# ---- block 1 ----
Fig. 1: block 1, met3 routing
Bar = 50 µm.
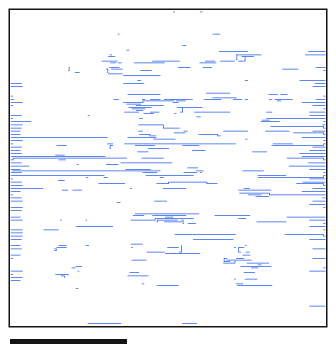

## config.mk

```make
export PLATFORM = sky130hd
export DESIGN_NAME = mem_agu_stage
export DESIGN_NICKNAME = d
export VERILOG_FILES = /design/src/rtl/mem_agu_stage.sv
export SDC_FILE = /design/constraint.sdc
export NUM_CORES = 1
export LEC_CHECK = 0
export CAP_MARGIN = 10
export CORE_MARGIN = 4
export CORE_UTILIZATION = 55
export DETAILED_ROUTE_END_ITERATION = 10
export GPL_TIMING_DRIVEN = 0
export PLACE_DENSITY = 0.84
export RECOVER_POWER = 50
export SETUP_SLACK_MARGIN = 0.5
export SYNTH_ARGS = -nofsm -noshare
export SYNTH_HDL_FRONTEND = slang
export SYNTH_SLANG_ARGS = --single-unit
```

## constraint.sdc

```tcl
create_clock -name clock -period 4.05 [get_ports clock]
set_input_delay 0.405 -clock clock [delete_from_list [all_inputs] [get_ports clock]]
set_output_delay 0.405 -clock clock [all_outputs]
set_load 0.005 [all_outputs]
```

## src/rtl/mem_agu_stage.sv

```systemverilog
// Memory address-generation stage: computes base+offset, flags misaligned
// accesses, and buffers results in a 2-entry skid FIFO with registered outputs.
module mem_agu_stage #(
  parameter int DATA_W    = 32,
  parameter int REG_W     = 5,
  parameter int ERR_CNT_W = 8
) (
  input  logic                 clock,
  input  logic                 reset,
  input  logic                 flush,
  input  logic                 in_valid,
  output logic                 in_ready,
  input  logic                 in_oper,
  input  logic                 in_readmem,
  input  logic                 in_writemem,
  input  logic [1:0]           in_size,
  input  logic [DATA_W-1:0]    in_rega,
  input  logic [DATA_W-1:0]    in_imedext,
  input  logic [DATA_W-1:0]    in_regb,
  input  logic [REG_W-1:0]     in_regdest,
  input  logic                 in_writereg,
  output logic                 out_valid,
  input  logic                 out_ready,
  output logic                 out_readmem,
  output logic                 out_writemem,
  output logic                 out_writereg,
  output logic [1:0]           out_size,
  output logic [DATA_W-1:0]    out_addr,
  output logic [DATA_W-1:0]    out_regb,
  output logic [REG_W-1:0]     out_regdest,
  output logic                 out_misalign,
  output logic [ERR_CNT_W-1:0] err_count
);

  typedef struct packed {
    logic              readmem;
    logic              writemem;
    logic              writereg;
    logic              misalign;
    logic [1:0]        size;
    logic [DATA_W-1:0] addr;
    logic [DATA_W-1:0] regb;
    logic [REG_W-1:0]  regdest;
  } entry_t;

  entry_t                head_q, head_d;
  entry_t                tail_q, tail_d;
  entry_t                new_entry;
  logic                  head_vld_q, head_vld_d;
  logic                  tail_vld_q, tail_vld_d;
  logic [ERR_CNT_W-1:0]  err_q, err_d;
  logic                  accept;
  logic                  enq;
  logic                  deq;
  logic                  misalign;
  logic [DATA_W-1:0]     addr;

  assign in_ready = ~tail_vld_q;
  assign accept   = in_valid & in_ready & ~flush;
  assign enq      = accept & in_oper;
  assign deq      = head_vld_q & out_ready;
  assign addr     = in_rega + in_imedext;

  always_comb begin
    misalign = 1'b0;
    case (in_size)
      2'b00:   misalign = 1'b0;
      2'b01:   misalign = addr[0];
      2'b10:   misalign = |addr[1:0];
      default: misalign = 1'b1;
    endcase
  end

  // Faulted entries keep their payload but must not trigger any side effect.
  always_comb begin
    new_entry.readmem  = in_readmem & ~misalign;
    new_entry.writemem = in_writemem & ~misalign;
    new_entry.writereg = in_writereg & ~misalign;
    new_entry.misalign = misalign;
    new_entry.size     = in_size;
    new_entry.addr     = addr;
    new_entry.regb     = in_regb;
    new_entry.regdest  = in_regdest;
  end

  // Empty slots are held at zero so the head register doubles as the
  // output with idle controls already low.
  always_comb begin
    head_d     = head_q;
    tail_d     = tail_q;
    head_vld_d = head_vld_q;
    tail_vld_d = tail_vld_q;
    if (flush) begin
      head_d     = '0;
      tail_d     = '0;
      head_vld_d = 1'b0;
      tail_vld_d = 1'b0;
    end else begin
      if (deq) begin
        head_d     = tail_q;
        head_vld_d = tail_vld_q;
        tail_d     = '0;
        tail_vld_d = 1'b0;
      end
      if (enq) begin
        if (!head_vld_d) begin
          head_d     = new_entry;
          head_vld_d = 1'b1;
        end else begin
          tail_d     = new_entry;
          tail_vld_d = 1'b1;
        end
      end
    end
  end

  always_comb begin
    err_d = err_q;
    if (enq && new_entry.misalign && (err_q != {ERR_CNT_W{1'b1}})) begin
      err_d = err_q + 1'b1;
    end
  end

  always_ff @(posedge clock or negedge reset) begin
    if (!reset) begin
      head_q     <= '0;
      tail_q     <= '0;
      head_vld_q <= 1'b0;
      tail_vld_q <= 1'b0;
      err_q      <= '0;
    end else begin
      head_q     <= head_d;
      tail_q     <= tail_d;
      head_vld_q <= head_vld_d;
      tail_vld_q <= tail_vld_d;
      err_q      <= err_d;
    end
  end

  assign out_valid    = head_vld_q;
  assign out_readmem  = head_q.readmem;
  assign out_writemem = head_q.writemem;
  assign out_writereg = head_q.writereg;
  assign out_misalign = head_q.misalign;
  assign out_size     = head_q.size;
  assign out_addr     = head_q.addr;
  assign out_regb     = head_q.regb;
  assign out_regdest  = head_q.regdest;
  assign err_count    = err_q;

endmodule

```

# ---- block 2 ----
### config.mk
export PLATFORM = sky130hd
export DESIGN_NAME = sdram_line_fetcher
export DESIGN_NICKNAME = d
export VERILOG_FILES = /design/src/rtl/sdram_fetch_pkg.sv /design/src/rtl/sync_fifo.sv /design/src/rtl/sdram_line_fetcher.sv
export SDC_FILE = /design/constraint.sdc
export NUM_CORES = 1
export LEC_CHECK = 0
export ABC_AREA = 1
export ABC_CLOCK_PERIOD_IN_PS = 5670
export CAP_MARGIN = 20
export CORE_MARGIN = 1.5
export CORE_UTILIZATION = 55
export CTS_CLUSTER_SIZE = 28
export DETAILED_ROUTE_END_ITERATION = 6
export PLACE_DENSITY = 0.74
export SLEW_MARGIN = 20
export SYNTH_ARGS = -nofsm -noshare
export SYNTH_HDL_FRONTEND = slang
export SYNTH_SLANG_ARGS = --single-unit
### constraint.sdc
create_clock -name clk -period 5.67 [get_ports clk]
set_clock_uncertainty 0.15 [all_clocks]
set_input_delay 0.567 -clock clk [delete_from_list [all_inputs] [get_ports clk]]
set_output_delay 0.567 -clock clk [all_outputs]
set_load 0.01 [all_outputs]
### src/rtl/sdram_fetch_pkg.sv
// Shared types and constants for the SDRAM scanout fetch path.
package sdram_fetch_pkg;

    localparam int ADDR_W = 22;
    localparam int DATA_W = 16;

    typedef enum logic [1:0] {
        ST_IDLE      = 2'd0,
        ST_ISSUE     = 2'd1,
        ST_WAIT_BUSY = 2'd2,
        ST_WAIT_DATA = 2'd3
    } fetch_state_e;

    // Bits needed to hold a word count running from 0 up to and including total.
    function automatic int word_cnt_width(input int total);
        return $clog2(total + 1);
    endfunction

endpackage

### src/rtl/sync_fifo.sv
// Show-ahead FIFO: the head entry is visible on rd_data while not empty.
// flush empties the FIFO synchronously and takes priority over reads/writes.
module sync_fifo #(
    parameter int DEPTH = 16,
    parameter int WIDTH = 16
) (
    input  logic                     clk,
    input  logic                     rst_n,
    input  logic                     flush,
    input  logic                     wr_en,
    input  logic [WIDTH-1:0]         wr_data,
    input  logic                     rd_en,
    output logic [WIDTH-1:0]         rd_data,
    output logic                     full,
    output logic                     empty,
    output logic [$clog2(DEPTH):0]   count
);

    localparam int AW = $clog2(DEPTH);
    localparam int CW = AW + 1;
    localparam logic [CW-1:0] FULL_V = CW'(DEPTH);

    logic [WIDTH-1:0] mem [DEPTH];
    logic [AW-1:0]    wr_ptr_reg;
    logic [AW-1:0]    rd_ptr_reg;
    logic [CW-1:0]    count_reg;
    logic             wr_ok;
    logic             rd_ok;

    assign empty   = (count_reg == '0);
    assign full    = (count_reg == FULL_V);
    assign rd_ok   = rd_en && !empty;
    // A write into a full FIFO is allowed when a pop frees the slot on the same edge.
    assign wr_ok   = wr_en && (!full || rd_ok);
    assign count   = count_reg;
    // Empty FIFO presents zero rather than stale storage.
    assign rd_data = empty ? '0 : mem[rd_ptr_reg];

    // Storage write port.
    always_ff @(posedge clk) begin
        if (wr_ok) begin
            mem[wr_ptr_reg] <= wr_data;
        end
    end

    // Pointer and occupancy bookkeeping.
    always_ff @(posedge clk or negedge rst_n) begin
        if (!rst_n) begin
            wr_ptr_reg <= '0;
            rd_ptr_reg <= '0;
            count_reg  <= '0;
        end else if (flush) begin
            wr_ptr_reg <= '0;
            rd_ptr_reg <= '0;
            count_reg  <= '0;
        end else begin
            if (wr_ok) begin
                wr_ptr_reg <= wr_ptr_reg + AW'(1);
            end
            if (rd_ok) begin
                rd_ptr_reg <= rd_ptr_reg + AW'(1);
            end
            count_reg <= count_reg + CW'(wr_ok) - CW'(rd_ok);
        end
    end

endmodule

### src/rtl/sdram_line_fetcher.sv
// Framebuffer scanout: single-word SDRAM reads into a show-ahead pixel FIFO.
// One read in flight at most; each in-flight read reserves a FIFO slot.
module sdram_line_fetcher
    import sdram_fetch_pkg::*;
#(
    parameter int                FIFO_DEPTH = 16,
    parameter int                LINE_WORDS = 800,
    parameter int                LINES      = 480,
    parameter logic [ADDR_W-1:0] BASE_ADDR  = 22'h000000
) (
    input  logic              clk,
    input  logic              rst_n,
    input  logic              frame_start,
    input  logic              pix_ready,
    output logic [DATA_W-1:0] pix_data,
    output logic              pix_valid,
    output logic              frame_done,
    output logic              underrun,
    output logic [ADDR_W-1:0] rd_addr,
    output logic              rd_enable,
    input  logic [DATA_W-1:0] rd_data,
    input  logic              busy
);

    localparam int TOTAL = LINE_WORDS * LINES;
    localparam int CNT_W = word_cnt_width(TOTAL);
    localparam int FCW   = $clog2(FIFO_DEPTH) + 1;
    localparam int OCC_W = FCW + 1;
    localparam logic [CNT_W-1:0] TOTAL_V = CNT_W'(TOTAL);
    localparam logic [OCC_W-1:0] DEPTH_V = OCC_W'(FIFO_DEPTH);

    fetch_state_e     state_reg;
    fetch_state_e     state_next;
    logic [CNT_W-1:0] word_cnt_reg;
    logic             frame_active_reg;
    logic             frame_done_reg;
    logic             underrun_reg;
    logic             discard_reg;

    logic [FCW-1:0]   fifo_count;
    logic             fifo_empty;
    logic             fifo_full;
    logic             capture;
    logic             push;
    logic             pop;
    logic             in_flight;
    logic [OCC_W-1:0] occupancy;
    logic             slot_free;
    logic [CNT_W-1:0] cnt_after;
    logic             issue_ok;
    logic             all_fetched;

    // Returning word is on rd_data this cycle.
    assign capture     = (state_reg == ST_WAIT_DATA) && !busy;
    // frame_start beats both the returning word and any pop on the same edge.
    assign push        = capture && !discard_reg && !frame_start;
    assign pop         = pix_ready && !fifo_empty && !frame_start;
    // A discarded read has no claim on a FIFO slot.
    assign in_flight   = (state_reg != ST_IDLE) && !discard_reg;
    assign occupancy   = OCC_W'(fifo_count) + OCC_W'(in_flight);
    // Occupancy seen here already includes the read being captured now.
    assign slot_free   = (!fifo_full && (occupancy < DEPTH_V)) || pop;
    assign cnt_after   = word_cnt_reg + CNT_W'(push);
    assign issue_ok    = frame_active_reg && (cnt_after < TOTAL_V) && slot_free;
    assign all_fetched = (word_cnt_reg == TOTAL_V);

    assign rd_addr     = BASE_ADDR + ADDR_W'(word_cnt_reg);
    assign pix_valid   = !fifo_empty;
    assign frame_done  = frame_done_reg;
    assign underrun    = underrun_reg;

    sync_fifo #(
        .DEPTH (FIFO_DEPTH),
        .WIDTH (DATA_W)
    ) u_fifo (
        .clk     (clk),
        .rst_n   (rst_n),
        .flush   (frame_start),
        .wr_en   (push),
        .wr_data (rd_data),
        .rd_en   (pop),
        .rd_data (pix_data),
        .full    (fifo_full),
        .empty   (fifo_empty),
        .count   (fifo_count)
    );

    // Read-request sequencing; an unaccepted request is dropped by frame_start.
    always_comb begin
        state_next = state_reg;
        rd_enable  = 1'b0;
        case (state_reg)
            ST_IDLE: begin
                if (!frame_start && issue_ok) begin
                    state_next = ST_ISSUE;
                end
            end
            ST_ISSUE: begin
                rd_enable = !frame_start;
                if (frame_start) begin
                    state_next = ST_IDLE;
                end else if (!busy) begin
                    state_next = ST_WAIT_BUSY;
                end
            end
            ST_WAIT_BUSY: begin
                if (busy) begin
                    state_next = ST_WAIT_DATA;
                end
            end
            ST_WAIT_DATA: begin
                if (!busy) begin
                    state_next = (!frame_start && issue_ok) ? ST_ISSUE : ST_IDLE;
                end
            end
            default: state_next = ST_IDLE;
        endcase
    end

    // State, word counter and frame status flags.
    always_ff @(posedge clk or negedge rst_n) begin
        if (!rst_n) begin
            state_reg        <= ST_IDLE;
            word_cnt_reg     <= '0;
            frame_active_reg <= 1'b0;
            frame_done_reg   <= 1'b0;
            underrun_reg     <= 1'b0;
            discard_reg      <= 1'b0;
        end else begin
            state_reg <= state_next;
            if (frame_start) begin
                word_cnt_reg     <= '0;
                frame_active_reg <= 1'b1;
                frame_done_reg   <= 1'b0;
                underrun_reg     <= 1'b0;
                // A read already accepted by the controller still returns; drop its word.
                discard_reg      <= (state_reg == ST_WAIT_BUSY) ||
                                    ((state_reg == ST_WAIT_DATA) && busy);
            end else begin
                if (push) begin
                    word_cnt_reg <= word_cnt_reg + CNT_W'(1);
                end
                if (capture) begin
                    discard_reg <= 1'b0;
                end
                if (frame_active_reg && all_fetched && fifo_empty) begin
                    frame_done_reg <= 1'b1;
                end
                if (frame_active_reg && !frame_done_reg && !(all_fetched && fifo_empty) &&
                    pix_ready && fifo_empty) begin
                    underrun_reg <= 1'b1;
                end
            end
        end
    end

endmodule

Fig. 2: block 1, layout detail
Region (48, 21) to (88, 61) µm. Cells in gray, sequential cells in the stronger gray; small squares are vias.
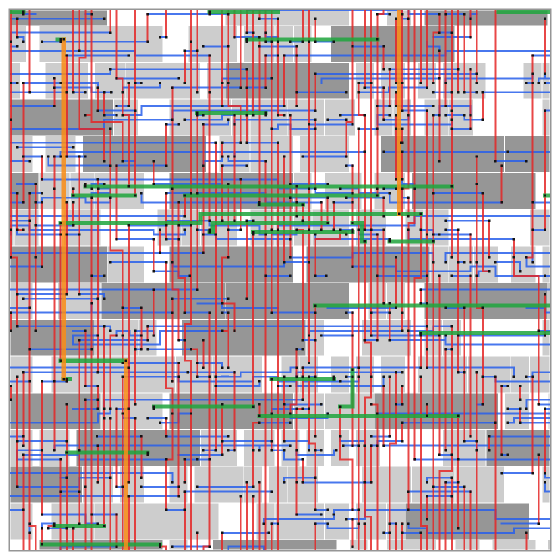
layer	color
M1	blue
M4	orange
M3	green
M2	red
netlist names of flops here include	out_addr (8), tail_q (8), err_count (2)
sequential cells in the window	22
most frequent	dfrtp_1 (22), nand2_1 (16)
cells with their middle in the window	129

About Fig. 1:
share of all routed wire	7.7%
longest straight run	63.0 µm
via count: 8748
Post-Route WL: 26400 µm

==> impl_metrics.tcl, block 1 <==
# implementation run metrics
set metrics [dict create \
    violations "max-capacitance violations, max-slew violations" \
    worstHoldStart "tail_q[66]" \
    worstSetupEndpointType "flop" \
    cp-startpoint "in_rega[0]" \
    tap-cell-count 216 \
    ys_sh_simple_pct 20.5 \
    routed_via_density 5.94 \
    seq_area_share_pct 34.2 \
    run_status "complete, but fails checks" \
    fin_max_slew_vios 95 \
    pwr.group.clock_mw 1.56 \
    logic_gate_count 779 \
    netlist_top_cells_count "sky130_fd_sc_hd__nand2_1, sky130_fd_sc_hd__dfrtp_1, sky130_fd_sc_hd__nor2_1" \
    p_comb_share_pct 20.3 \
    tool_warnings 26 \
    power.density_mw_per_mm2 351 \
    period_minus_slack_ps 3350 \
    max_cap_violations 1 \
    worstRegToRegCells 6 \
    netlist_top_cells_area "sky130_fd_sc_hd__dfrtp_1, sky130_fd_sc_hd__nand2_1, sky130_fd_sc_hd__a311oi_1, sky130_fd_sc_hd__a21oi_1, sky130_fd_sc_hd__ha_1" \
]
==> block 1: worst max-delay path, stage by stage <==
cell,delay [ps]
sky130_fd_sc_hd__clkdlybuf4s50_1,420
sky130_fd_sc_hd__ha_1,240
sky130_fd_sc_hd__fa_1,430
sky130_fd_sc_hd__a21o_1,230
sky130_fd_sc_hd__a221oi_2,360
sky130_fd_sc_hd__or3_4,230
sky130_fd_sc_hd__a21boi_2,70
sky130_fd_sc_hd__a31oi_1,550
sky130_fd_sc_hd__o221ai_1,290
sky130_fd_sc_hd__xnor2_1,290
sky130_fd_sc_hd__o21ai_0,130
==> block 1: per-stage QoR <==
| stage | setup TNS (ps) | worst slack (ps) |
|---|---|---|
| floorplan | 0 | 1350 |
| global placement | -614110 | -3850 |
| detailed placement | 0 | 382 |
| CTS | 0 | 821 |
| global route | 0 | 388 |
| finish | 0 | 697 |
==> block 1: sequential cells by signal, summed over array words and instances, names as in the netlist, 2 cells and up <==
register	flops
out_regb	32
out_addr	32
out_regdest	5
out_size	2
tail_q	75
err_count	8
==> block 1: layer usage <==
metal	share of wire (%)	up-vias
met2	48	453
li1	-	4110
met1	41	4132
met4	2.5	0
met3	7.7	53
met5	0	-
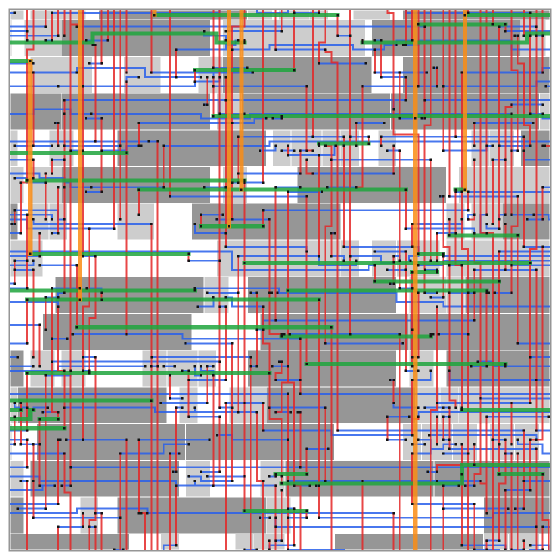
Fig. 3. Layout detail (block 2).
Region (56, 26) to (96, 66) µm. Cells in gray, sequential cells in the stronger gray; small squares are vias.
layer	color
M2	red
M4	orange
M1	blue
M3	green
netlist names of flops here include	u_fifo.mem (27)
sequential cells in the window	27
cells with their middle in the window	84
most frequent	edfxtp_1 (27), o21ai_0 (14), nor2_1 (11)

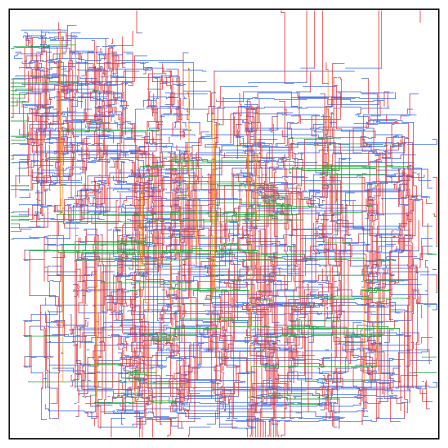
Fig. 4. Metal layers overlaid (block 2).
layer	color	wire length
M1	blue	11800 µm
M3	green	2720 µm
M2	red	14100 µm
M4	orange	914 µm
overall fraction of global-route tracks in use: 25.3%
via count: 8259

==> impl_metrics.tcl, block 2 <==
# implementation run metrics
set metrics [dict create \
    port_buffers 59 \
    cts_post_setup_buffers_inserted 0 \
    final_cell_mix "sky130_fd_sc_hd__edfxtp_1, sky130_fd_sc_hd__nand2_1, sky130_fd_sc_hd__nor2_1" \
    synthToLayoutAreaGrowth_pct 16.3 \
    edff_count_synth 256 \
    synth-seq-area-share_pct 69.9 \
    seq_area_share_pct 60.2 \
    worstSetupEndpointType "output port" \
    slew_headroom_pct 27.8 \
    ys.warnings.count 0 \
    synth-adder-area-share_pct 1.78 \
    violations "design-rule violations" \
    post-route-util_pct 65.4 \
    measured_slew_at_the_worst_slew_check_pin_ps 1080 \
    detail_route.drc_violations 6 \
    worstHoldStart "u_fifo.rd_ptr_reg[3]" \
    route.detailed.wl_per_inst_um 21.4 \
    run_status "complete, but fails checks" \
]
==> block 2: critical path, stage by stage, from the launching register on <==
cell and delay (ps):
sky130_fd_sc_hd__dfrtp_4 810, sky130_fd_sc_hd__buf_4 840, sky130_fd_sc_hd__o21ai_0 260, sky130_fd_sc_hd__o22ai_1 260
sky130_fd_sc_hd__a21oi_1 100, sky130_fd_sc_hd__a211oi_1 440, sky130_fd_sc_hd__clkdlybuf4s50_1 630
==> block 2: through the flow <==
stage | hold slack (ps) | total power, mW
finish | 324 | 5.67
global route | 369 | 5.89
CTS | 323 | 5.68
detailed placement | 315 | 3.67
global placement | 302 | 3.65
floorplan | 121 | 3.20
==> block 2: synthesized netlist by cell type (all sizes together), types with 20 or more instances <==
library cell and n:
nor3 28, clkbuf 37, inv 52, a21oi 70, nand3 20, nand2 154, o21ai 81, dfrtp 38
edfxtp 256, mux2i 32, o22ai 33, nor2 123
==> block 2: metal layers <==
layer  up-vias  wire [µm]  global-route usage [%]  share of wire, %
met5         -          0                       0                 0
met4         0        914                    9.34               3.1
met3        61       2720                    4.03               9.2
met2       420      14100                    40.5                48
met1      3989      11800                    35.6                40
li1       3789          -                       -                 -

==> gallery <==
Clock wires, drivers and flops.
Bar = 50 µm.
(a)
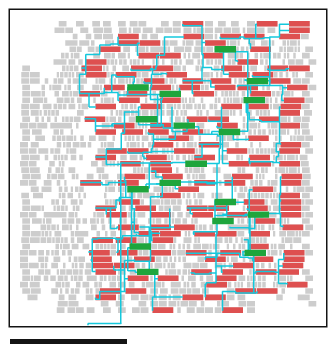
(b)
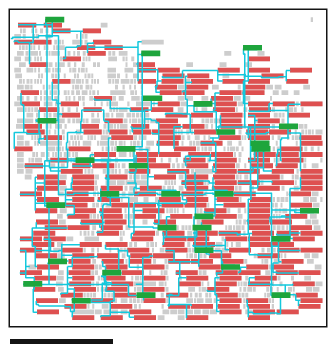
For block 1, see (a).
For block 2, see (b).
Of these, most sequential cells: (b)
Of these, largest die: (b)

Key to (b):
[clock-net drivers] green | count: 30
[flip-flops] red | count: 294
[clock wires] cyan | length: 3190 µm
flops lie	all over the die
routed clock nets	31


# ---- block 3 ----
Fig. 5: block 3, placement view
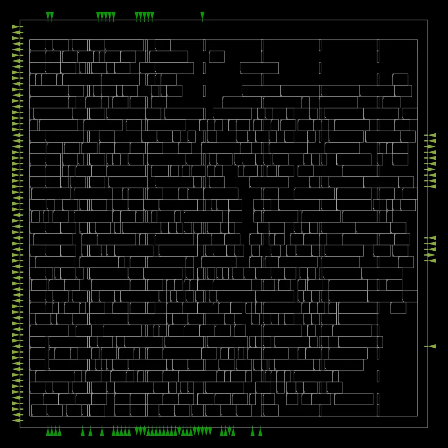

File: src/rtl/rf_wb_arbiter.sv
// -----------------------------------------------------------------------------
// rf_wb_arbiter
//
// Shares the register file's single write port between the primary pipeline
// writeback (P) and the multi-cycle unit writeback (M). It also keeps a
// pending-write scoreboard so that decode can stall on registers whose M
// result has not landed yet. Writes to register 0 finish their handshake but
// are never presented to the register file, because the file does not
// hardwire r0.
//
// Handshake (P and M): a transfer completes in a cycle where valid && ready.
// A requester holds valid, reg and data stable until ready. The ready signals
// are combinational and depend only on the two valids and the starvation
// counter. At most one ready is high in any cycle.
//
// Ports:
//   CLK, RST_N           clock (rising edge), asynchronous active-low reset
//   p_valid/p_reg/p_data primary writeback request
//   p_ready              primary grant this cycle (combinational)
//   m_valid/m_reg/m_data multi-cycle unit writeback request
//   m_ready              M grant this cycle (combinational)
//   issue_valid/reg      an M op was issued; mark its destination pending
//   R_reg1, R_reg2       scoreboard query indices
//   busy1, busy2         pending M write to R_reg1 / R_reg2 (combinational)
//   W, W_reg, W_data     register file write port (registered, latency 1)
//   sb_err               sticky scoreboard protocol error
// -----------------------------------------------------------------------------
module rf_wb_arbiter #(
    parameter int DW         = 32,
    parameter int AW         = 5,
    parameter int STARVE_MAX = 3
) (
    input  logic          CLK,
    input  logic          RST_N,
    input  logic          p_valid,
    input  logic [AW-1:0] p_reg,
    input  logic [DW-1:0] p_data,
    output logic          p_ready,
    input  logic          m_valid,
    input  logic [AW-1:0] m_reg,
    input  logic [DW-1:0] m_data,
    output logic          m_ready,
    input  logic          issue_valid,
    input  logic [AW-1:0] issue_reg,
    input  logic [AW-1:0] R_reg1,
    input  logic [AW-1:0] R_reg2,
    output logic          busy1,
    output logic          busy2,
    output logic          W,
    output logic [AW-1:0] W_reg,
    output logic [DW-1:0] W_data,
    output logic          sb_err
);

    localparam int          NREG       = 1 << AW;
    localparam logic [3:0]  STARVE_LIM = 4'(STARVE_MAX);

    // Registered state
    logic [3:0]      starve_q, starve_d;
    logic [NREG-1:0] sb_q,     sb_d;
    logic            w_q,      w_d;
    logic [AW-1:0]   w_reg_q,  w_reg_d;
    logic [DW-1:0]   w_data_q, w_data_d;
    logic            err_q,    err_d;

    // Combinational helpers
    logic            starve_hit;
    logic            p_grant;
    logic            m_grant;
    logic [AW-1:0]   sel_reg;
    logic [DW-1:0]   sel_data;
    logic            issue_set;

    // ------------------------------------------------------------------
    // Arbitration: P wins by default. Once M has been refused STARVE_MAX
    // cycles in a row, M wins the next cycle it is still valid.
    // ------------------------------------------------------------------
    always_comb begin
        starve_hit = (starve_q == STARVE_LIM);
        m_grant    = m_valid && (!p_valid || starve_hit);
        p_grant    = p_valid && !m_grant;
    end

    assign p_ready = p_grant;
    assign m_ready = m_grant;

    // The counter only counts cycles where M waits. It holds while M is idle,
    // so a burst of P traffic with no M request does not pre-charge it.
    always_comb begin
        starve_d = starve_q;
        if (m_grant) begin
            starve_d = '0;
        end else if (m_valid && (starve_q != STARVE_LIM)) begin
            starve_d = starve_q + 4'd1;
        end
    end

    // ------------------------------------------------------------------
    // Write port: the granted transfer lands one cycle later. r0 writes
    // complete the handshake but leave W low and the index/data untouched.
    // ------------------------------------------------------------------
    always_comb begin
        sel_reg  = m_grant ? m_reg  : p_reg;
        sel_data = m_grant ? m_data : p_data;
        w_d      = (p_grant || m_grant) && (sel_reg != '0);
        w_reg_d  = w_reg_q;
        w_data_d = w_data_q;
        if (w_d) begin
            w_reg_d  = sel_reg;
            w_data_d = sel_data;
        end
    end

    // ------------------------------------------------------------------
    // Scoreboard. The clear is applied before the set, so a same-cycle
    // issue and M completion to one register leaves it pending. P writes
    // never touch the scoreboard.
    // ------------------------------------------------------------------
    always_comb begin
        issue_set = issue_valid && (issue_reg != '0);
        sb_d      = sb_q;
        if (m_grant) begin
            sb_d[m_reg] = 1'b0;
        end
        if (issue_set) begin
            sb_d[issue_reg] = 1'b1;
        end
        sb_d[0] = 1'b0;
    end

    // A re-issue to a pending register is legal only if that register is
    // retired in the same cycle. An M completion must find its bit set.
    always_comb begin
        err_d = err_q;
        if (issue_set && sb_q[issue_reg] && !(m_grant && (m_reg == issue_reg))) begin
            err_d = 1'b1;
        end
        if (m_grant && !sb_q[m_reg]) begin
            err_d = 1'b1;
        end
    end

    always_ff @(posedge CLK or negedge RST_N) begin
        if (!RST_N) begin
            starve_q <= '0;
            sb_q     <= '0;
            w_q      <= 1'b0;
            w_reg_q  <= '0;
            w_data_q <= '0;
            err_q    <= 1'b0;
        end else begin
            starve_q <= starve_d;
            sb_q     <= sb_d;
            w_q      <= w_d;
            w_reg_q  <= w_reg_d;
            w_data_q <= w_data_d;
            err_q    <= err_d;
        end
    end

    assign busy1  = (R_reg1 != '0) && sb_q[R_reg1];
    assign busy2  = (R_reg2 != '0) && sb_q[R_reg2];
    assign W      = w_q;
    assign W_reg  = w_reg_q;
    assign W_data = w_data_q;
    assign sb_err = err_q;

endmodule
File: config.mk
export PLATFORM = sky130hd
export DESIGN_NAME = rf_wb_arbiter
export DESIGN_NICKNAME = d
export VERILOG_FILES = /design/src/rtl/rf_wb_arbiter.sv
export SDC_FILE = /design/constraint.sdc
export NUM_CORES = 1
export LEC_CHECK = 0
export CAP_MARGIN = 15
export CORE_MARGIN = 2
export CORE_UTILIZATION = 51
export CTS_BUF_LIST = sky130_fd_sc_hd__clkbuf_16
export DETAILED_ROUTE_END_ITERATION = 10
export PLACE_DENSITY = 0.93
export RECOVER_POWER = 25
export SLEW_MARGIN = 20
export SYNTH_ARGS = -nofsm -noshare
export SYNTH_HDL_FRONTEND = slang
export SYNTH_SLANG_ARGS = --single-unit
File: constraint.sdc
create_clock -name CLK -period 4.86 [get_ports CLK]
set_input_delay 0.972 -clock CLK [delete_from_list [all_inputs] [get_ports CLK]]
set_output_delay 0.972 -clock CLK [all_outputs]
set_load 0.01 [all_outputs]
# ---- block 4 ----
===== config.mk =====
export PLATFORM = sky130hd
export DESIGN_NAME = pu_config_sequencer
export DESIGN_NICKNAME = d
export VERILOG_FILES = /design/src/rtl/pu_cfg_pkg.sv /design/src/rtl/pu_config_sequencer.sv
export SDC_FILE = /design/constraint.sdc
export NUM_CORES = 1
export LEC_CHECK = 0
export ABC_AREA = 0
export CAP_MARGIN = 20
export CORE_UTILIZATION = 44
export CTS_BUF_LIST = sky130_fd_sc_hd__clkbuf_16
export DETAILED_ROUTE_END_ITERATION = 8
export HOLD_SLACK_MARGIN = 0.1
export PLACE_DENSITY = 0.9
export SLEW_MARGIN = 20
export SYNTH_ARGS = -nofsm -noshare
export SYNTH_HDL_FRONTEND = slang
export SYNTH_SLANG_ARGS = --single-unit

===== constraint.sdc =====
create_clock -name m00_axi_aclk -period 2.1 [get_ports m00_axi_aclk]
set_clock_uncertainty 0.15 [all_clocks]
set_input_delay 0.42 -clock m00_axi_aclk [delete_from_list [all_inputs] [get_ports m00_axi_aclk]]
set_output_delay 0.42 -clock m00_axi_aclk [all_outputs]
set_load 0.02 [all_outputs]

===== src/rtl/pu_cfg_pkg.sv =====
// Shared types and constants for the ProtectionUnit configuration sequencer.
package pu_cfg_pkg;

    typedef enum logic [2:0] {
        ST_IDLE = 3'd0,
        ST_WR   = 3'd1,
        ST_B    = 3'd2,
        ST_AR   = 3'd3,
        ST_R    = 3'd4,
        ST_DONE = 3'd5,
        ST_ERR  = 3'd6
    } state_t;

    localparam logic [1:0] ERR_NONE    = 2'd0;
    localparam logic [1:0] ERR_BRESP   = 2'd1;
    localparam logic [1:0] ERR_VERIFY  = 2'd2;
    localparam logic [1:0] ERR_TIMEOUT = 2'd3;

    localparam logic [7:0] PU_CFG    = 8'h00;
    localparam logic [7:0] PU_STATUS = 8'h04;
    localparam logic [7:0] PU_POLICY = 8'h40;

    localparam logic [1:0] RESP_OKAY   = 2'b00;
    localparam logic [1:0] RESP_EXOKAY = 2'b01;
    localparam logic [1:0] RESP_SLVERR = 2'b10;
    localparam logic [1:0] RESP_DECERR = 2'b11;

endpackage


===== src/rtl/pu_config_sequencer.sv =====
// AXI4-Lite master issuing one register write per command, with optional
// readback compare; halts with a sticky error code on the first failure.
//
// state | meaning
// IDLE  | waiting for a command (ready only when no error is pending)
// WR    | AW and W in flight, each retired on its own handshake
// B     | waiting for write response
// AR    | read address in flight (verify only)
// R     | waiting for readback data
// DONE  | one-cycle completion pulse
// ERR   | halted until err_clr
module pu_config_sequencer
    import pu_cfg_pkg::*;
#(
    parameter int ADDR_W  = 8,
    parameter int DATA_W  = 32,
    parameter int TIMEOUT = 1023
) (
    input  logic              m00_axi_aclk,
    input  logic              m00_axi_aresetn,
    input  logic              cmd_valid,
    output logic              cmd_ready,
    input  logic [ADDR_W-1:0] cmd_addr,
    input  logic [DATA_W-1:0] cmd_data,
    input  logic              cmd_verify,
    input  logic              err_clr,
    output logic [ADDR_W-1:0] m00_axi_awaddr,
    output logic              m00_axi_awvalid,
    input  logic              m00_axi_awready,
    output logic [DATA_W-1:0] m00_axi_wdata,
    output logic [3:0]        m00_axi_wstrb,
    output logic              m00_axi_wvalid,
    input  logic              m00_axi_wready,
    input  logic [1:0]        m00_axi_bresp,
    input  logic              m00_axi_bvalid,
    output logic              m00_axi_bready,
    output logic [ADDR_W-1:0] m00_axi_araddr,
    output logic              m00_axi_arvalid,
    input  logic              m00_axi_arready,
    input  logic [DATA_W-1:0] m00_axi_rdata,
    input  logic [1:0]        m00_axi_rresp,
    input  logic              m00_axi_rvalid,
    output logic              m00_axi_rready,
    output logic              busy,
    output logic              done,
    output logic [1:0]        err_code,
    output logic [DATA_W-1:0] rd_data
);

    localparam int TMR_W = $clog2(TIMEOUT + 1);
    localparam logic [TMR_W-1:0] TMR_LAST = TMR_W'(TIMEOUT - 1);

    state_t            r_state;
    logic [TMR_W-1:0]  r_tmr;
    logic [ADDR_W-1:0] r_addr;
    logic [DATA_W-1:0] r_wdata;
    logic [DATA_W-1:0] r_rd_data;
    logic              r_verify;
    logic              r_cmd_ready;
    logic              r_awvalid;
    logic              r_wvalid;
    logic              r_bready;
    logic              r_arvalid;
    logic              r_rready;
    logic              r_busy;
    logic              r_done;
    logic [1:0]        r_err;

    logic w_aw_done;
    logic w_w_done;
    logic w_timeout;
    logic w_unused;

    assign w_aw_done = !r_awvalid || m00_axi_awready;
    assign w_w_done  = !r_wvalid || m00_axi_wready;
    assign w_timeout = (r_tmr == TMR_LAST);
    assign w_unused  = &{1'b0, cmd_addr[1:0], m00_axi_bresp[0], m00_axi_rresp[0]};

    always_ff @(posedge m00_axi_aclk or negedge m00_axi_aresetn) begin
        if (!m00_axi_aresetn) begin
            r_state     <= ST_IDLE;
            r_tmr       <= '0;
            r_addr      <= '0;
            r_wdata     <= '0;
            r_rd_data   <= '0;
            r_verify    <= 1'b0;
            r_cmd_ready <= 1'b0;
            r_awvalid   <= 1'b0;
            r_wvalid    <= 1'b0;
            r_bready    <= 1'b0;
            r_arvalid   <= 1'b0;
            r_rready    <= 1'b0;
            r_busy      <= 1'b0;
            r_done      <= 1'b0;
            r_err       <= ERR_NONE;
        end else begin
            // Timer restarts on every state entry; wait paths below override.
            r_tmr  <= '0;
            r_done <= 1'b0;
            case (r_state)
                ST_IDLE: begin
                    if (cmd_valid && r_cmd_ready) begin
                        r_cmd_ready <= 1'b0;
                        r_addr      <= {cmd_addr[ADDR_W-1:2], 2'b00};
                        r_wdata     <= cmd_data;
                        r_verify    <= cmd_verify;
                        r_busy      <= 1'b1;
                        r_awvalid   <= 1'b1;
                        r_wvalid    <= 1'b1;
                        r_state     <= ST_WR;
                    end else begin
                        r_cmd_ready <= (r_err == ERR_NONE);
                    end
                end
                ST_WR: begin
                    if (w_aw_done && w_w_done) begin
                        r_awvalid <= 1'b0;
                        r_wvalid  <= 1'b0;
                        r_bready  <= 1'b1;
                        r_state   <= ST_B;
                    end else if (w_timeout) begin
                        r_awvalid <= 1'b0;
                        r_wvalid  <= 1'b0;
                        r_busy    <= 1'b0;
                        r_err     <= ERR_TIMEOUT;
                        r_state   <= ST_ERR;
                    end else begin
                        r_tmr <= r_tmr + TMR_W'(1);
                        if (r_awvalid && m00_axi_awready) r_awvalid <= 1'b0;
                        if (r_wvalid && m00_axi_wready) r_wvalid <= 1'b0;
                    end
                end
                ST_B: begin
                    if (m00_axi_bvalid) begin
                        r_bready <= 1'b0;
                        if (m00_axi_bresp[1]) begin
                            r_busy  <= 1'b0;
                            r_err   <= ERR_BRESP;
                            r_state <= ST_ERR;
                        end else if (r_verify) begin
                            r_arvalid <= 1'b1;
                            r_state   <= ST_AR;
                        end else begin
                            r_busy  <= 1'b0;
                            r_done  <= 1'b1;
                            r_state <= ST_DONE;
                        end
                    end else if (w_timeout) begin
                        r_bready <= 1'b0;
                        r_busy   <= 1'b0;
                        r_err    <= ERR_TIMEOUT;
                        r_state  <= ST_ERR;
                    end else begin
                        r_tmr <= r_tmr + TMR_W'(1);
                    end
                end
                ST_AR: begin
                    if (m00_axi_arready) begin
                        r_arvalid <= 1'b0;
                        r_rready  <= 1'b1;
                        r_state   <= ST_R;
                    end else if (w_timeout) begin
                        r_arvalid <= 1'b0;
                        r_busy    <= 1'b0;
                        r_err     <= ERR_TIMEOUT;
                        r_state   <= ST_ERR;
                    end else begin
                        r_tmr <= r_tmr + TMR_W'(1);
                    end
                end
                ST_R: begin
                    if (m00_axi_rvalid) begin
                        r_rready  <= 1'b0;
                        r_rd_data <= m00_axi_rdata;
                        r_busy    <= 1'b0;
                        if (m00_axi_rresp[1] || (m00_axi_rdata != r_wdata)) begin
                            r_err   <= ERR_VERIFY;
                            r_state <= ST_ERR;
                        end else begin
                            r_done  <= 1'b1;
                            r_state <= ST_DONE;
                        end
                    end else if (w_timeout) begin
                        r_rready <= 1'b0;
                        r_busy   <= 1'b0;
                        r_err    <= ERR_TIMEOUT;
                        r_state  <= ST_ERR;
                    end else begin
                        r_tmr <= r_tmr + TMR_W'(1);
                    end
                end
                ST_DONE: begin
                    r_state <= ST_IDLE;
                end
                ST_ERR: begin
                    if (err_clr) begin
                        r_err   <= ERR_NONE;
                        r_state <= ST_IDLE;
                    end
                end
                default: begin
                    r_state <= ST_IDLE;
                end
            endcase
        end
    end

    assign cmd_ready       = r_cmd_ready;
    assign m00_axi_awaddr  = r_addr;
    assign m00_axi_awvalid = r_awvalid;
    assign m00_axi_wdata   = r_wdata;
    assign m00_axi_wstrb   = 4'hF;
    assign m00_axi_wvalid  = r_wvalid;
    assign m00_axi_bready  = r_bready;
    assign m00_axi_araddr  = r_addr;
    assign m00_axi_arvalid = r_arvalid;
    assign m00_axi_rready  = r_rready;
    assign busy            = r_busy;
    assign done            = r_done;
    assign err_code        = r_err;
    assign rd_data         = r_rd_data;

endmodule


Fig. 6: block 3, layout detail
Region (29, 9) to (69, 49) µm. Cells in gray, sequential cells in the stronger gray; small squares are vias.
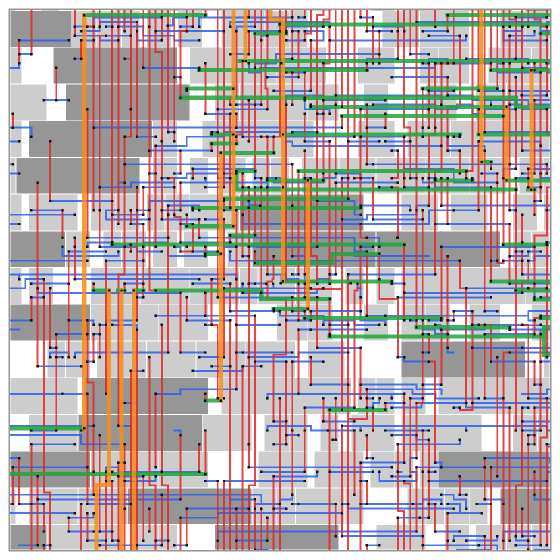
layer	color
M3	green
M4	orange
M2	red
M1	blue
netlist names of flops here include	sb_q (6), W_data (4), W_reg (3)
sequential cells in the window	15
cells with their middle in the window	144
most frequent	o21ai_0 (34), clkdlybuf4s50_1 (16)

About Fig. 5:
sequential share of cell area: 30.5%
fillcell total: 556
number of sequential storage elements: 74

==> impl_metrics.tcl, block 3 <==
# implementation run metrics
set metrics [dict create \
    use_met2_pct 51.1 \
    violations "max-capacitance violations, max-slew violations" \
    setup_slack_ps 383 \
    ys.warnings.count 0 \
    design.final.nets 643 \
    dp.final_hpwl_um 10400 \
    cts_sinks 74 \
    cp.buffers_inverters 2 \
    power_sequential_mw 0.866 \
    fp-utilization_pct 53.3 \
    global_route.peak_usage_layer "met2" \
    run_status "complete, but fails checks" \
    clock_tree.root_cell "sky130_fd_sc_hd__clkbuf_16" \
    cts_inserted_buffers 9 \
    max_cap_violations 2 \
    totalPowerFinal_mw 2.04 \
    fin_max_slew_vios 48 \
    globalRouteMet1Util_pct 36.2 \
]
==> block 3: worst paths after layout <==
path	from	end	slack (ps)	cells after the start
setup / recovery	R_reg2[0]	busy2	380	5
hold / removal	W_data[30]	W_data[30]	480	2
hold reg to reg	W_data[30]	W_data[30]	480	2
min in group asynchronous	RST_N	sb_q[28]	1390	1
setup reg to reg	starve_q[0]	sb_q[21]	2230	7
max in group asynchronous	RST_N	W_data[25]	1120	2
==> block 3: area by class of cell <==
| type | count | area [µm²] | share of cell area, % |
|---|---|---|---|
| Multi-Input combinational cell | 313 | 2390 | 39.5 |
| Sequential cell | 74 | 1850 | 30.5 |
| Clock buffer | 9 | 225 | 3.71 |
| Tap cell | 105 | 131 | 2.17 |
| Inverter | 10 | 37.5 | 0.619 |
| Timing Repair Buffer | 140 | 1380 | 22.8 |
| Clock inverter | 7 | 43.8 | 0.722 |
==> block 3: logic make-up after synthesis <==
group                    share of synthesized area (%)
AND/OR/NAND/NOR                                   10.0
XOR/XNOR                                         0.989
flip-flops                                        41.8
multiplexers                                      25.9
AND-OR/OR-AND                                     16.4
adder cells (fa/ha/maj)                          0.283
buffers and inverters                             4.55
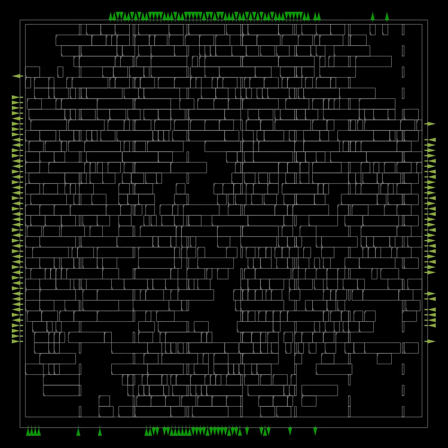
Fig. 7. Placement view (block 4).
filler-free cell count of the finished design: 816
sequential share of cell area: 33.3%
Tapcells: 136
fillcell total: 724
# rows: 37

==> impl_metrics.tcl, block 4 <==
# implementation run metrics
set metrics [dict create \
    clock_tree.root_cell "sky130_fd_sc_hd__clkbuf_16" \
    p_comb_share_pct 51.9 \
    cts_inserted_buffers 9 \
    tool_warnings 32 \
    synth-adder-area-share_pct 0.542 \
    die.size.x_um 104 \
    finalSetupViolCount 1 \
    run_status "complete, but fails checks" \
    clkTransAtPathRegs_ps 70 \
    setup_slack_ps -14.8 \
    yosysCellCount 480 \
    drtPass1Iterations 5 \
    routabilityCongestion 0.877 \
    use_met2_pct 43.6 \
    comb-cell-share_pct 30.8 \
    place_ws_ps -476 \
    path_delay_family "simple AND/OR/NAND/NOR gates" \
    post-route-util_pct 69.0 \
    grt.total_usage_pct 25.8 \
    ant_nets 0 \
    diodes 0 \
    largestClassByArea "flip-flops and latches" \
    max_cap_violations 0 \
    crit_fanout 2 \
    ys.warnings.count 0 \
    final-nonclk-buf-share_pct 28.9 \
    violations "negative setup slack" \
    synth-async-reset-ratio_pct 100 \
]
## block 4: synth_stat cells, drive strengths merged, types with 2 or more instances
| cell type | n | area, µm² |
|---|---|---|
| a21o | 3 | 22.5 |
| a21oi | 10 | 50.1 |
| a222oi | 2 | 20.0 |
| a22oi | 2 | 15.0 |
| and2 | 3 | 18.8 |
| and3 | 2 | 12.5 |
| and4 | 3 | 26.3 |
| buf | 18 | 128 |
| clkbuf | 14 | 52.6 |
| conb | 2 | 7.51 |
| dfrtp | 94 | 2350 |
| ha | 2 | 25.0 |
| inv | 11 | 41.3 |
| mux2 | 28 | 315 |
| nand2 | 134 | 503 |
| nand2b | 3 | 18.8 |
| nand3 | 13 | 70.1 |
| nand4 | 7 | 43.8 |
| nor2 | 28 | 108 |
| nor2b | 18 | 120 |
| nor3 | 7 | 35.0 |
| nor4 | 11 | 105 |
| o2111ai | 3 | 26.3 |
| o211ai | 3 | 22.5 |
| o21ai | 17 | 85.1 |
| o41ai | 2 | 17.5 |
| xnor2 | 16 | 140 |
| xor2 | 14 | 123 |

# ---- block 5 ----
File: config.mk
export PLATFORM = sky130hd
export DESIGN_NAME = fir_mac_sequencer
export DESIGN_NICKNAME = d
export VERILOG_FILES = /design/src/rtl/fir_pkg.sv /design/src/rtl/fir_seq_delay_line.sv /design/src/rtl/fir_mac_sequencer.sv
export SDC_FILE = /design/constraint.sdc
export NUM_CORES = 1
export LEC_CHECK = 0
export CAP_MARGIN = 25
export CORE_MARGIN = 10
export CORE_UTILIZATION = 34
export DETAILED_ROUTE_END_ITERATION = 10
export SYNTH_ARGS = -nofsm -noshare
export SYNTH_HDL_FRONTEND = slang
export SYNTH_HIERARCHICAL = 1
export SYNTH_SLANG_ARGS = --single-unit
File: constraint.sdc
create_clock -name clk -period 3.3 [get_ports clk]
set_clock_uncertainty 0.15 [all_clocks]
set_input_delay 0.825 -clock clk [delete_from_list [all_inputs] [get_ports clk]]
set_output_delay 0.825 -clock clk [all_outputs]
set_load 0.005 [all_outputs]
File: src/rtl/fir_pkg.sv
// Shared types and defaults for the FIR MAC sequencer slice.
package fir_pkg;

  typedef enum logic [1:0] {
    IDLE  = 2'd0,
    CALC  = 2'd1,
    DRAIN = 2'd2,
    DONE  = 2'd3
  } fir_seq_state_t;

  localparam int FIR_DEF_TAPS     = 16;
  localparam int FIR_DEF_PIPE_LAT = 2;

  // Address width for a tap count; never narrower than one bit.
  function automatic int fir_addr_width(input int taps);
    if (taps <= 2) begin
      return 1;
    end else begin
      return $clog2(taps);
    end
  endfunction

endpackage

File: src/rtl/fir_seq_delay_line.sv
// PIPE_LAT-deep 1-bit shift register aligning acc_en with the product
// emerging from the MAC pipeline; pass-through when PIPE_LAT is zero.
module fir_seq_delay_line #(
  parameter int PIPE_LAT = 2
) (
  input  logic clk,
  input  logic rst_n,
  input  logic d,
  output logic q
);

  generate
    if (PIPE_LAT == 0) begin : g_bypass
      assign q = d;
    end else begin : g_shift
      logic [PIPE_LAT-1:0] sr_r;

      // Shift the address-valid flag one stage per clock.
      always_ff @(posedge clk or negedge rst_n) begin
        if (!rst_n) begin
          sr_r <= {PIPE_LAT{1'b0}};
        end else begin
          sr_r[0] <= d;
          for (int i = 1; i < PIPE_LAT; i++) begin
            sr_r[i] <= sr_r[i-1];
          end
        end
      end

      assign q = sr_r[PIPE_LAT-1];
    end
  endgenerate

endmodule

File: src/rtl/fir_mac_sequencer.sv
// Sequences one shared MAC datapath across all FIR taps per input sample.
// Optional feature macro: FIR_SEQ_BACKPRESSURE_EN (DONE waits for out_ready).
module fir_mac_sequencer
  import fir_pkg::*;
#(
  parameter int TAPS       = FIR_DEF_TAPS,
  parameter int ADDR_WIDTH = fir_addr_width(TAPS),
  parameter int PIPE_LAT   = FIR_DEF_PIPE_LAT
) (
  input  logic                  clk,
  input  logic                  rst_n,
  input  logic                  in_valid,
  output logic                  in_ready,
  output logic                  out_valid,
  input  logic                  out_ready,
  output logic                  buf_wr_en,
  output logic [ADDR_WIDTH-1:0] buf_addr,
  output logic [ADDR_WIDTH-1:0] coef_addr,
  output logic                  acc_clr,
  output logic                  acc_en,
  output logic                  busy
);

  localparam logic [ADDR_WIDTH-1:0] ADDR_ZERO  = ADDR_WIDTH'(32'd0);
  localparam logic [ADDR_WIDTH-1:0] ADDR_ONE   = ADDR_WIDTH'(32'd1);
  localparam logic [ADDR_WIDTH-1:0] LAST_K     = ADDR_WIDTH'(TAPS - 1);
  localparam logic [2:0]            DRAIN_LAST = 3'((PIPE_LAT > 0) ? (PIPE_LAT - 1) : 0);

  fir_seq_state_t        state_r;
  logic [ADDR_WIDTH-1:0] wr_ptr_r;
  logic [ADDR_WIDTH-1:0] k_r;
  logic [ADDR_WIDTH-1:0] buf_addr_r;
  logic [ADDR_WIDTH-1:0] coef_addr_r;
  logic [2:0]            drain_cnt_r;
  logic                  addr_valid_r;
  logic                  in_ready_r;
  logic                  out_valid_r;
  logic                  busy_r;
  logic                  accept_s;
  logic                  done_exit_s;

  // in_ready_r is only ever high in IDLE, so it alone qualifies the accept.
  assign accept_s = in_valid & in_ready_r;

`ifdef FIR_SEQ_BACKPRESSURE_EN
  assign done_exit_s = out_ready;
`else
  logic unused_out_ready_s;
  assign unused_out_ready_s = out_ready;
  assign done_exit_s        = 1'b1;
`endif

  // Control FSM with registered handshake, status and address outputs.
  always_ff @(posedge clk or negedge rst_n) begin
    if (!rst_n) begin
      state_r      <= IDLE;
      wr_ptr_r     <= ADDR_ZERO;
      k_r          <= ADDR_ZERO;
      buf_addr_r   <= ADDR_ZERO;
      coef_addr_r  <= ADDR_ZERO;
      drain_cnt_r  <= 3'd0;
      addr_valid_r <= 1'b0;
      in_ready_r   <= 1'b0;
      out_valid_r  <= 1'b0;
      busy_r       <= 1'b0;
    end else begin
      case (state_r)
        IDLE: begin
          if (accept_s) begin
            state_r      <= CALC;
            k_r          <= ADDR_ZERO;
            coef_addr_r  <= ADDR_ZERO;
            buf_addr_r   <= wr_ptr_r;
            addr_valid_r <= 1'b1;
            in_ready_r   <= 1'b0;
            busy_r       <= 1'b1;
          end else begin
            in_ready_r   <= 1'b1;
            busy_r       <= 1'b0;
          end
        end
        CALC: begin
          if (k_r == LAST_K) begin
            addr_valid_r <= 1'b0;
            if (PIPE_LAT == 0) begin
              state_r     <= DONE;
              out_valid_r <= 1'b1;
            end else begin
              state_r     <= DRAIN;
              drain_cnt_r <= 3'd0;
            end
          end else begin
            k_r         <= k_r + ADDR_ONE;
            coef_addr_r <= k_r + ADDR_ONE;
            // Walk backwards from the newest sample through the circular line.
            buf_addr_r  <= wr_ptr_r - k_r - ADDR_ONE;
          end
        end
        DRAIN: begin
          if (drain_cnt_r == DRAIN_LAST) begin
            state_r     <= DONE;
            out_valid_r <= 1'b1;
          end else begin
            drain_cnt_r <= drain_cnt_r + 3'd1;
          end
        end
        DONE: begin
          if (done_exit_s) begin
            state_r     <= IDLE;
            out_valid_r <= 1'b0;
            busy_r      <= 1'b0;
            in_ready_r  <= 1'b1;
            wr_ptr_r    <= wr_ptr_r + ADDR_ONE;
            buf_addr_r  <= wr_ptr_r + ADDR_ONE;
          end else begin
            out_valid_r <= 1'b1;
          end
        end
        default: begin
          state_r      <= IDLE;
          addr_valid_r <= 1'b0;
          in_ready_r   <= 1'b0;
          out_valid_r  <= 1'b0;
          busy_r       <= 1'b0;
        end
      endcase
    end
  end

  fir_seq_delay_line #(
    .PIPE_LAT (PIPE_LAT)
  ) u_acc_en_dly (
    .clk   (clk),
    .rst_n (rst_n),
    .d     (addr_valid_r),
    .q     (acc_en)
  );

  assign in_ready  = in_ready_r;
  assign out_valid = out_valid_r;
  assign busy      = busy_r;
  assign buf_addr  = buf_addr_r;
  assign coef_addr = coef_addr_r;
  assign buf_wr_en = accept_s;
  assign acc_clr   = accept_s;

endmodule

# ---- block 6 ----
$ cat src/rtl/disp_pkg.sv
// Shared display constants: active-low segment patterns (seg[0]=a .. seg[6]=g),
// anode select codes and the per-frame snapshot type.
package disp_pkg;

  typedef logic [1:0] slot_t;

  localparam slot_t SLOT_LAST = 2'd3;

  localparam logic [6:0] SEG_0    = 7'h40;
  localparam logic [6:0] SEG_1    = 7'h79;
  localparam logic [6:0] SEG_2    = 7'h24;
  localparam logic [6:0] SEG_3    = 7'h30;
  localparam logic [6:0] SEG_4    = 7'h19;
  localparam logic [6:0] SEG_5    = 7'h12;
  localparam logic [6:0] SEG_6    = 7'h02;
  localparam logic [6:0] SEG_7    = 7'h78;
  localparam logic [6:0] SEG_8    = 7'h00;
  localparam logic [6:0] SEG_9    = 7'h10;
  localparam logic [6:0] SEG_DASH = 7'h3F;
  localparam logic [6:0] SEG_OFF  = 7'h7F;

  localparam logic [3:0] AN_OFF = 4'b1111;
  // Element i drives anode i low.
  localparam logic [3:0][3:0] AN_SEL = {4'b0111, 4'b1011, 4'b1101, 4'b1110};

  typedef struct packed {
    logic [3:0][3:0] digits;   // digits[0] = ones .. digits[3] = thousands
    logic [3:0]      blink;
    logic [3:0]      dp;
    logic            blank_lz;
  } snap_t;

endpackage

$ cat src/rtl/seg_decode.sv
// Combinational 4-bit code to active-low seven-segment pattern; codes 10-15 show a dash.
module seg_decode
  import disp_pkg::*;
(
  input  logic [3:0] code_i,
  output logic [6:0] seg_o
);

  always_comb begin
    seg_o = SEG_DASH;
    case (code_i)
      4'd0:    seg_o = SEG_0;
      4'd1:    seg_o = SEG_1;
      4'd2:    seg_o = SEG_2;
      4'd3:    seg_o = SEG_3;
      4'd4:    seg_o = SEG_4;
      4'd5:    seg_o = SEG_5;
      4'd6:    seg_o = SEG_6;
      4'd7:    seg_o = SEG_7;
      4'd8:    seg_o = SEG_8;
      4'd9:    seg_o = SEG_9;
      default: seg_o = SEG_DASH;
    endcase
  end

endmodule

$ cat src/rtl/seg_scan.sv
// Four-digit multiplexed seven-segment driver with per-frame input snapshot,
// per-digit blink and decimal point, and leading-zero blanking of digit 3.
module seg_scan
  import disp_pkg::*;
#(
  parameter int unsigned REFRESH_DIV = 100000,
  parameter int unsigned BLINK_DIV   = 25000000
) (
  input  logic       clk,
  input  logic       reset,
  input  logic [3:0] ones,
  input  logic [3:0] tens,
  input  logic [3:0] hundreds,
  input  logic [3:0] thousands,
  input  logic [3:0] blink_mask,
  input  logic [3:0] dp_mask,
  input  logic       blank_lz,
  output logic [3:0] an,
  output logic [6:0] seg,
  output logic       dp
);

  localparam int unsigned PW = $clog2(REFRESH_DIV);
  localparam int unsigned BW = $clog2(BLINK_DIV);
  localparam logic [PW-1:0] PRESC_TC = PW'(REFRESH_DIV - 1);
  localparam logic [BW-1:0] BLINK_TC = BW'(BLINK_DIV - 1);

  logic [PW-1:0] presc_q, presc_d;
  logic [BW-1:0] blink_q, blink_d;
  slot_t         slot_q, slot_d;
  logic          phase_q, phase_d;
  snap_t         snap_q, snap_d;
  logic          init_q, init_d;
  logic [3:0]    an_q, an_d;
  logic [6:0]    seg_q, seg_d;
  logic          dp_q, dp_d;

  logic          presc_tc, blink_tc, blanked;
  logic [3:0]    cur_digit;
  logic [6:0]    dec_seg;

  seg_decode u_seg_decode (
    .code_i (cur_digit),
    .seg_o  (dec_seg)
  );

  always_comb begin
    presc_tc = (presc_q == PRESC_TC);
    blink_tc = (blink_q == BLINK_TC);

    presc_d = presc_tc ? '0 : presc_q + PW'(1);
    slot_d  = presc_tc ? slot_q + 2'd1 : slot_q;
    blink_d = blink_tc ? '0 : blink_q + BW'(1);
    phase_d = phase_q ^ blink_tc;
    init_d  = 1'b0;

    // Reload at the frame boundary, and once right after reset so the first
    // frame never shows the cleared snapshot.
    snap_d = snap_q;
    if (init_q || (slot_q == SLOT_LAST && presc_tc)) begin
      snap_d.digits   = {thousands, hundreds, tens, ones};
      snap_d.blink    = blink_mask;
      snap_d.dp       = dp_mask;
      snap_d.blank_lz = blank_lz;
    end

    cur_digit = snap_q.digits[slot_q];
    blanked   = init_q
              | (phase_q & snap_q.blink[slot_q])
              | ((slot_q == SLOT_LAST) & snap_q.blank_lz & (snap_q.digits[3] == 4'd0));

    an_d  = blanked ? AN_OFF  : AN_SEL[slot_q];
    seg_d = blanked ? SEG_OFF : dec_seg;
    dp_d  = ~(snap_q.dp[slot_q] & ~blanked);
  end

  always_ff @(posedge clk) begin
    if (reset) begin
      presc_q <= '0;
      blink_q <= '0;
      slot_q  <= '0;
      phase_q <= 1'b0;
      snap_q  <= '0;
      init_q  <= 1'b1;
      an_q    <= AN_OFF;
      seg_q   <= SEG_OFF;
      dp_q    <= 1'b1;
    end else begin
      presc_q <= presc_d;
      blink_q <= blink_d;
      slot_q  <= slot_d;
      phase_q <= phase_d;
      snap_q  <= snap_d;
      init_q  <= init_d;
      an_q    <= an_d;
      seg_q   <= seg_d;
      dp_q    <= dp_d;
    end
  end

  assign an  = an_q;
  assign seg = seg_q;
  assign dp  = dp_q;

endmodule

$ cat config.mk
export PLATFORM = sky130hd
export DESIGN_NAME = seg_scan
export DESIGN_NICKNAME = d
export VERILOG_FILES = /design/src/rtl/disp_pkg.sv /design/src/rtl/seg_decode.sv /design/src/rtl/seg_scan.sv
export SDC_FILE = /design/constraint.sdc
export NUM_CORES = 1
export LEC_CHECK = 0
export CAP_MARGIN = 10
export CELL_PAD_IN_SITES_DETAIL_PLACEMENT = 0
export CELL_PAD_IN_SITES_GLOBAL_PLACEMENT = 1
export CORE_MARGIN = 3
export CORE_UTILIZATION = 46
export CTS_CLUSTER_SIZE = 12
export DETAILED_ROUTE_END_ITERATION = 16
export HOLD_SLACK_MARGIN = 0.05
export PLACE_DENSITY_LB_ADDON = 0.05
export SLEW_MARGIN = 40
export SYNTH_ARGS = -nofsm -noshare
export SYNTH_HDL_FRONTEND = slang
export SYNTH_SLANG_ARGS = --single-unit
$ cat constraint.sdc
create_clock -name clk -period 3.8 [get_ports clk]
set_input_delay 0.95 -clock clk [delete_from_list [all_inputs] [get_ports clk]]
set_output_delay 0.95 -clock clk [all_outputs]
set_load 0.01 [all_outputs]
# ---- block 7 ----
**src/rtl/watchdog_counter.sv**
```systemverilog
// Saturating up-counter with synchronous clear, count enable and a
// terminal-count flag raised while the count equals TERMINAL.
module watchdog_counter #(
    parameter int               WIDTH    = 8,
    parameter logic [WIDTH-1:0] TERMINAL = '1
) (
    input  logic             clk,
    input  logic             rst_n,
    input  logic             clr,
    input  logic             en,
    output logic [WIDTH-1:0] count,
    output logic             tc
);

    always_ff @(posedge clk or negedge rst_n) begin
        if (!rst_n) begin
            count <= '0;
        end else if (clr) begin
            count <= '0;
        end else if (en && (count != '1)) begin
            count <= count + 1'b1;
        end
    end

    assign tc = (count == TERMINAL);

endmodule

```
**config.mk**
```make
export PLATFORM = sky130hd
export DESIGN_NAME = watchdog_counter
export DESIGN_NICKNAME = d
export VERILOG_FILES = /design/src/rtl/watchdog_counter.sv
export SDC_FILE = /design/constraint.sdc
export NUM_CORES = 1
export LEC_CHECK = 0
export CORE_AREA = 2 2 39 41
export CTS_BUF_LIST = sky130_fd_sc_hd__clkbuf_4 sky130_fd_sc_hd__clkbuf_8 sky130_fd_sc_hd__clkbuf_16
export DETAILED_ROUTE_END_ITERATION = 10
export DIE_AREA = 0 0 41 43
export PLACE_DENSITY = 0.7
export SLEW_MARGIN = 30
export SYNTH_ARGS = -nofsm -noshare
export SYNTH_HDL_FRONTEND = slang
export SYNTH_SLANG_ARGS = --single-unit
```
**constraint.sdc**
```tcl
create_clock -name clk -period 2.8 [get_ports clk]
set_input_delay 0.56 -clock clk [delete_from_list [all_inputs] [get_ports clk]]
set_output_delay 0.56 -clock clk [all_outputs]
set_load 0.03 [all_outputs]
```

==> notes/layouts.md <==
Pictures saved along the way, in no particular order.

Placement view.
panel A
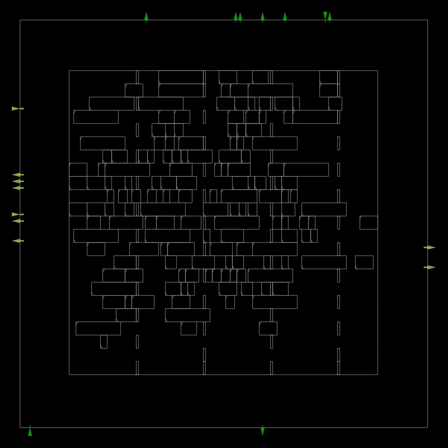
panel B
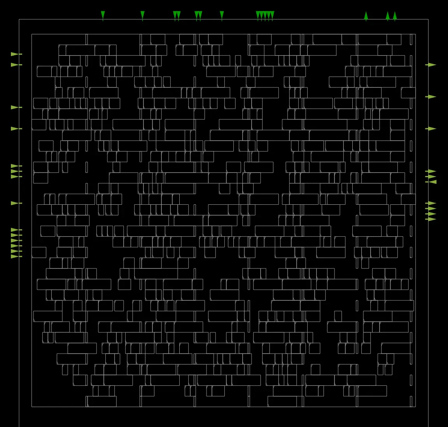
panel C
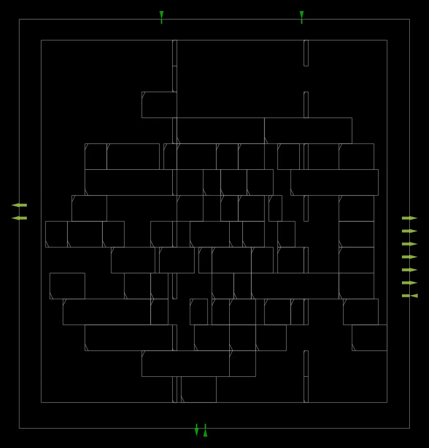
Panel A comes from block 5.
Panel C comes from block 7.
Panel B comes from block 6.
Of these, highest utilization: panel B
Of these, most cells: panel B

Fig. 8: block 7, wire density map
8 x 9 tiles, from dark purple (low) to yellow (high), scaled to the fullest tile. Values are wire area over tile area, all layers added.
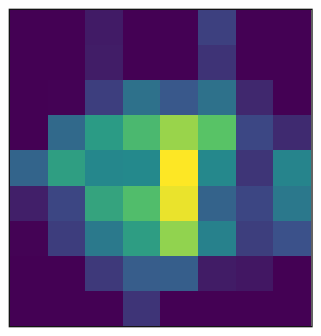
densest ninth of the die	center
fullest tile	0.38
nearly empty tiles	38%

==> impl_metrics.tcl, block 7 <==
# implementation run metrics
set metrics [dict create \
    run_status "complete, no violations" \
    start_kind "flop" \
    globalRouteMet1Util_pct 18.7 \
    global_route.peak_usage_layer "met2" \
    grt_setup_unrepaired "false" \
    clk_path_buf_depth 2 \
    p_comb_share_pct 12.8 \
    r2r_start "count[0]" \
    filler_free_cell_count_of_the_finished_design 77 \
    global_route.overflow_total 0 \
    pwr.group.clock_mw 0.0871 \
    drive_above_1_share_pct 14.8 \
    post_cts_hold_fix_buffer_tally 0 \
    yosysCellCount 47 \
    max_cap_violations 0 \
    totalPowerFinal_mw 0.240 \
    reg2reg_to "count[0]" \
    power-top-group "sequential cells" \
    synth_top_flop_cell "sky130_fd_sc_hd__dfrtp_1" \
    detail_route.wirelength_um 970 \
    power.switching_fraction_pct 24.2 \
    critical_path.max_stage_delay_ps 650 \
    routabilityCongestion 0.744 \
    cts_post_setup_buffers_inserted 0 \
    worstSetupPathDepth 4 \
    largest_net_degree_at_the_start_of_global_routing 12 \
    number_of_global_route_vias_before_repair 390 \
]
## block 7: cell families after synthesis
family | after synthesis
multiplexers | 3
buffers and inverters | 2
AND/OR/NAND/NOR | 21
adder cells (fa/ha/maj) | 1
AND-OR/OR-AND | 12
flip-flops | 8
## block 7: per-layer routing
| layer | wire, µm | share of wire, % |
|---|---|---|
| met1 | 501 | 52 |
| met2 | 414 | 43 |
| met3 | 41 | 4.2 |
| met4 | 12 | 1.2 |
| met5 | 0 | 0 |
## block 7: cell type report
type                       instances  area share [%]
inverter                           1           0.598
clock buffer                       3            3.59
timing repair buffer              12            19.1
tap                               16            3.19
multi-input combinational         37            41.6
sequential                         8            31.9
## block 7: worst min path at each step
stage,to,from,cells after the start
finish,count[5],count[5],1
global route,count[5],count[5],1
CTS,count[5],count[5],1
detailed placement,count[5],count[5],1
global placement,count[5],count[5],1
floorplan,count[0],rst_n,0
## block 7: synthesized netlist by cell type (all sizes together), types with 2 or more instances
cell type,number,area share (%)
o21bai,2,3.2
a31oi,2,2.7
nand4,2,2.7
nand2,3,2.4
a21oi,3,3.2
nor3,2,2.1
dfrtp,8,43
nand2b,2,2.7
a211oi,4,6.4
nand3,3,3.2
and4,2,4.5
nor2b,2,2.7
mux2,2,5.6
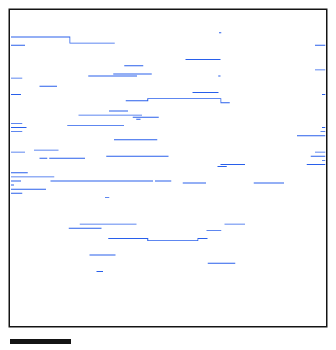
Fig. 9. Met3 routing (block 6).
Bar = 20 µm.
wire length on this layer	499 µm
nets with wire on the layer	45
main direction	horizontal

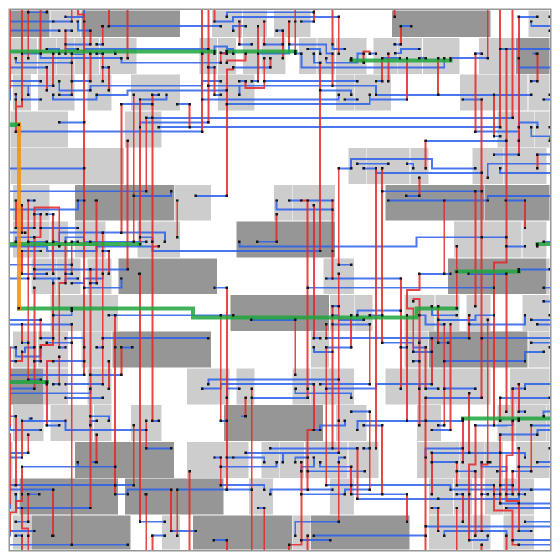
Fig. 10. Layout detail (block 6).
Region (32, 11) to (72, 51) µm. Cells in gray, sequential cells in the stronger gray; small squares are vias.
layer	color
M4	orange
M3	green
M1	blue
M2	red
most frequent	dfxtp_1 (18), nor2_1 (15), nand2_1 (11)
cells with their middle in the window	122
sequential cells in the window	18
netlist names of flops here include	blink_q (11), presc_q (5), snap_q (2)

==> impl_metrics.tcl, block 6 <==
# implementation run metrics
set metrics [dict create \
    netlist_top_cells_count "sky130_fd_sc_hd__dfxtp_1, sky130_fd_sc_hd__nand2_1, sky130_fd_sc_hd__nor2_1" \
    max_cap_violations 0 \
    dp.cells 697 \
    route.detailed.wl_per_inst_um 15.2 \
    edff_count_synth 0 \
    worst_clock_skew_ps 12.6 \
    run_status "complete, no violations" \
    global_route.overflow_total 0 \
    synth-async-reset-ratio_pct 0 \
    globalRouteMet1Util_pct 27.7 \
    netlist_instances 566 \
    critical_path.max_stage_delay_ps 640 \
    drive_above_1_share_pct 6.16 \
    use_met2_pct 32.1 \
    setup_slack_ps 1490 \
    yosysTopAreaCell "sky130_fd_sc_hd__dfxtp_1" \
    filler_free_cell_count_of_the_finished_design 713 \
    crit_path_cell_trace "ha_1, or4b_2, nor3b_1, a2111oi_4, o21ai_0" \
    count_leader_synth "sky130_fd_sc_hd__dfxtp_1" \
    ioPinCount 39 \
    lay_top_count "sky130_fd_sc_hd__dfxtp_1" \
    muxShareOfSynthArea_pct 3.03 \
    core_region_area_mm2 0.00933 \
    cts_sinks 83 \
    post_cts_hold_fix_buffer_tally 0 \
    fin_tns_setup_ps 0 \
    measured_slew_at_the_worst_slew_check_pin_ps 722 \
    ant_nets 0 \
    largest_net_degree_at_the_start_of_global_routing 53 \
]
-- block 6: flip-flops by register name (all words and copies together) (netlist names) --
| name | count |
|---|---|
| dp | 1 |
| phase_q | 1 |
| snap_q | 25 |
| blink_q | 25 |
| seg | 7 |
| an | 4 |
| init_q | 1 |
| presc_q | 17 |
| slot_q | 2 |
-- block 6: path summary, 6_finish.rpt --
path / start / endpoint / slack (ps)
max: slot_q[0] / seg[1] / 1490
min: blink_q[24] / blink_q[24] / 500
max reg2reg: slot_q[0] / seg[1] / 1490
min reg2reg: blink_q[24] / blink_q[24] / 500
-- block 6: area by class of cell --
class | count | area, µm² | share of cell area [%]
clock buffer | 11 | 151 | 2.93
clock inverter | 5 | 108 | 2.08
inverter | 13 | 48.8 | 0.945
multi-input combinational | 426 | 2590 | 50.3
sequential | 83 | 1660 | 32.2
tap | 129 | 161 | 3.13
timing repair buffer | 46 | 435 | 8.43
-- block 6: where the power goes --
| group | switching (mW) | internal, mW |
|---|---|---|
| Sequential | 0.0355 | 0.907 |
| Combinational | 0.0961 | 0.0927 |
| Clock | 0.340 | 0.477 |
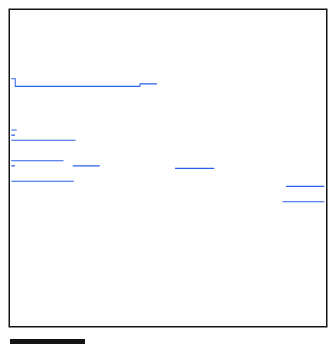
Fig. 11. Met3 routing (block 5).
Bar = 20 µm.
share of all routed wire	4.3%
wire length on this layer	128 µm
main direction	horizontal
longest straight run	33.1 µm
Global Route met3 Usage: 2.54%
via count: 1033
Post-Route WL: 2970 µm

==> impl_metrics.tcl, block 5 <==
# implementation run metrics
set metrics [dict create \
    run_status "complete, no violations" \
    seq_area_share_pct 35.4 \
    setup_slack_ps 207 \
    ctsResizeCount 0 \
    place_ws_ps 218 \
    min_path_type "flop to flop" \
    cts_tree "done" \
    ioPinCount 18 \
    post-route-util_pct 41.0 \
    final.clkbuf_count 4 \
    ys.flops 23 \
    design.final.nets 174 \
    detail_route.drc_violations 0 \
    netlist_instances 141 \
    use_met2_pct 14.7 \
    dp.cells 203 \
    critPathKind "input pin to output port" \
    wl_met1_um 1430 \
]
## block 5: Yosys cell counts, types with 2 or more instances
library cell	instances	area, µm²
sky130_fd_sc_hd__nand2b_1	2	12.5
sky130_fd_sc_hd__nor3_1	3	15.0
sky130_fd_sc_hd__a21oi_1	9	45.0
sky130_fd_sc_hd__ha_1	11	138
sky130_fd_sc_hd__buf_2	3	15.0
sky130_fd_sc_hd__nand2_1	11	41.3
sky130_fd_sc_hd__a21o_1	3	22.5
sky130_fd_sc_hd__o21ai_0	5	25.0
sky130_fd_sc_hd__xnor2_1	3	26.3
sky130_fd_sc_hd__dfrtp_1	23	576
sky130_fd_sc_hd__nor2_1	9	33.8
sky130_fd_sc_hd__xor2_1	2	17.5
sky130_fd_sc_hd__o2bb2ai_1	3	26.3
sky130_fd_sc_hd__nand3_1	7	35.0
sky130_fd_sc_hd__inv_1	13	48.8
sky130_fd_sc_hd__o21ai_1	4	20.0
sky130_fd_sc_hd__a221oi_1	2	17.5
## block 5: worst max-delay path: stages
cell and delay, ps:
sky130_fd_sc_hd__clkdlybuf4s50_1 550, sky130_fd_sc_hd__nand2_1 120, sky130_fd_sc_hd__inv_1 110, sky130_fd_sc_hd__clkdlybuf4s50_1 510

# ---- block 8 ----
**src/rtl/seg7_pkg.sv**
```systemverilog
// Shared types and constants for the seven-segment capture path.
// Segment vectors are active-low, bit6=a ... bit0=g.
package seg7_pkg;

  localparam int unsigned SEG_W = 7;

  typedef logic [SEG_W-1:0] seg_t;

  localparam seg_t SEG7_BLANK = 7'h7F;

  localparam seg_t SEG7_HEX [16] = '{
    7'h01, 7'h4F, 7'h12, 7'h06, 7'h4C, 7'h24, 7'h20, 7'h0F,
    7'h00, 7'h04, 7'h08, 7'h60, 7'h31, 7'h42, 7'h30, 7'h38
  };

  typedef enum logic [1:0] {IDLE, TRACK, HELD} trk_state_e;

endpackage

```
**src/rtl/seg7_encoder.sv**
```systemverilog
// Combinational inverse of the hex-to-segment table.
// Classifies a segment pattern as hex (with nibble), blank or neither.
module seg7_encoder
  import seg7_pkg::*;
(
  input  seg_t       seg,
  output logic       is_hex,
  output logic       is_blank,
  output logic [3:0] nibble
);

  always_comb begin
    is_hex = 1'b0;
    nibble = 4'h0;
    for (int i = 0; i < 16; i++) begin
      if (seg == SEG7_HEX[i]) begin
        is_hex = 1'b1;
        nibble = 4'(i);
      end
    end
    is_blank = (seg == SEG7_BLANK);
  end

endmodule

```
**src/rtl/seg7_capture.sv**
```systemverilog
// Scanned seven-segment display monitor: filters each anode/segment sample
// for stability and reconstructs per-digit hex values with valid/error flags.
module seg7_capture
  import seg7_pkg::*;
#(
  parameter int unsigned NUM_DIGITS = 8,
  parameter int unsigned STABLE_CNT = 4
) (
  input  logic                    clk,
  input  logic                    rst_n,
  input  logic                    sample_en_i,
  input  logic [NUM_DIGITS-1:0]   an_i,
  input  logic [6:0]              seg_i,
  input  logic                    clear_i,
  output logic [4*NUM_DIGITS-1:0] digits_o,
  output logic [NUM_DIGITS-1:0]   valid_o,
  output logic [NUM_DIGITS-1:0]   err_o,
  output logic                    update_o
);

  localparam int unsigned CW = $clog2(STABLE_CNT + 1);
  localparam int unsigned IW = (NUM_DIGITS > 1) ? $clog2(NUM_DIGITS) : 1;
  localparam logic [CW-1:0] CNT_MAX = CW'(STABLE_CNT);

  trk_state_e      state, state_d;
  logic [CW-1:0]   cnt, cnt_d;
  logic [IW-1:0]   sel_idx, sel_d;
  seg_t            last_pat, pat_d;

  logic [NUM_DIGITS-1:0]   low_c;
  logic                    one_hot_c;
  logic [IW-1:0]           idx_c;
  logic                    commit_c;
  logic                    is_hex_c, is_blank_c;
  logic [3:0]              nibble_c;
  logic [4*NUM_DIGITS-1:0] digits_d;
  logic [NUM_DIGITS-1:0]   valid_d, err_d;
  logic                    update_d;

  seg7_encoder u_enc (
    .seg      (seg_i),
    .is_hex   (is_hex_c),
    .is_blank (is_blank_c),
    .nibble   (nibble_c)
  );

  // Exactly one anode low selects a digit; anything else is a scan gap.
  always_comb begin
    low_c     = ~an_i;
    one_hot_c = (low_c != '0) && ((low_c & (low_c - NUM_DIGITS'(1))) == '0);
    idx_c     = '0;
    for (int i = 0; i < int'(NUM_DIGITS); i++) begin
      if (low_c[i]) idx_c = IW'(i);
    end
  end

  always_ff @(posedge clk or negedge rst_n) begin
    if (!rst_n) begin
      state    <= IDLE;
      cnt      <= '0;
      sel_idx  <= '0;
      last_pat <= SEG7_BLANK;
    end else begin
      state    <= state_d;
      cnt      <= cnt_d;
      sel_idx  <= sel_d;
      last_pat <= pat_d;
    end
  end

  // Stability tracker; commit fires only on the sample that reaches CNT_MAX.
  always_comb begin
    state_d  = state;
    cnt_d    = cnt;
    sel_d    = sel_idx;
    pat_d    = last_pat;
    commit_c = 1'b0;
    if (clear_i) begin
      state_d = IDLE;
      cnt_d   = '0;
      sel_d   = '0;
      pat_d   = SEG7_BLANK;
    end else if (sample_en_i) begin
      if (!one_hot_c) begin
        cnt_d = '0;
      end else if (idx_c == sel_idx && seg_i == last_pat) begin
        if (state != HELD) begin
          cnt_d    = cnt + CW'(1);
          commit_c = (cnt_d == CNT_MAX);
        end
      end else begin
        sel_d    = idx_c;
        pat_d    = seg_i;
        cnt_d    = CW'(1);
        commit_c = (CNT_MAX == CW'(1));
      end
      if (cnt_d == '0)          state_d = IDLE;
      else if (cnt_d == CNT_MAX) state_d = HELD;
      else                      state_d = TRACK;
    end
  end

  // Commit into the per-digit output image; pulse only on a visible change.
  always_comb begin
    digits_d = digits_o;
    valid_d  = valid_o;
    err_d    = err_o;
    update_d = 1'b0;
    if (clear_i) begin
      digits_d = '0;
      valid_d  = '0;
      err_d    = '0;
    end else if (commit_c) begin
      if (is_hex_c) begin
        digits_d[{idx_c, 2'b00} +: 4] = nibble_c;
        valid_d[idx_c]                = 1'b1;
      end else if (is_blank_c) begin
        valid_d[idx_c] = 1'b0;
      end else begin
        err_d[idx_c] = 1'b1;
      end
      update_d = (digits_d != digits_o) || (valid_d != valid_o);
    end
  end

  always_ff @(posedge clk or negedge rst_n) begin
    if (!rst_n) begin
      digits_o <= '0;
      valid_o  <= '0;
      err_o    <= '0;
      update_o <= 1'b0;
    end else begin
      digits_o <= digits_d;
      valid_o  <= valid_d;
      err_o    <= err_d;
      update_o <= update_d;
    end
  end

endmodule

```
**config.mk**
```make
export PLATFORM = sky130hd
export DESIGN_NAME = seg7_capture
export DESIGN_NICKNAME = d
export VERILOG_FILES = /design/src/rtl/seg7_pkg.sv /design/src/rtl/seg7_encoder.sv /design/src/rtl/seg7_capture.sv
export SDC_FILE = /design/constraint.sdc
export NUM_CORES = 1
export LEC_CHECK = 0
export CORE_ASPECT_RATIO = 1.25
export CORE_UTILIZATION = 30
export CTS_CLUSTER_SIZE = 8
export DETAILED_ROUTE_END_ITERATION = 7
export SLEW_MARGIN = 20
export SYNTH_ARGS = -nofsm -noshare
export SYNTH_HDL_FRONTEND = slang
export SYNTH_SLANG_ARGS = --single-unit
```
**constraint.sdc**
```tcl
create_clock -name clk -period 8.5 [get_ports clk]
set_clock_uncertainty 0.15 [all_clocks]
set_input_delay 1.7 -clock clk [delete_from_list [all_inputs] [get_ports clk]]
set_output_delay 1.7 -clock clk [all_outputs]
set_load 0.01 [all_outputs]
```
# ---- block 9 ----
===== src/rtl/simpledev_access_monitor_if.sv =====
// CPU-side valid/ack access bus seen by the simpledev access monitor.
interface simpledev_access_monitor_if;
    logic        bus_valid;
    logic        bus_write;
    logic [31:0] bus_addr;
    logic [31:0] bus_wdata;
    logic        bus_ack;
    logic [31:0] bus_rdata;

    modport master (
        output bus_valid,
        output bus_write,
        output bus_addr,
        output bus_wdata,
        input  bus_ack,
        input  bus_rdata
    );

    modport slave (
        input  bus_valid,
        input  bus_write,
        input  bus_addr,
        input  bus_wdata,
        output bus_ack,
        output bus_rdata
    );
endinterface


===== src/rtl/simpledev_access_monitor.sv =====
// Bus-side capture stage for the simpledev register-model checker.
// Keeps shadow copies of REGA and CHANNEL_TIME_SCALE, queues every mapped
// access in a small FIFO and replays it to the checker as a one-cycle
// ready strobe, spaced so the checker always sees distinct events.
module simpledev_access_monitor #(
    parameter int          DEPTH     = 4,
    parameter logic [31:0] REGA_ADDR = 32'd0,
    parameter logic [31:0] CTS_ADDR  = 32'd4,
    parameter logic [31:0] REGA_RST  = 32'd0,
    parameter logic [31:0] CTS_RST   = 32'd0
) (
    input  logic                     clk,
    input  logic                     rst_n,
    simpledev_access_monitor_if.slave bus,
    input  logic                     chk_busy,
    output logic                     accessType,
    output logic [31:0]              address,
    output logic [31:0]              data,
    output logic                     ready,
    output logic [31:0]              shadow_rega,
    output logic [31:0]              shadow_cts,
    output logic                     err_unmapped,
    output logic [$clog2(DEPTH):0]   fifo_level
);

    localparam int AW = $clog2(DEPTH);
    localparam int LW = AW + 1;
    localparam logic [LW-1:0] DEPTH_L = LW'(DEPTH);

    typedef enum logic [1:0] {
        IDLE    = 2'd0,
        PRESENT = 2'd1,
        GAP     = 2'd2
    } state_t;

    state_t state_q, state_d;

    // Bus-side (capture) stage
    logic          hit_rega_p0;
    logic          hit_cts_p0;
    logic          mapped_p0;
    logic          vld_p0;
    logic [31:0]   rdata_p0;
    logic [31:0]   payload_p0;

    // FIFO storage and pointers
    logic          fifo_wr   [DEPTH];
    logic [31:0]   fifo_addr [DEPTH];
    logic [31:0]   fifo_data [DEPTH];
    logic [AW-1:0] wr_ptr;
    logic [AW-1:0] rd_ptr;
    logic [LW-1:0] level;
    logic          pop;

    assign fifo_level  = level;
    assign bus.bus_ack = bus.bus_valid && (level < DEPTH_L);
    assign bus.bus_rdata = rdata_p0;

    // Decode the address, pick the pre-access shadow and build the FIFO payload
    always_comb begin
        hit_rega_p0 = (bus.bus_addr == REGA_ADDR);
        hit_cts_p0  = (bus.bus_addr == CTS_ADDR);
        mapped_p0   = hit_rega_p0 || hit_cts_p0;
        vld_p0      = bus.bus_ack && mapped_p0;
        rdata_p0    = 32'd0;
        if (hit_rega_p0) begin
            rdata_p0 = shadow_rega;
        end else if (hit_cts_p0) begin
            rdata_p0 = shadow_cts;
        end
        payload_p0 = bus.bus_write ? bus.bus_wdata : rdata_p0;
    end

    // Shadow registers follow accepted mapped writes; unmapped accesses flag an error
    always_ff @(posedge clk or negedge rst_n) begin
        if (!rst_n) begin
            shadow_rega  <= REGA_RST;
            shadow_cts   <= CTS_RST;
            err_unmapped <= 1'b0;
        end else begin
            err_unmapped <= bus.bus_ack && !mapped_p0;
            if (vld_p0 && bus.bus_write && hit_rega_p0) begin
                shadow_rega <= bus.bus_wdata;
            end
            if (vld_p0 && bus.bus_write && hit_cts_p0) begin
                shadow_cts <= bus.bus_wdata;
            end
        end
    end

    // FIFO entry storage; contents need no reset since occupancy is tracked separately
    always_ff @(posedge clk) begin
        if (vld_p0) begin
            fifo_wr[wr_ptr]   <= bus.bus_write;
            fifo_addr[wr_ptr] <= bus.bus_addr;
            fifo_data[wr_ptr] <= payload_p0;
        end
    end

    // FIFO pointers and occupancy; pointers wrap naturally at DEPTH
    always_ff @(posedge clk or negedge rst_n) begin
        if (!rst_n) begin
            wr_ptr <= '0;
            rd_ptr <= '0;
            level  <= '0;
        end else begin
            if (vld_p0) begin
                wr_ptr <= wr_ptr + AW'(1);
            end
            if (pop) begin
                rd_ptr <= rd_ptr + AW'(1);
            end
            case ({vld_p0, pop})
                2'b10:   level <= level + LW'(1);
                2'b01:   level <= level - LW'(1);
                default: level <= level;
            endcase
        end
    end

    // Output FSM state register
    always_ff @(posedge clk or negedge rst_n) begin
        if (!rst_n) begin
            state_q <= IDLE;
        end else begin
            state_q <= state_d;
        end
    end

    // Output FSM next state: pop only from IDLE, then PRESENT and GAP space the strobes
    always_comb begin
        state_d = state_q;
        pop     = 1'b0;
        case (state_q)
            IDLE: begin
                if ((level != '0) && !chk_busy) begin
                    pop     = 1'b1;
                    state_d = PRESENT;
                end
            end
            PRESENT: state_d = GAP;
            GAP:     state_d = IDLE;
            default: state_d = IDLE;
        endcase
    end

    // Event outputs: strobe ready for the cycle after a pop, hold the event fields until the next pop
    always_ff @(posedge clk or negedge rst_n) begin
        if (!rst_n) begin
            ready      <= 1'b0;
            accessType <= 1'b0;
            address    <= 32'd0;
            data       <= 32'd0;
        end else begin
            ready <= pop;
            if (pop) begin
                accessType <= fifo_wr[rd_ptr];
                address    <= fifo_addr[rd_ptr];
                data       <= fifo_data[rd_ptr];
            end
        end
    end

endmodule


===== src/flat_wrapper.sv =====
// flat-port wrapper written by rule: the top's interface ports become plain ports
module simpledev_access_monitor_flat 
#(
    parameter int          DEPTH     = 4,
    parameter logic [31:0] REGA_ADDR = 32'd0,
    parameter logic [31:0] CTS_ADDR  = 32'd4,
    parameter logic [31:0] REGA_RST  = 32'd0,
    parameter logic [31:0] CTS_RST   = 32'd0
)
  (clk, rst_n, chk_busy, accessType, address, data, ready, shadow_rega, shadow_cts, err_unmapped, fifo_level, bus_bus_valid, bus_bus_write, bus_bus_addr, bus_bus_wdata, bus_bus_ack, bus_bus_rdata);
  simpledev_access_monitor_if bus_i ();
  input  logic clk;
  input  logic rst_n;
  input  logic chk_busy;
  output logic accessType;
  output logic [31:0] address;
  output logic [31:0] data;
  output logic ready;
  output logic [31:0] shadow_rega;
  output logic [31:0] shadow_cts;
  output logic err_unmapped;
  output logic [$clog2(DEPTH):0] fifo_level;
  input wire logic [$bits(bus_i.bus_valid)-1:0] bus_bus_valid;
  input wire logic [$bits(bus_i.bus_write)-1:0] bus_bus_write;
  input wire logic [$bits(bus_i.bus_addr)-1:0] bus_bus_addr;
  input wire logic [$bits(bus_i.bus_wdata)-1:0] bus_bus_wdata;
  output wire logic [$bits(bus_i.bus_ack)-1:0] bus_bus_ack;
  output wire logic [$bits(bus_i.bus_rdata)-1:0] bus_bus_rdata;
  assign bus_i.bus_valid = bus_bus_valid;
  assign bus_i.bus_write = bus_bus_write;
  assign bus_i.bus_addr = bus_bus_addr;
  assign bus_i.bus_wdata = bus_bus_wdata;
  assign bus_bus_ack = bus_i.bus_ack;
  assign bus_bus_rdata = bus_i.bus_rdata;
  simpledev_access_monitor #(.DEPTH(DEPTH), .REGA_ADDR(REGA_ADDR), .CTS_ADDR(CTS_ADDR), .REGA_RST(REGA_RST), .CTS_RST(CTS_RST)) u_core (.clk(clk), .rst_n(rst_n), .bus(bus_i), .chk_busy(chk_busy), .accessType(accessType), .address(address), .data(data), .ready(ready), .shadow_rega(shadow_rega), .shadow_cts(shadow_cts), .err_unmapped(err_unmapped), .fifo_level(fifo_level));
endmodule

===== config.mk =====
export PLATFORM = sky130hd
export DESIGN_NAME = simpledev_access_monitor_flat
export DESIGN_NICKNAME = d
export VERILOG_FILES = /design/src/rtl/simpledev_access_monitor_if.sv /design/src/rtl/simpledev_access_monitor.sv /design/src/flat_wrapper.sv
export SDC_FILE = /design/constraint.sdc
export NUM_CORES = 1
export LEC_CHECK = 0
export ABC_CLOCK_PERIOD_IN_PS = 3900
export CAP_MARGIN = 20
export CORE_MARGIN = 2
export CORE_UTILIZATION = 45
export DETAILED_ROUTE_END_ITERATION = 12
export PLACE_DENSITY = 0.68
export REMOVE_ABC_BUFFERS = 1
export SETUP_SLACK_MARGIN = 0.3
export SLEW_MARGIN = 20
export SYNTH_ARGS = -nofsm -noshare
export SYNTH_HDL_FRONTEND = slang
export SYNTH_SLANG_ARGS = --single-unit

===== constraint.sdc =====
create_clock -name clk -period 3.9 [get_ports clk]
set_clock_uncertainty 0.2 [all_clocks]
set_input_delay 0.78 -clock clk [delete_from_list [all_inputs] [get_ports clk]]
set_output_delay 0.78 -clock clk [all_outputs]
set_load 0.01 [all_outputs]

# ---- block 10 ----
==> src/rtl/hazard_controller_pkg.sv <==
// hazard_pkg: shared FSM state type and register-index width for the hazard controller
// Ports: none (package)
package hazard_pkg;
    localparam int REG_W = 5;
    typedef enum logic [1:0] {RUN, LOAD_STALL, REDIRECT, MEM_WAIT} state_t;
    function automatic int max_int(input int a, input int b);
        return a > b ? a : b;
    endfunction
endpackage

==> src/rtl/hazard_controller_if.sv <==
// hazard_controller_if: pipeline-side hazard inputs and fetch/boundary control outputs
// Ports (master = pipeline, slave = controller):
//   *_i  idRs/idRt/idUsesRt, idExMemRead/idExRt, branchTaken/branchTarget, memBusy
//   *_o  pcWrite, ifIdWrite, ifIdFlush, idExBubble, exMemHold, branch, branchProgramCounter, stallCount
interface hazard_controller_if #(
    parameter int ADDR_WIDTH  = 32,
    parameter int COUNT_WIDTH = 16
);
    import hazard_pkg::*;
    logic [REG_W-1:0]       idRs_i;
    logic [REG_W-1:0]       idRt_i;
    logic                   idUsesRt_i;
    logic                   idExMemRead_i;
    logic [REG_W-1:0]       idExRt_i;
    logic                   branchTaken_i;
    logic [ADDR_WIDTH-1:0]  branchTarget_i;
    logic                   memBusy_i;
    logic                   pcWrite_o;
    logic                   ifIdWrite_o;
    logic                   ifIdFlush_o;
    logic                   idExBubble_o;
    logic                   exMemHold_o;
    logic                   branch_o;
    logic [ADDR_WIDTH-1:0]  branchProgramCounter_o;
    logic [COUNT_WIDTH-1:0] stallCount_o;
    modport master (
        output idRs_i, idRt_i, idUsesRt_i, idExMemRead_i, idExRt_i, branchTaken_i, branchTarget_i, memBusy_i,
        input  pcWrite_o, ifIdWrite_o, ifIdFlush_o, idExBubble_o, exMemHold_o, branch_o, branchProgramCounter_o, stallCount_o
    );
    modport slave (
        input  idRs_i, idRt_i, idUsesRt_i, idExMemRead_i, idExRt_i, branchTaken_i, branchTarget_i, memBusy_i,
        output pcWrite_o, ifIdWrite_o, ifIdFlush_o, idExBubble_o, exMemHold_o, branch_o, branchProgramCounter_o, stallCount_o
    );
endinterface

==> src/rtl/hazard_controller_load_use_detector.sv <==
// load_use_detector: flags an ID instruction reading the destination of a load currently in EX
// Ports: idRs_i/idRt_i/idUsesRt_i (ID sources), idExMemRead_i/idExRt_i (EX load), hazard_o
module load_use_detector
    import hazard_pkg::*;
(
    input  logic [REG_W-1:0] idRs_i,
    input  logic [REG_W-1:0] idRt_i,
    input  logic             idUsesRt_i,
    input  logic             idExMemRead_i,
    input  logic [REG_W-1:0] idExRt_i,
    output logic             hazard_o
);
    // r0 is hardwired zero, so a load targeting it never creates a dependency
    assign hazard_o = idExMemRead_i && idExRt_i != '0 &&
                      (idExRt_i == idRs_i || (idUsesRt_i && idExRt_i == idRt_i));
endmodule

==> src/rtl/hazard_controller.sv <==
// hazard_controller: Mealy FSM sequencing load-use stalls, branch redirects and data-memory holds
// Ports: clk, reset (sync, active-high), bus (hazard_controller_if.slave: hazard inputs, fetch/boundary controls, stallCount)
module hazard_controller
    import hazard_pkg::*;
#(
    parameter int ADDR_WIDTH      = 32,
    parameter int LOAD_USE_CYCLES = 1,
    parameter int REDIRECT_CYCLES = 1,
    parameter int COUNT_WIDTH     = 16
) (
    input logic clk,
    input logic reset,
    hazard_controller_if.slave bus
);
    localparam int CNT_W = $clog2(max_int(LOAD_USE_CYCLES, REDIRECT_CYCLES) + 1);
    // cnt counts remaining cycles after the current one, so entry loads N-2
    localparam logic [CNT_W-1:0] LU_INIT = CNT_W'(LOAD_USE_CYCLES > 1 ? LOAD_USE_CYCLES - 2 : 0);
    localparam logic [CNT_W-1:0] RD_INIT = CNT_W'(REDIRECT_CYCLES > 1 ? REDIRECT_CYCLES - 2 : 0);
    localparam state_t LU_NEXT = (LOAD_USE_CYCLES > 1) ? LOAD_STALL : RUN;
    localparam state_t RD_NEXT = (REDIRECT_CYCLES > 1) ? REDIRECT : RUN;

    state_t                 state_q, state_d, saved_q, saved_d, act_state;
    logic [CNT_W-1:0]       cnt_q, cnt_d;
    logic                   pend_valid_q, pend_valid_d;
    logic [ADDR_WIDTH-1:0]  pend_target_q, pend_target_d;
    logic [COUNT_WIDTH-1:0] stall_count_q;
    logic                   hazard, cnt_done;
    logic                   pc_write, if_id_write, if_id_flush, id_ex_bubble, ex_mem_hold, branch;
    logic [ADDR_WIDTH-1:0]  branch_pc;

    load_use_detector u_det (
        .idRs_i        (bus.idRs_i),
        .idRt_i        (bus.idRt_i),
        .idUsesRt_i    (bus.idUsesRt_i),
        .idExMemRead_i (bus.idExMemRead_i),
        .idExRt_i      (bus.idExRt_i),
        .hazard_o      (hazard)
    );

    // leaving a memory wait resumes whatever was interrupted, with cnt untouched
    assign act_state = (state_q == MEM_WAIT) ? saved_q : state_q;
    assign cnt_done  = cnt_q == '0;

    always_comb begin
        pc_write      = 1'b1;
        if_id_write   = 1'b1;
        if_id_flush   = 1'b0;
        id_ex_bubble  = 1'b0;
        ex_mem_hold   = 1'b0;
        branch        = 1'b0;
        branch_pc     = '0;
        state_d       = state_q;
        saved_d       = saved_q;
        cnt_d         = cnt_q;
        pend_valid_d  = pend_valid_q;
        pend_target_d = pend_target_q;
        if (reset) begin
            pc_write     = 1'b0;
            if_id_write  = 1'b0;
            if_id_flush  = 1'b1;
            id_ex_bubble = 1'b1;
        end else if (bus.memBusy_i) begin
            pc_write    = 1'b0;
            if_id_write = 1'b0;
            ex_mem_hold = 1'b1;
            state_d     = MEM_WAIT;
            saved_d     = (state_q == MEM_WAIT) ? saved_q : state_q;
            if (bus.branchTaken_i) begin
                pend_valid_d  = 1'b1;
                pend_target_d = bus.branchTarget_i;
            end
        end else if (bus.branchTaken_i || pend_valid_q) begin
            branch       = 1'b1;
            branch_pc    = pend_valid_q ? pend_target_q : bus.branchTarget_i;
            if_id_flush  = 1'b1;
            id_ex_bubble = 1'b1;
            pend_valid_d = 1'b0;
            state_d      = RD_NEXT;
            cnt_d        = RD_INIT;
        end else begin
            case (act_state)
                LOAD_STALL: begin
                    pc_write     = 1'b0;
                    if_id_write  = 1'b0;
                    id_ex_bubble = 1'b1;
                    state_d      = cnt_done ? RUN : LOAD_STALL;
                    cnt_d        = cnt_done ? cnt_q : cnt_q - CNT_W'(1);
                end
                REDIRECT: begin
                    if_id_flush  = 1'b1;
                    id_ex_bubble = 1'b1;
                    state_d      = cnt_done ? RUN : REDIRECT;
                    cnt_d        = cnt_done ? cnt_q : cnt_q - CNT_W'(1);
                end
                default: begin
                    pc_write     = !hazard;
                    if_id_write  = !hazard;
                    id_ex_bubble = hazard;
                    state_d      = hazard ? LU_NEXT : RUN;
                    cnt_d        = hazard ? LU_INIT : cnt_q;
                end
            endcase
        end
    end

    always_ff @(posedge clk) begin
        if (reset) begin
            state_q       <= RUN;
            saved_q       <= RUN;
            cnt_q         <= '0;
            pend_valid_q  <= 1'b0;
            pend_target_q <= '0;
            stall_count_q <= '0;
        end else begin
            state_q       <= state_d;
            saved_q       <= saved_d;
            cnt_q         <= cnt_d;
            pend_valid_q  <= pend_valid_d;
            pend_target_q <= pend_target_d;
            if (!pc_write && stall_count_q != '1)
                stall_count_q <= stall_count_q + COUNT_WIDTH'(1);
        end
    end

    assign bus.pcWrite_o              = pc_write;
    assign bus.ifIdWrite_o            = if_id_write;
    assign bus.ifIdFlush_o            = if_id_flush;
    assign bus.idExBubble_o           = id_ex_bubble;
    assign bus.exMemHold_o            = ex_mem_hold;
    assign bus.branch_o               = branch;
    assign bus.branchProgramCounter_o = branch_pc;
    assign bus.stallCount_o           = stall_count_q;
endmodule

==> src/flat_wrapper.sv <==
// flat-port wrapper written by rule: the top's interface ports become plain ports
module hazard_controller_flat import hazard_pkg::*;
#(
    parameter int ADDR_WIDTH      = 32,
    parameter int LOAD_USE_CYCLES = 1,
    parameter int REDIRECT_CYCLES = 1,
    parameter int COUNT_WIDTH     = 16
)
  (clk, reset, bus_idRs_i, bus_idRt_i, bus_idUsesRt_i, bus_idExMemRead_i, bus_idExRt_i, bus_branchTaken_i, bus_branchTarget_i, bus_memBusy_i, bus_pcWrite_o, bus_ifIdWrite_o, bus_ifIdFlush_o, bus_idExBubble_o, bus_exMemHold_o, bus_branch_o, bus_branchProgramCounter_o, bus_stallCount_o);
  hazard_controller_if #(.ADDR_WIDTH(ADDR_WIDTH), .COUNT_WIDTH(COUNT_WIDTH)) bus_i ();
  input logic clk;
  input logic reset;
  input wire logic [$bits(bus_i.idRs_i)-1:0] bus_idRs_i;
  input wire logic [$bits(bus_i.idRt_i)-1:0] bus_idRt_i;
  input wire logic [$bits(bus_i.idUsesRt_i)-1:0] bus_idUsesRt_i;
  input wire logic [$bits(bus_i.idExMemRead_i)-1:0] bus_idExMemRead_i;
  input wire logic [$bits(bus_i.idExRt_i)-1:0] bus_idExRt_i;
  input wire logic [$bits(bus_i.branchTaken_i)-1:0] bus_branchTaken_i;
  input wire logic [$bits(bus_i.branchTarget_i)-1:0] bus_branchTarget_i;
  input wire logic [$bits(bus_i.memBusy_i)-1:0] bus_memBusy_i;
  output wire logic [$bits(bus_i.pcWrite_o)-1:0] bus_pcWrite_o;
  output wire logic [$bits(bus_i.ifIdWrite_o)-1:0] bus_ifIdWrite_o;
  output wire logic [$bits(bus_i.ifIdFlush_o)-1:0] bus_ifIdFlush_o;
  output wire logic [$bits(bus_i.idExBubble_o)-1:0] bus_idExBubble_o;
  output wire logic [$bits(bus_i.exMemHold_o)-1:0] bus_exMemHold_o;
  output wire logic [$bits(bus_i.branch_o)-1:0] bus_branch_o;
  output wire logic [$bits(bus_i.branchProgramCounter_o)-1:0] bus_branchProgramCounter_o;
  output wire logic [$bits(bus_i.stallCount_o)-1:0] bus_stallCount_o;
  assign bus_i.idRs_i = bus_idRs_i;
  assign bus_i.idRt_i = bus_idRt_i;
  assign bus_i.idUsesRt_i = bus_idUsesRt_i;
  assign bus_i.idExMemRead_i = bus_idExMemRead_i;
  assign bus_i.idExRt_i = bus_idExRt_i;
  assign bus_i.branchTaken_i = bus_branchTaken_i;
  assign bus_i.branchTarget_i = bus_branchTarget_i;
  assign bus_i.memBusy_i = bus_memBusy_i;
  assign bus_pcWrite_o = bus_i.pcWrite_o;
  assign bus_ifIdWrite_o = bus_i.ifIdWrite_o;
  assign bus_ifIdFlush_o = bus_i.ifIdFlush_o;
  assign bus_idExBubble_o = bus_i.idExBubble_o;
  assign bus_exMemHold_o = bus_i.exMemHold_o;
  assign bus_branch_o = bus_i.branch_o;
  assign bus_branchProgramCounter_o = bus_i.branchProgramCounter_o;
  assign bus_stallCount_o = bus_i.stallCount_o;
  hazard_controller #(.ADDR_WIDTH(ADDR_WIDTH), .LOAD_USE_CYCLES(LOAD_USE_CYCLES), .REDIRECT_CYCLES(REDIRECT_CYCLES), .COUNT_WIDTH(COUNT_WIDTH)) u_core (.clk(clk), .reset(reset), .bus(bus_i));
endmodule
==> config.mk <==
export PLATFORM = sky130hd
export DESIGN_NAME = hazard_controller_flat
export DESIGN_NICKNAME = d
export VERILOG_FILES = /design/src/rtl/hazard_controller_pkg.sv /design/src/rtl/hazard_controller_if.sv /design/src/rtl/hazard_controller_load_use_detector.sv /design/src/rtl/hazard_controller.sv /design/src/flat_wrapper.sv
export SDC_FILE = /design/constraint.sdc
export NUM_CORES = 1
export LEC_CHECK = 0
export ABC_AREA = 1
export CAP_MARGIN = 40
export CORE_ASPECT_RATIO = 0.9
export CORE_MARGIN = 2
export CORE_UTILIZATION = 45
export CTS_CLUSTER_SIZE = 30
export DETAILED_ROUTE_END_ITERATION = 16
export PLACE_DENSITY = 0.81
export RECOVER_POWER = 50
export SKIP_LAST_GASP = 1
export SYNTH_ARGS = -nofsm -noshare
export SYNTH_HDL_FRONTEND = slang
export SYNTH_SLANG_ARGS = --single-unit
==> constraint.sdc <==
create_clock -name clk -period 2.1 [get_ports clk]
set_input_delay 0.525 -clock clk [delete_from_list [all_inputs] [get_ports clk]]
set_output_delay 0.525 -clock clk [all_outputs]
set_load 0.01 [all_outputs]
# ---- block 11 ----
## src/rtl/mem_wb_stage.sv

```systemverilog
// mem_wb_stage: EX/MEM register, word-addressed data memory, MEM/WB register
// and write-back mux feeding the register bank. Adds lw/sw support downstream
// of the ALU with a fixed two-edge latency from ex_* to wb_*.

module mem_wb_stage #(
    parameter int DEPTH_LOG2 = 6
) (
    input  logic        clk,
    input  logic        rst,
    input  logic        ex_valid,
    input  logic [31:0] ex_alu_result,
    input  logic [31:0] ex_store_data,
    input  logic [4:0]  ex_write_reg,
    input  logic        ex_reg_write,
    input  logic        ex_mem_read,
    input  logic        ex_mem_write,
    input  logic        ex_mem_to_reg,
    output logic        wb_valid,
    output logic        wb_reg_write,
    output logic [4:0]  wb_write_reg,
    output logic [31:0] wb_write_data,
    output logic        mem_addr_err
);

    localparam int DEPTH = 1 << DEPTH_LOG2;

    logic                  r_em_valid;
    logic [31:0]           r_em_alu;
    logic [31:0]           r_em_store_data;
    logic [4:0]            r_em_write_reg;
    logic                  r_em_reg_write;
    logic                  r_em_mem_read;
    logic                  r_em_mem_write;
    logic                  r_em_mem_to_reg;

    logic                  r_wb_valid;
    logic                  r_wb_reg_write;
    logic [4:0]            r_wb_write_reg;
    logic [31:0]           r_wb_write_data;
    logic                  r_addr_err;

    logic [31:0]           r_mem [DEPTH];

    logic [DEPTH_LOG2-1:0] w_word;
    logic                  w_misaligned;
    logic                  w_is_load;
    logic                  w_do_store;
    logic [31:0]           w_load_data;
    logic                  w_wb_reg_write;
    logic [31:0]           w_wb_data;

    // EX/MEM register: a bubble is captured with all fields zeroed so that
    // nothing downstream has to re-qualify the payload with valid.
    always_ff @(posedge clk) begin
        if (rst) begin
            r_em_valid      <= 1'b0;
            r_em_alu        <= '0;
            r_em_store_data <= '0;
            r_em_write_reg  <= '0;
            r_em_reg_write  <= 1'b0;
            r_em_mem_read   <= 1'b0;
            r_em_mem_write  <= 1'b0;
            r_em_mem_to_reg <= 1'b0;
        end else if (ex_valid) begin
            r_em_valid      <= 1'b1;
            r_em_alu        <= ex_alu_result;
            r_em_store_data <= ex_store_data;
            r_em_write_reg  <= ex_write_reg;
            r_em_reg_write  <= ex_reg_write;
            r_em_mem_read   <= ex_mem_read;
            r_em_mem_write  <= ex_mem_write;
            r_em_mem_to_reg <= ex_mem_to_reg;
        end else begin
            r_em_valid      <= 1'b0;
            r_em_alu        <= '0;
            r_em_store_data <= '0;
            r_em_write_reg  <= '0;
            r_em_reg_write  <= 1'b0;
            r_em_mem_read   <= 1'b0;
            r_em_mem_write  <= 1'b0;
            r_em_mem_to_reg <= 1'b0;
        end
    end

    // MEM stage decode. Upper address bits are dropped so accesses wrap
    // modulo the memory size. A slot with both read and write set is a store.
    assign w_word         = r_em_alu[DEPTH_LOG2+1:2];
    assign w_misaligned   = r_em_valid & (r_em_mem_read | r_em_mem_write)
                            & (r_em_alu[1:0] != 2'b00);
    assign w_is_load      = r_em_mem_read & ~r_em_mem_write;
    assign w_do_store     = r_em_valid & r_em_mem_write & ~w_misaligned & ~rst;
    assign w_load_data    = r_mem[w_word];
    assign w_wb_reg_write = r_em_valid & r_em_reg_write
                            & (r_em_write_reg != 5'd0)
                            & ~(w_misaligned & w_is_load);
    assign w_wb_data      = ~r_em_valid ? 32'd0 :
                            ((r_em_mem_to_reg & w_is_load) ? w_load_data : r_em_alu);

    // Data memory write port; contents survive reset, but a reset edge
    // suppresses the store sitting in EX/MEM.
    always_ff @(posedge clk) begin
        if (w_do_store) begin
            r_mem[w_word] <= r_em_store_data;
        end
    end

    // MEM/WB register plus the sticky misaligned-access flag.
    always_ff @(posedge clk) begin
        if (rst) begin
            r_wb_valid      <= 1'b0;
            r_wb_reg_write  <= 1'b0;
            r_wb_write_reg  <= '0;
            r_wb_write_data <= '0;
            r_addr_err      <= 1'b0;
        end else begin
            r_wb_valid      <= r_em_valid;
            r_wb_reg_write  <= w_wb_reg_write;
            r_wb_write_reg  <= r_em_write_reg;
            r_wb_write_data <= w_wb_data;
            if (w_misaligned) begin
                r_addr_err <= 1'b1;
            end
        end
    end

    assign wb_valid      = r_wb_valid;
    assign wb_reg_write  = r_wb_reg_write;
    assign wb_write_reg  = r_wb_write_reg;
    assign wb_write_data = r_wb_write_data;
    assign mem_addr_err  = r_addr_err;

endmodule
```

## config.mk

```make
export PLATFORM = sky130hd
export DESIGN_NAME = mem_wb_stage
export DESIGN_NICKNAME = d
export VERILOG_FILES = /design/src/rtl/mem_wb_stage.sv
export SDC_FILE = /design/constraint.sdc
export NUM_CORES = 2
export LEC_CHECK = 0
export ABC_AREA = 1
export CAP_MARGIN = 10
export CORE_ASPECT_RATIO = 1.25
export CORE_MARGIN = 1
export CORE_UTILIZATION = 32
export DETAILED_ROUTE_END_ITERATION = 10
export GPL_TIMING_DRIVEN = 0
export PLACE_DENSITY = 0.42
export SLEW_MARGIN = 0
export SYNTH_ARGS = -nofsm -noshare
export SYNTH_HDL_FRONTEND = slang
export SYNTH_SLANG_ARGS = --single-unit
```

## constraint.sdc

```tcl
create_clock -name clk -period 4.8 [get_ports clk]
set_clock_uncertainty 0.2 [all_clocks]
set_input_delay 0.96 -clock clk [delete_from_list [all_inputs] [get_ports clk]]
set_output_delay 0.96 -clock clk [all_outputs]
set_load 0.1 [all_outputs]
```

Fig. 12: block 9, met3 routing
Bar = 50 µm.
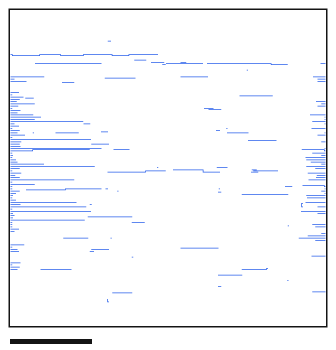
longest straight run	55.0 µm
share of all routed wire	5.0%
main direction	horizontal
wire length on this layer	1790 µm
via count: 8485
Global Route met3 Usage: 4.06%
Post-Route WL: 35800 µm

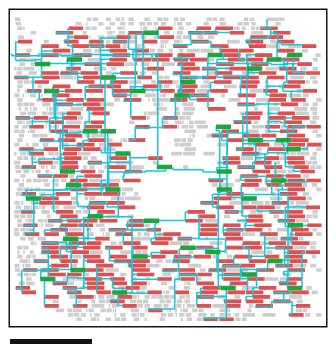
Fig. 13. Clock wires, drivers and flops (block 9).
Bar = 50 µm.
[flip-flops] red | count: 400
[clock wires] cyan | length: 4580 µm
[clock-net drivers] green | count: 42
flops lie	all over the die
routed clock nets	43

==> impl_metrics.tcl, block 9 <==
# implementation run metrics
set metrics [dict create \
    run_status "complete, no violations" \
    worstSetupPathDepth 8 \
    port_buffers 235 \
    number_of_global_route_vias_before_repair 8993 \
    timing.final.crit_share_pct 90.2 \
    power.density_mw_per_mm2 586 \
    ys.warnings.count 0 \
    biggestRegsByFlops "u_core.fifo_addr x128, u_core.fifo_data x128" \
    grt.total_usage_pct 19.9 \
    grt_setup_unrepaired "false" \
    die.size.x_um 192 \
    slew_headroom_pct 53.4 \
    h-tree-depth 2 \
    ctsResizeCount 112 \
    cts_inserted_buffers 42 \
    worst-endpoint-required_ps 2920 \
    cts_sinks 400 \
    fin_max_slew_vios 0 \
    max_freq_mhz 284 \
    synth_top_flop_cell "sky130_fd_sc_hd__edfxtp_1" \
    critPathKind "input pin to output port" \
    tool_warnings 28 \
    period_minus_slack_ps 3520 \
]
[block 9: metrics by stage]
step	setup WS, ps	power [mW]	area (µm²)	hold WS (ps)	util (%)
after floorplan	-2280	7.01	15700	243	-
after global placement	-219	8.31	19200	290	55.3
after detailed placement	-268	8.36	19200	295	55.3
after CTS	302	12.2	20600	103	59.4
after global routing	301	12.6	20600	131	59.5
final	383	12.1	20600	69.4	59.5
[block 9: metal layers]
layer	part of all wire (%)	vias up	track usage, %
met5	0.070	-	0
met4	1.6	4	3.93
met3	5.0	40	4.06
met2	49	213	33.1
met1	45	4445	27.4
li1	-	3783	-
[block 9: layout make-up]
class / count / area [µm²] / share of cell area, %
Clock buffer: 62 / 1230 / 5.97
Timing Repair Buffer: 294 / 2970 / 14.4
Clock inverter: 14 / 121 / 0.589
Multi-Input combinational cell: 365 / 4360 / 21.2
Tap cell: 455 / 569 / 2.76
Inverter: 7 / 26.3 / 0.128
Sequential cell: 400 / 11300 / 55.0
[block 9: cell families after synthesis]
logic type / synth area share, %
DFF: 71.1
muxes: 21.2
and+or+nand+nor: 3.66
buffers and inverters: 1.63
AOI/OAI and AO/OA: 1.51
xor gates and xnor gates: 0.331
adders and majority gates: 0.519
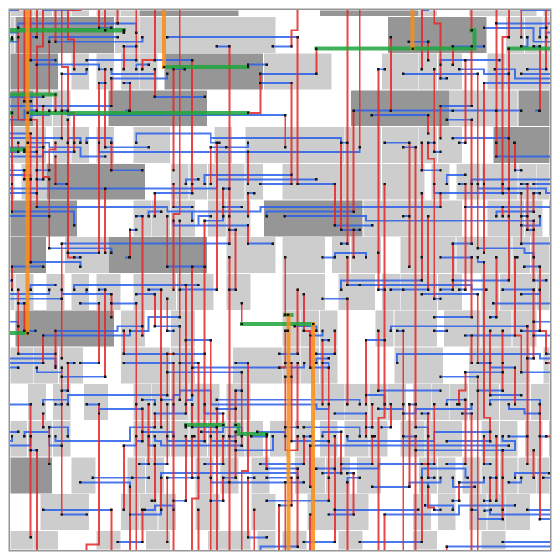
Fig. 14. Layout detail (block 10).
Region (24, 4) to (64, 44) µm. Cells in gray, sequential cells in the stronger gray; small squares are vias.
layer	color
M1	blue
M3	green
M4	orange
M2	red
netlist names of flops here include	u_core.pend_target_q (7), u_core.bus.stallCount_o (3)
most frequent	nand2_1 (45), nor2_1 (20), inv_1 (14)
cells with their middle in the window	176
sequential cells in the window	11

==> impl_metrics.tcl, block 10 <==
# implementation run metrics
set metrics [dict create \
    run_status "complete, no violations" \
    hold_path_depth 2 \
    cp-startpoint "bus_memBusy_i" \
    worst_path_max_delay_cell "sky130_fd_sc_hd__dlygate4sd2_1" \
    row_count 27 \
    comb-cell-share_pct 40.1 \
    detail_route.wirelength_um 8470 \
    die-area_mm2 0.00705 \
    post-route-util_pct 67.4 \
    synth-seq-area-share_pct 36.2 \
    routed_via_density 5.08 \
    post_cts_hold_fix_buffer_tally 0 \
    placed_instance_area_mm2 0.00409 \
    ioPinCount 107 \
    fp-utilization_pct 46.8 \
    logic_gate_count 355 \
    global_route.overflow_total 0 \
    detail_route.drc_violations 0 \
    avg_synthesized_cell_area_um2 6.10 \
    diodes 0 \
    crit_fanout 5 \
    yosysTopAreaCell "sky130_fd_sc_hd__dfxtp_1" \
    number_of_global_route_vias_before_repair 3172 \
    r2r_start "u_core.bus.stallCount_o[0]" \
    fillerInstances 560 \
    ant_nets 0 \
]
==> block 10: state kept, by name (all words and copies together), names as in the netlist <==
name and flops:
u_core.bus.stallCount_o 16, u_core.pend_valid_q 1, u_core.pend_target_q 32, u_core.state_q 1, u_core.saved_q 2
==> block 10: cell families (layout without fill, tap and decap cells) <==
kind of cell               after synthesis  after routing  share of synthesized area, %
AOI/OAI and AO/OA                       82             82                          14.4
xor gates and xnor gates                 1              1                         0.304
adders and majority gates                2              2                         0.869
buffers and inverters                   65            177                          9.43
DFF                                     52             52                          36.2
and+or+nand+nor                        270            270                          38.8
==> block 10: power by group <==
group          switching, mW  internal, mW  total, mW  leakage, nW
sequential            0.0296          1.03       1.06        0.426
combinational          0.237         0.220      0.457         1.51
clock                  0.323         0.294      0.618       0.0503
total                  0.590          1.55       2.14         1.98
==> block 10: what timing repair did <==
item,CTS,global route
pin swaps,21,24
resized,200,32
setup endpoints to repair,38,27
cloned,3,0
buffers inserted,0,2
==> block 10: metal layers <==
metal / wire (µm) / share of wire (%) / track usage (%)
met4: 127 / 1.5 / 7.73
met3: 518 / 6.1 / 4.65
met1: 3620 / 43 / 29.5
met2: 4200 / 50 / 42.8
met5: 0 / 0 / 0
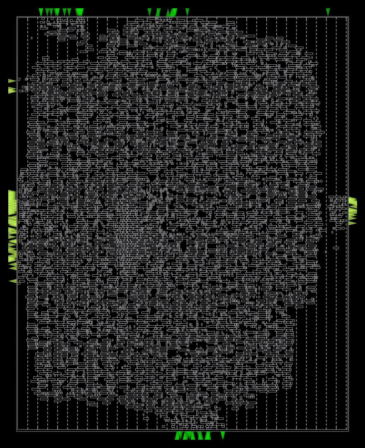
Fig. 15. Placement view (block 11).
number of sequential storage elements: 2162
sequential share of cell area: 63.5%
core area: 0.261 mm²
fillcell total: 25100

==> impl_metrics.tcl, block 11 <==
# implementation run metrics
set metrics [dict create \
    clock_tree.root_cell "sky130_fd_sc_hd__clkbuf_16" \
    largest_net_degree_at_the_start_of_global_routing 65 \
    crit_fanout 15 \
    fin_max_slew_vios 0 \
    run_status "complete, but fails checks" \
    timing.final.crit_share_pct 102 \
    number_of_global_route_vias_before_repair 53700 \
    top_logic_cell_family_in_the_synthesized_netlist "simple AND/OR/NAND/NOR gates" \
    setup_slack_ps -115 \
    cts_post_setup_buffers_inserted 34 \
    avg_synthesized_cell_area_um2 13.0 \
    die.size.x_um 460 \
    dp.final_hpwl_um 255000 \
    row_count 210 \
    slew_headroom_pct 5.94 \
    comb-cell-share_pct 17.6 \
    dr_wl_met2_um 175000 \
    finalSetupViolCount 81 \
    final_hold_viol_count 0 \
    largestClassByArea "flip-flops and latches" \
    post_synth_ao_oa_area_fraction_pct 9.32 \
    synth-adder-area-share_pct 0 \
    num-nonclk-buffers 680 \
    edff_count_synth 2048 \
    violations "negative setup slack" \
    routed_via_density 5.32 \
    reg2reg_to "r_mem[3][4]" \
    yosysTopAreaCellShare_pct 73.2 \
    cts_inserted_buffers 230 \
]
block 11: metrics by stage:
step / setup WS (ps) / area (µm²) / std cells / total power [mW] / hold slack [ps]
floorplan: 845 / 84100 / 6467 / 21.8 / 203
global placement: -4270 / 89600 / 10100 / 22.8 / 228
detailed placement: -842 / 93100 / 10200 / 22.8 / 228
CTS: -79.8 / 100000 / 10700 / 39.9 / 162
global route: -41.3 / 101000 / 10700 / 40.6 / 227
finish: -115 / 101000 / 10700 / 39.7 / 227
block 11: cells in the final DEF (no fill, tap or decap), drive strengths merged, types with 2 or more instances in the layout:
cell type      synthesis  routed
o211ai               343     343
or2                  163     163
dfxtp                114     114
clkbuf               146     469
edfxtp              2048    2048
nand2                563     563
bufinv                 0      10
o21a                  23      23
nor3                   5       5
diode                  0      13
a21oi                 12      12
nor2                1058    1058
inv                  341     344
o21ai                934     934
nand4                 70      70
o22ai                 56      56
buf                  252     418
clkdlybuf4s50          0     114
nand3                336     336
clkinv                 2      71
clkdlybuf4s15          0       2
block 11: where the power goes:
part           switching, mW  internal (mW)  total [mW]
Clock                   7.65           9.66        17.3
Combinational           1.30          0.396        1.70
Sequential             0.149           20.6        20.7
Total                   9.10           30.6        39.7
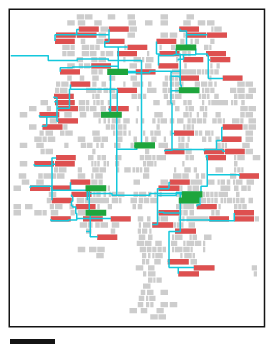
Fig. 16. Clock wires, drivers and flops (block 8).
Bar = 20 µm.
[clock wires] cyan | length: 966 µm
[clock-net drivers] green | count: 9
[flip-flops] red | count: 64
routed clock nets	10
insertion delay of the later-clocked pin in the worst-skew pair: 330 ps
clock power share: 49.5%

==> impl_metrics.tcl, block 8 <==
# implementation run metrics
set metrics [dict create \
    tool_warnings 27 \
    seq_area_share_pct 28.4 \
    yosysUniqueCellTypes 72 \
    crit_path_cell_trace "clkdlybuf4s50_1, nand2_1, a31oi_1, ha_1, ha_1, a31oi_1, a2111oi_0, a2111oi_0, a2111oi_0, nand4_1, o41a_1" \
    worstRegToRegCells 7 \
    max_cap_violations 0 \
    critPathKind "input pin to flop" \
    h-tree-depth 3 \
    regMostFlops "digits_o" \
    first_pass_grt_wire_length_um 22000 \
    placed_instance_area_mm2 0.00535 \
    power-top-group "clock" \
    worstSetupPathDepth 11 \
    non_clock_inverter_count 16 \
    run_status "complete, no violations" \
    detail_route.wirelength_um 13600 \
    worstHoldStart "last_pat[5]" \
]
block 8: worst register-to-register path, cell delays in order (launching register included):
cell	delay, ps
sky130_fd_sc_hd__dfstp_2	530
sky130_fd_sc_hd__xor2_1	80
sky130_fd_sc_hd__nor4_1	290
sky130_fd_sc_hd__nand4_1	150
sky130_fd_sc_hd__a2111oi_2	610
sky130_fd_sc_hd__or4b_1	720
sky130_fd_sc_hd__or3_1	480
sky130_fd_sc_hd__o21ai_1	160
block 8: cell usage in the layout (no fill, tap or decap), types with 9 or more instances in the layout:
master and count:
sky130_fd_sc_hd__xor2_1 13, sky130_fd_sc_hd__xnor2_1 18, sky130_fd_sc_hd__nand2b_1 46, sky130_fd_sc_hd__nand2_1 32
sky130_fd_sc_hd__dfrtp_1 57, sky130_fd_sc_hd__o21ai_0 19, sky130_fd_sc_hd__a31oi_1 14, sky130_fd_sc_hd__nor3_1 12
sky130_fd_sc_hd__nor2_1 51, sky130_fd_sc_hd__a21oi_1 19, sky130_fd_sc_hd__clkbuf_16 9, sky130_fd_sc_hd__inv_1 15
sky130_fd_sc_hd__nand3_1 15, sky130_fd_sc_hd__or3_1 9, sky130_fd_sc_hd__clkdlybuf4s50_1 65, sky130_fd_sc_hd__mux2i_1 42

==> layout pictures side by side <==
Metal layers overlaid.
shot_01.png
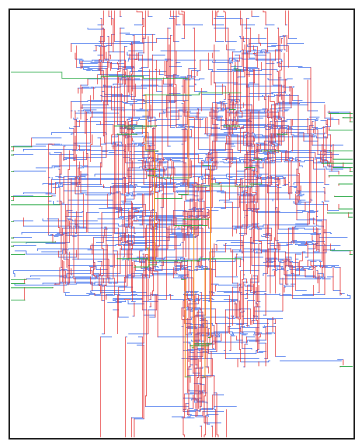
shot_02.png
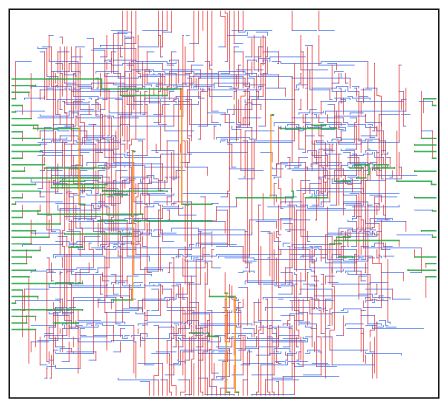
shot_03.png
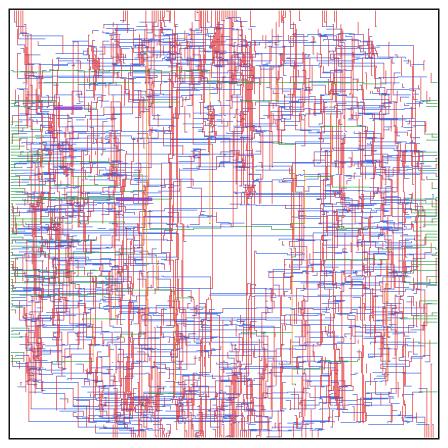
shot_04.png
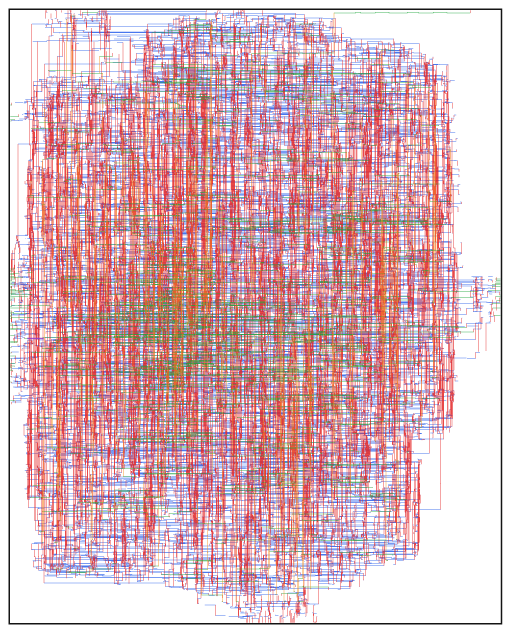
For block 8, see shot_01.png.
For block 11, see shot_04.png.
For block 10, see shot_02.png.
For block 9, see shot_03.png.



==> notes/layouts.md <==
Pictures saved along the way, in no particular order.

Clock wires, drivers and flops.
picture 1
Bar = 20 µm.
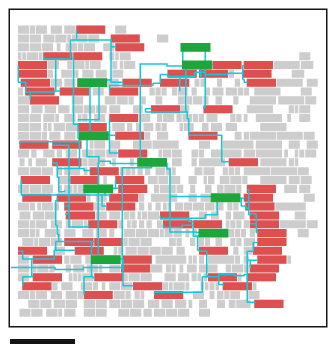
picture 2
Bar = 20 µm.
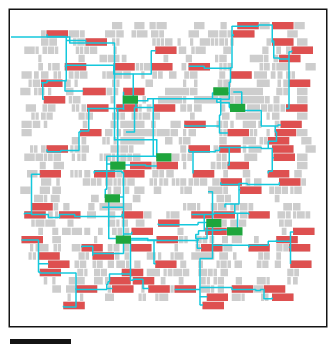
picture 3
Bar = 20 µm.
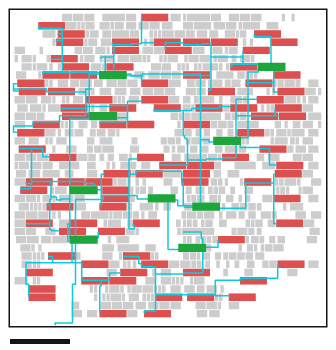
picture 4
Bar = 100 µm.
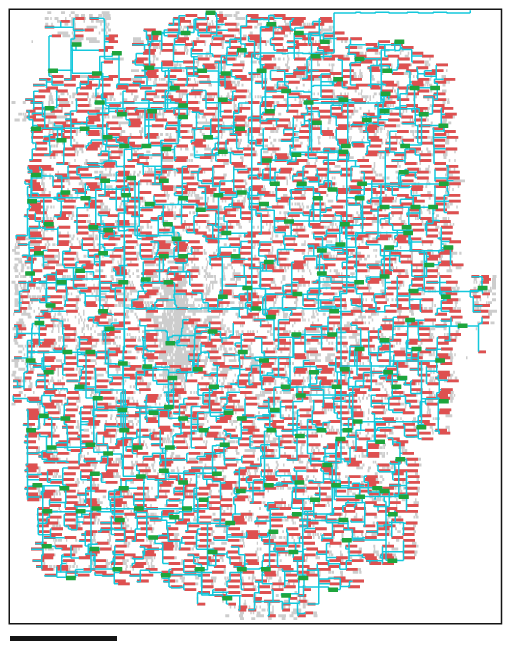
picture 5
Bar = 10 µm.
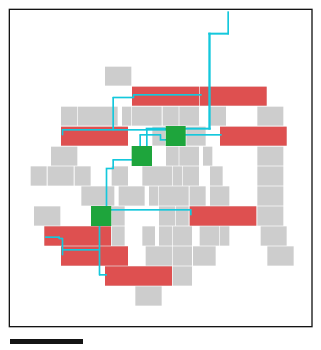
picture 6
Bar = 20 µm.
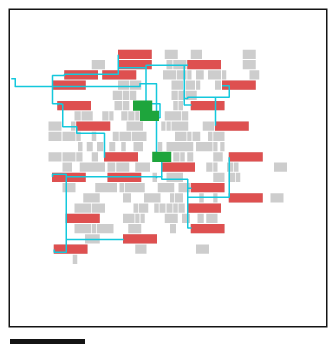
Block 4 is picture 3.
Block 11 is picture 4.
Block 3 is picture 1.
Block 6 is picture 2.
Block 7 is picture 5.
Block 5 is picture 6.
Of these, smallest die: picture 5
Of these, largest die: picture 4

Key to picture 4:
[flip-flops] red | count: 2162
[clock-net drivers] green | count: 230
[clock wires] cyan | length: 29.1 mm
flops lie	all over the die


## Gallery

Layout detail.
Plate I
Region (210, 153) to (250, 193) µm. Cells in gray, sequential cells in the stronger gray; small squares are vias.
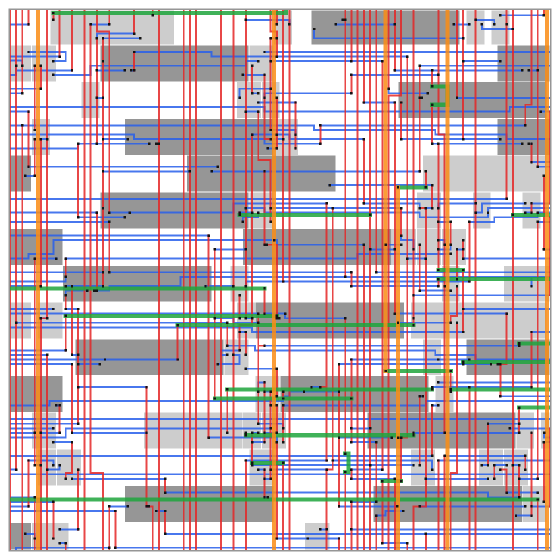
Plate II
Region (76, 38) to (116, 78) µm. Cells in gray, sequential cells in the stronger gray; small squares are vias.
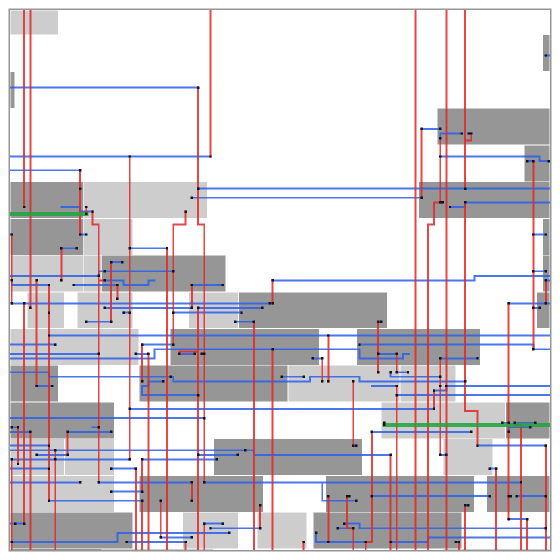
Plate III
Region (32, 11) to (72, 51) µm. Cells in gray, sequential cells in the stronger gray; small squares are vias.
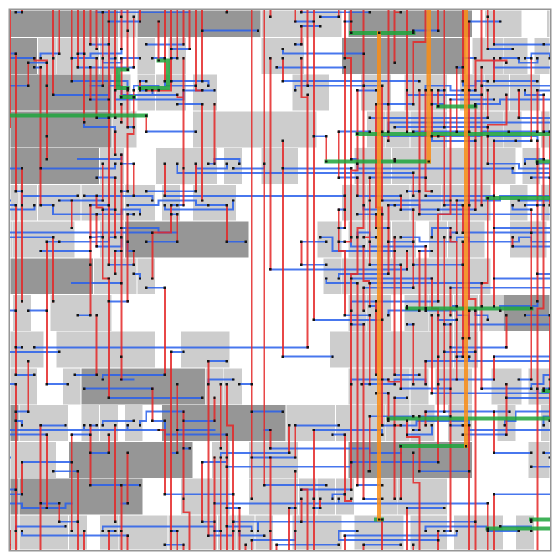
Plate IV
Region (22, 5) to (62, 45) µm. Cells in gray, sequential cells in the stronger gray; small squares are vias.
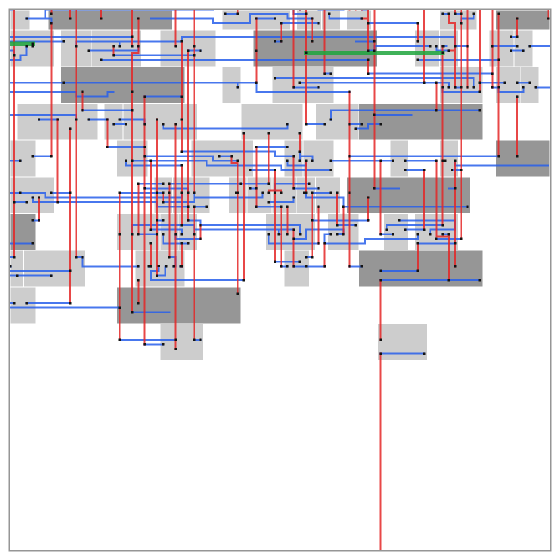
Plate V
Region (36, 22) to (76, 62) µm. Cells in gray, sequential cells in the stronger gray; small squares are vias.
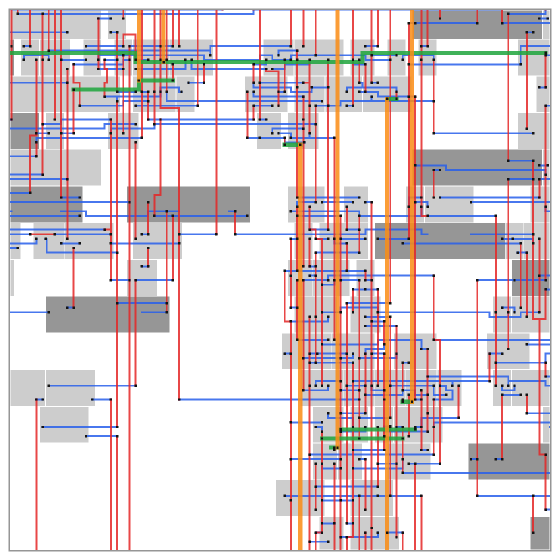
block 9: Plate II
block 4: Plate III
block 8: Plate V
block 5: Plate IV
block 11: Plate I

Key to Plate IV:
layer	color
M2	red
M1	blue
M3	green
netlist names of flops here include	drain_cnt_r (3), wr_ptr_r (2)
most frequent	dfrtp_1 (7), inv_1 (5), nor2_1 (5)
cells with their middle in the window	57
sequential cells in the window	7

No activity file was given, so power comes from the tool's default toggle rates.
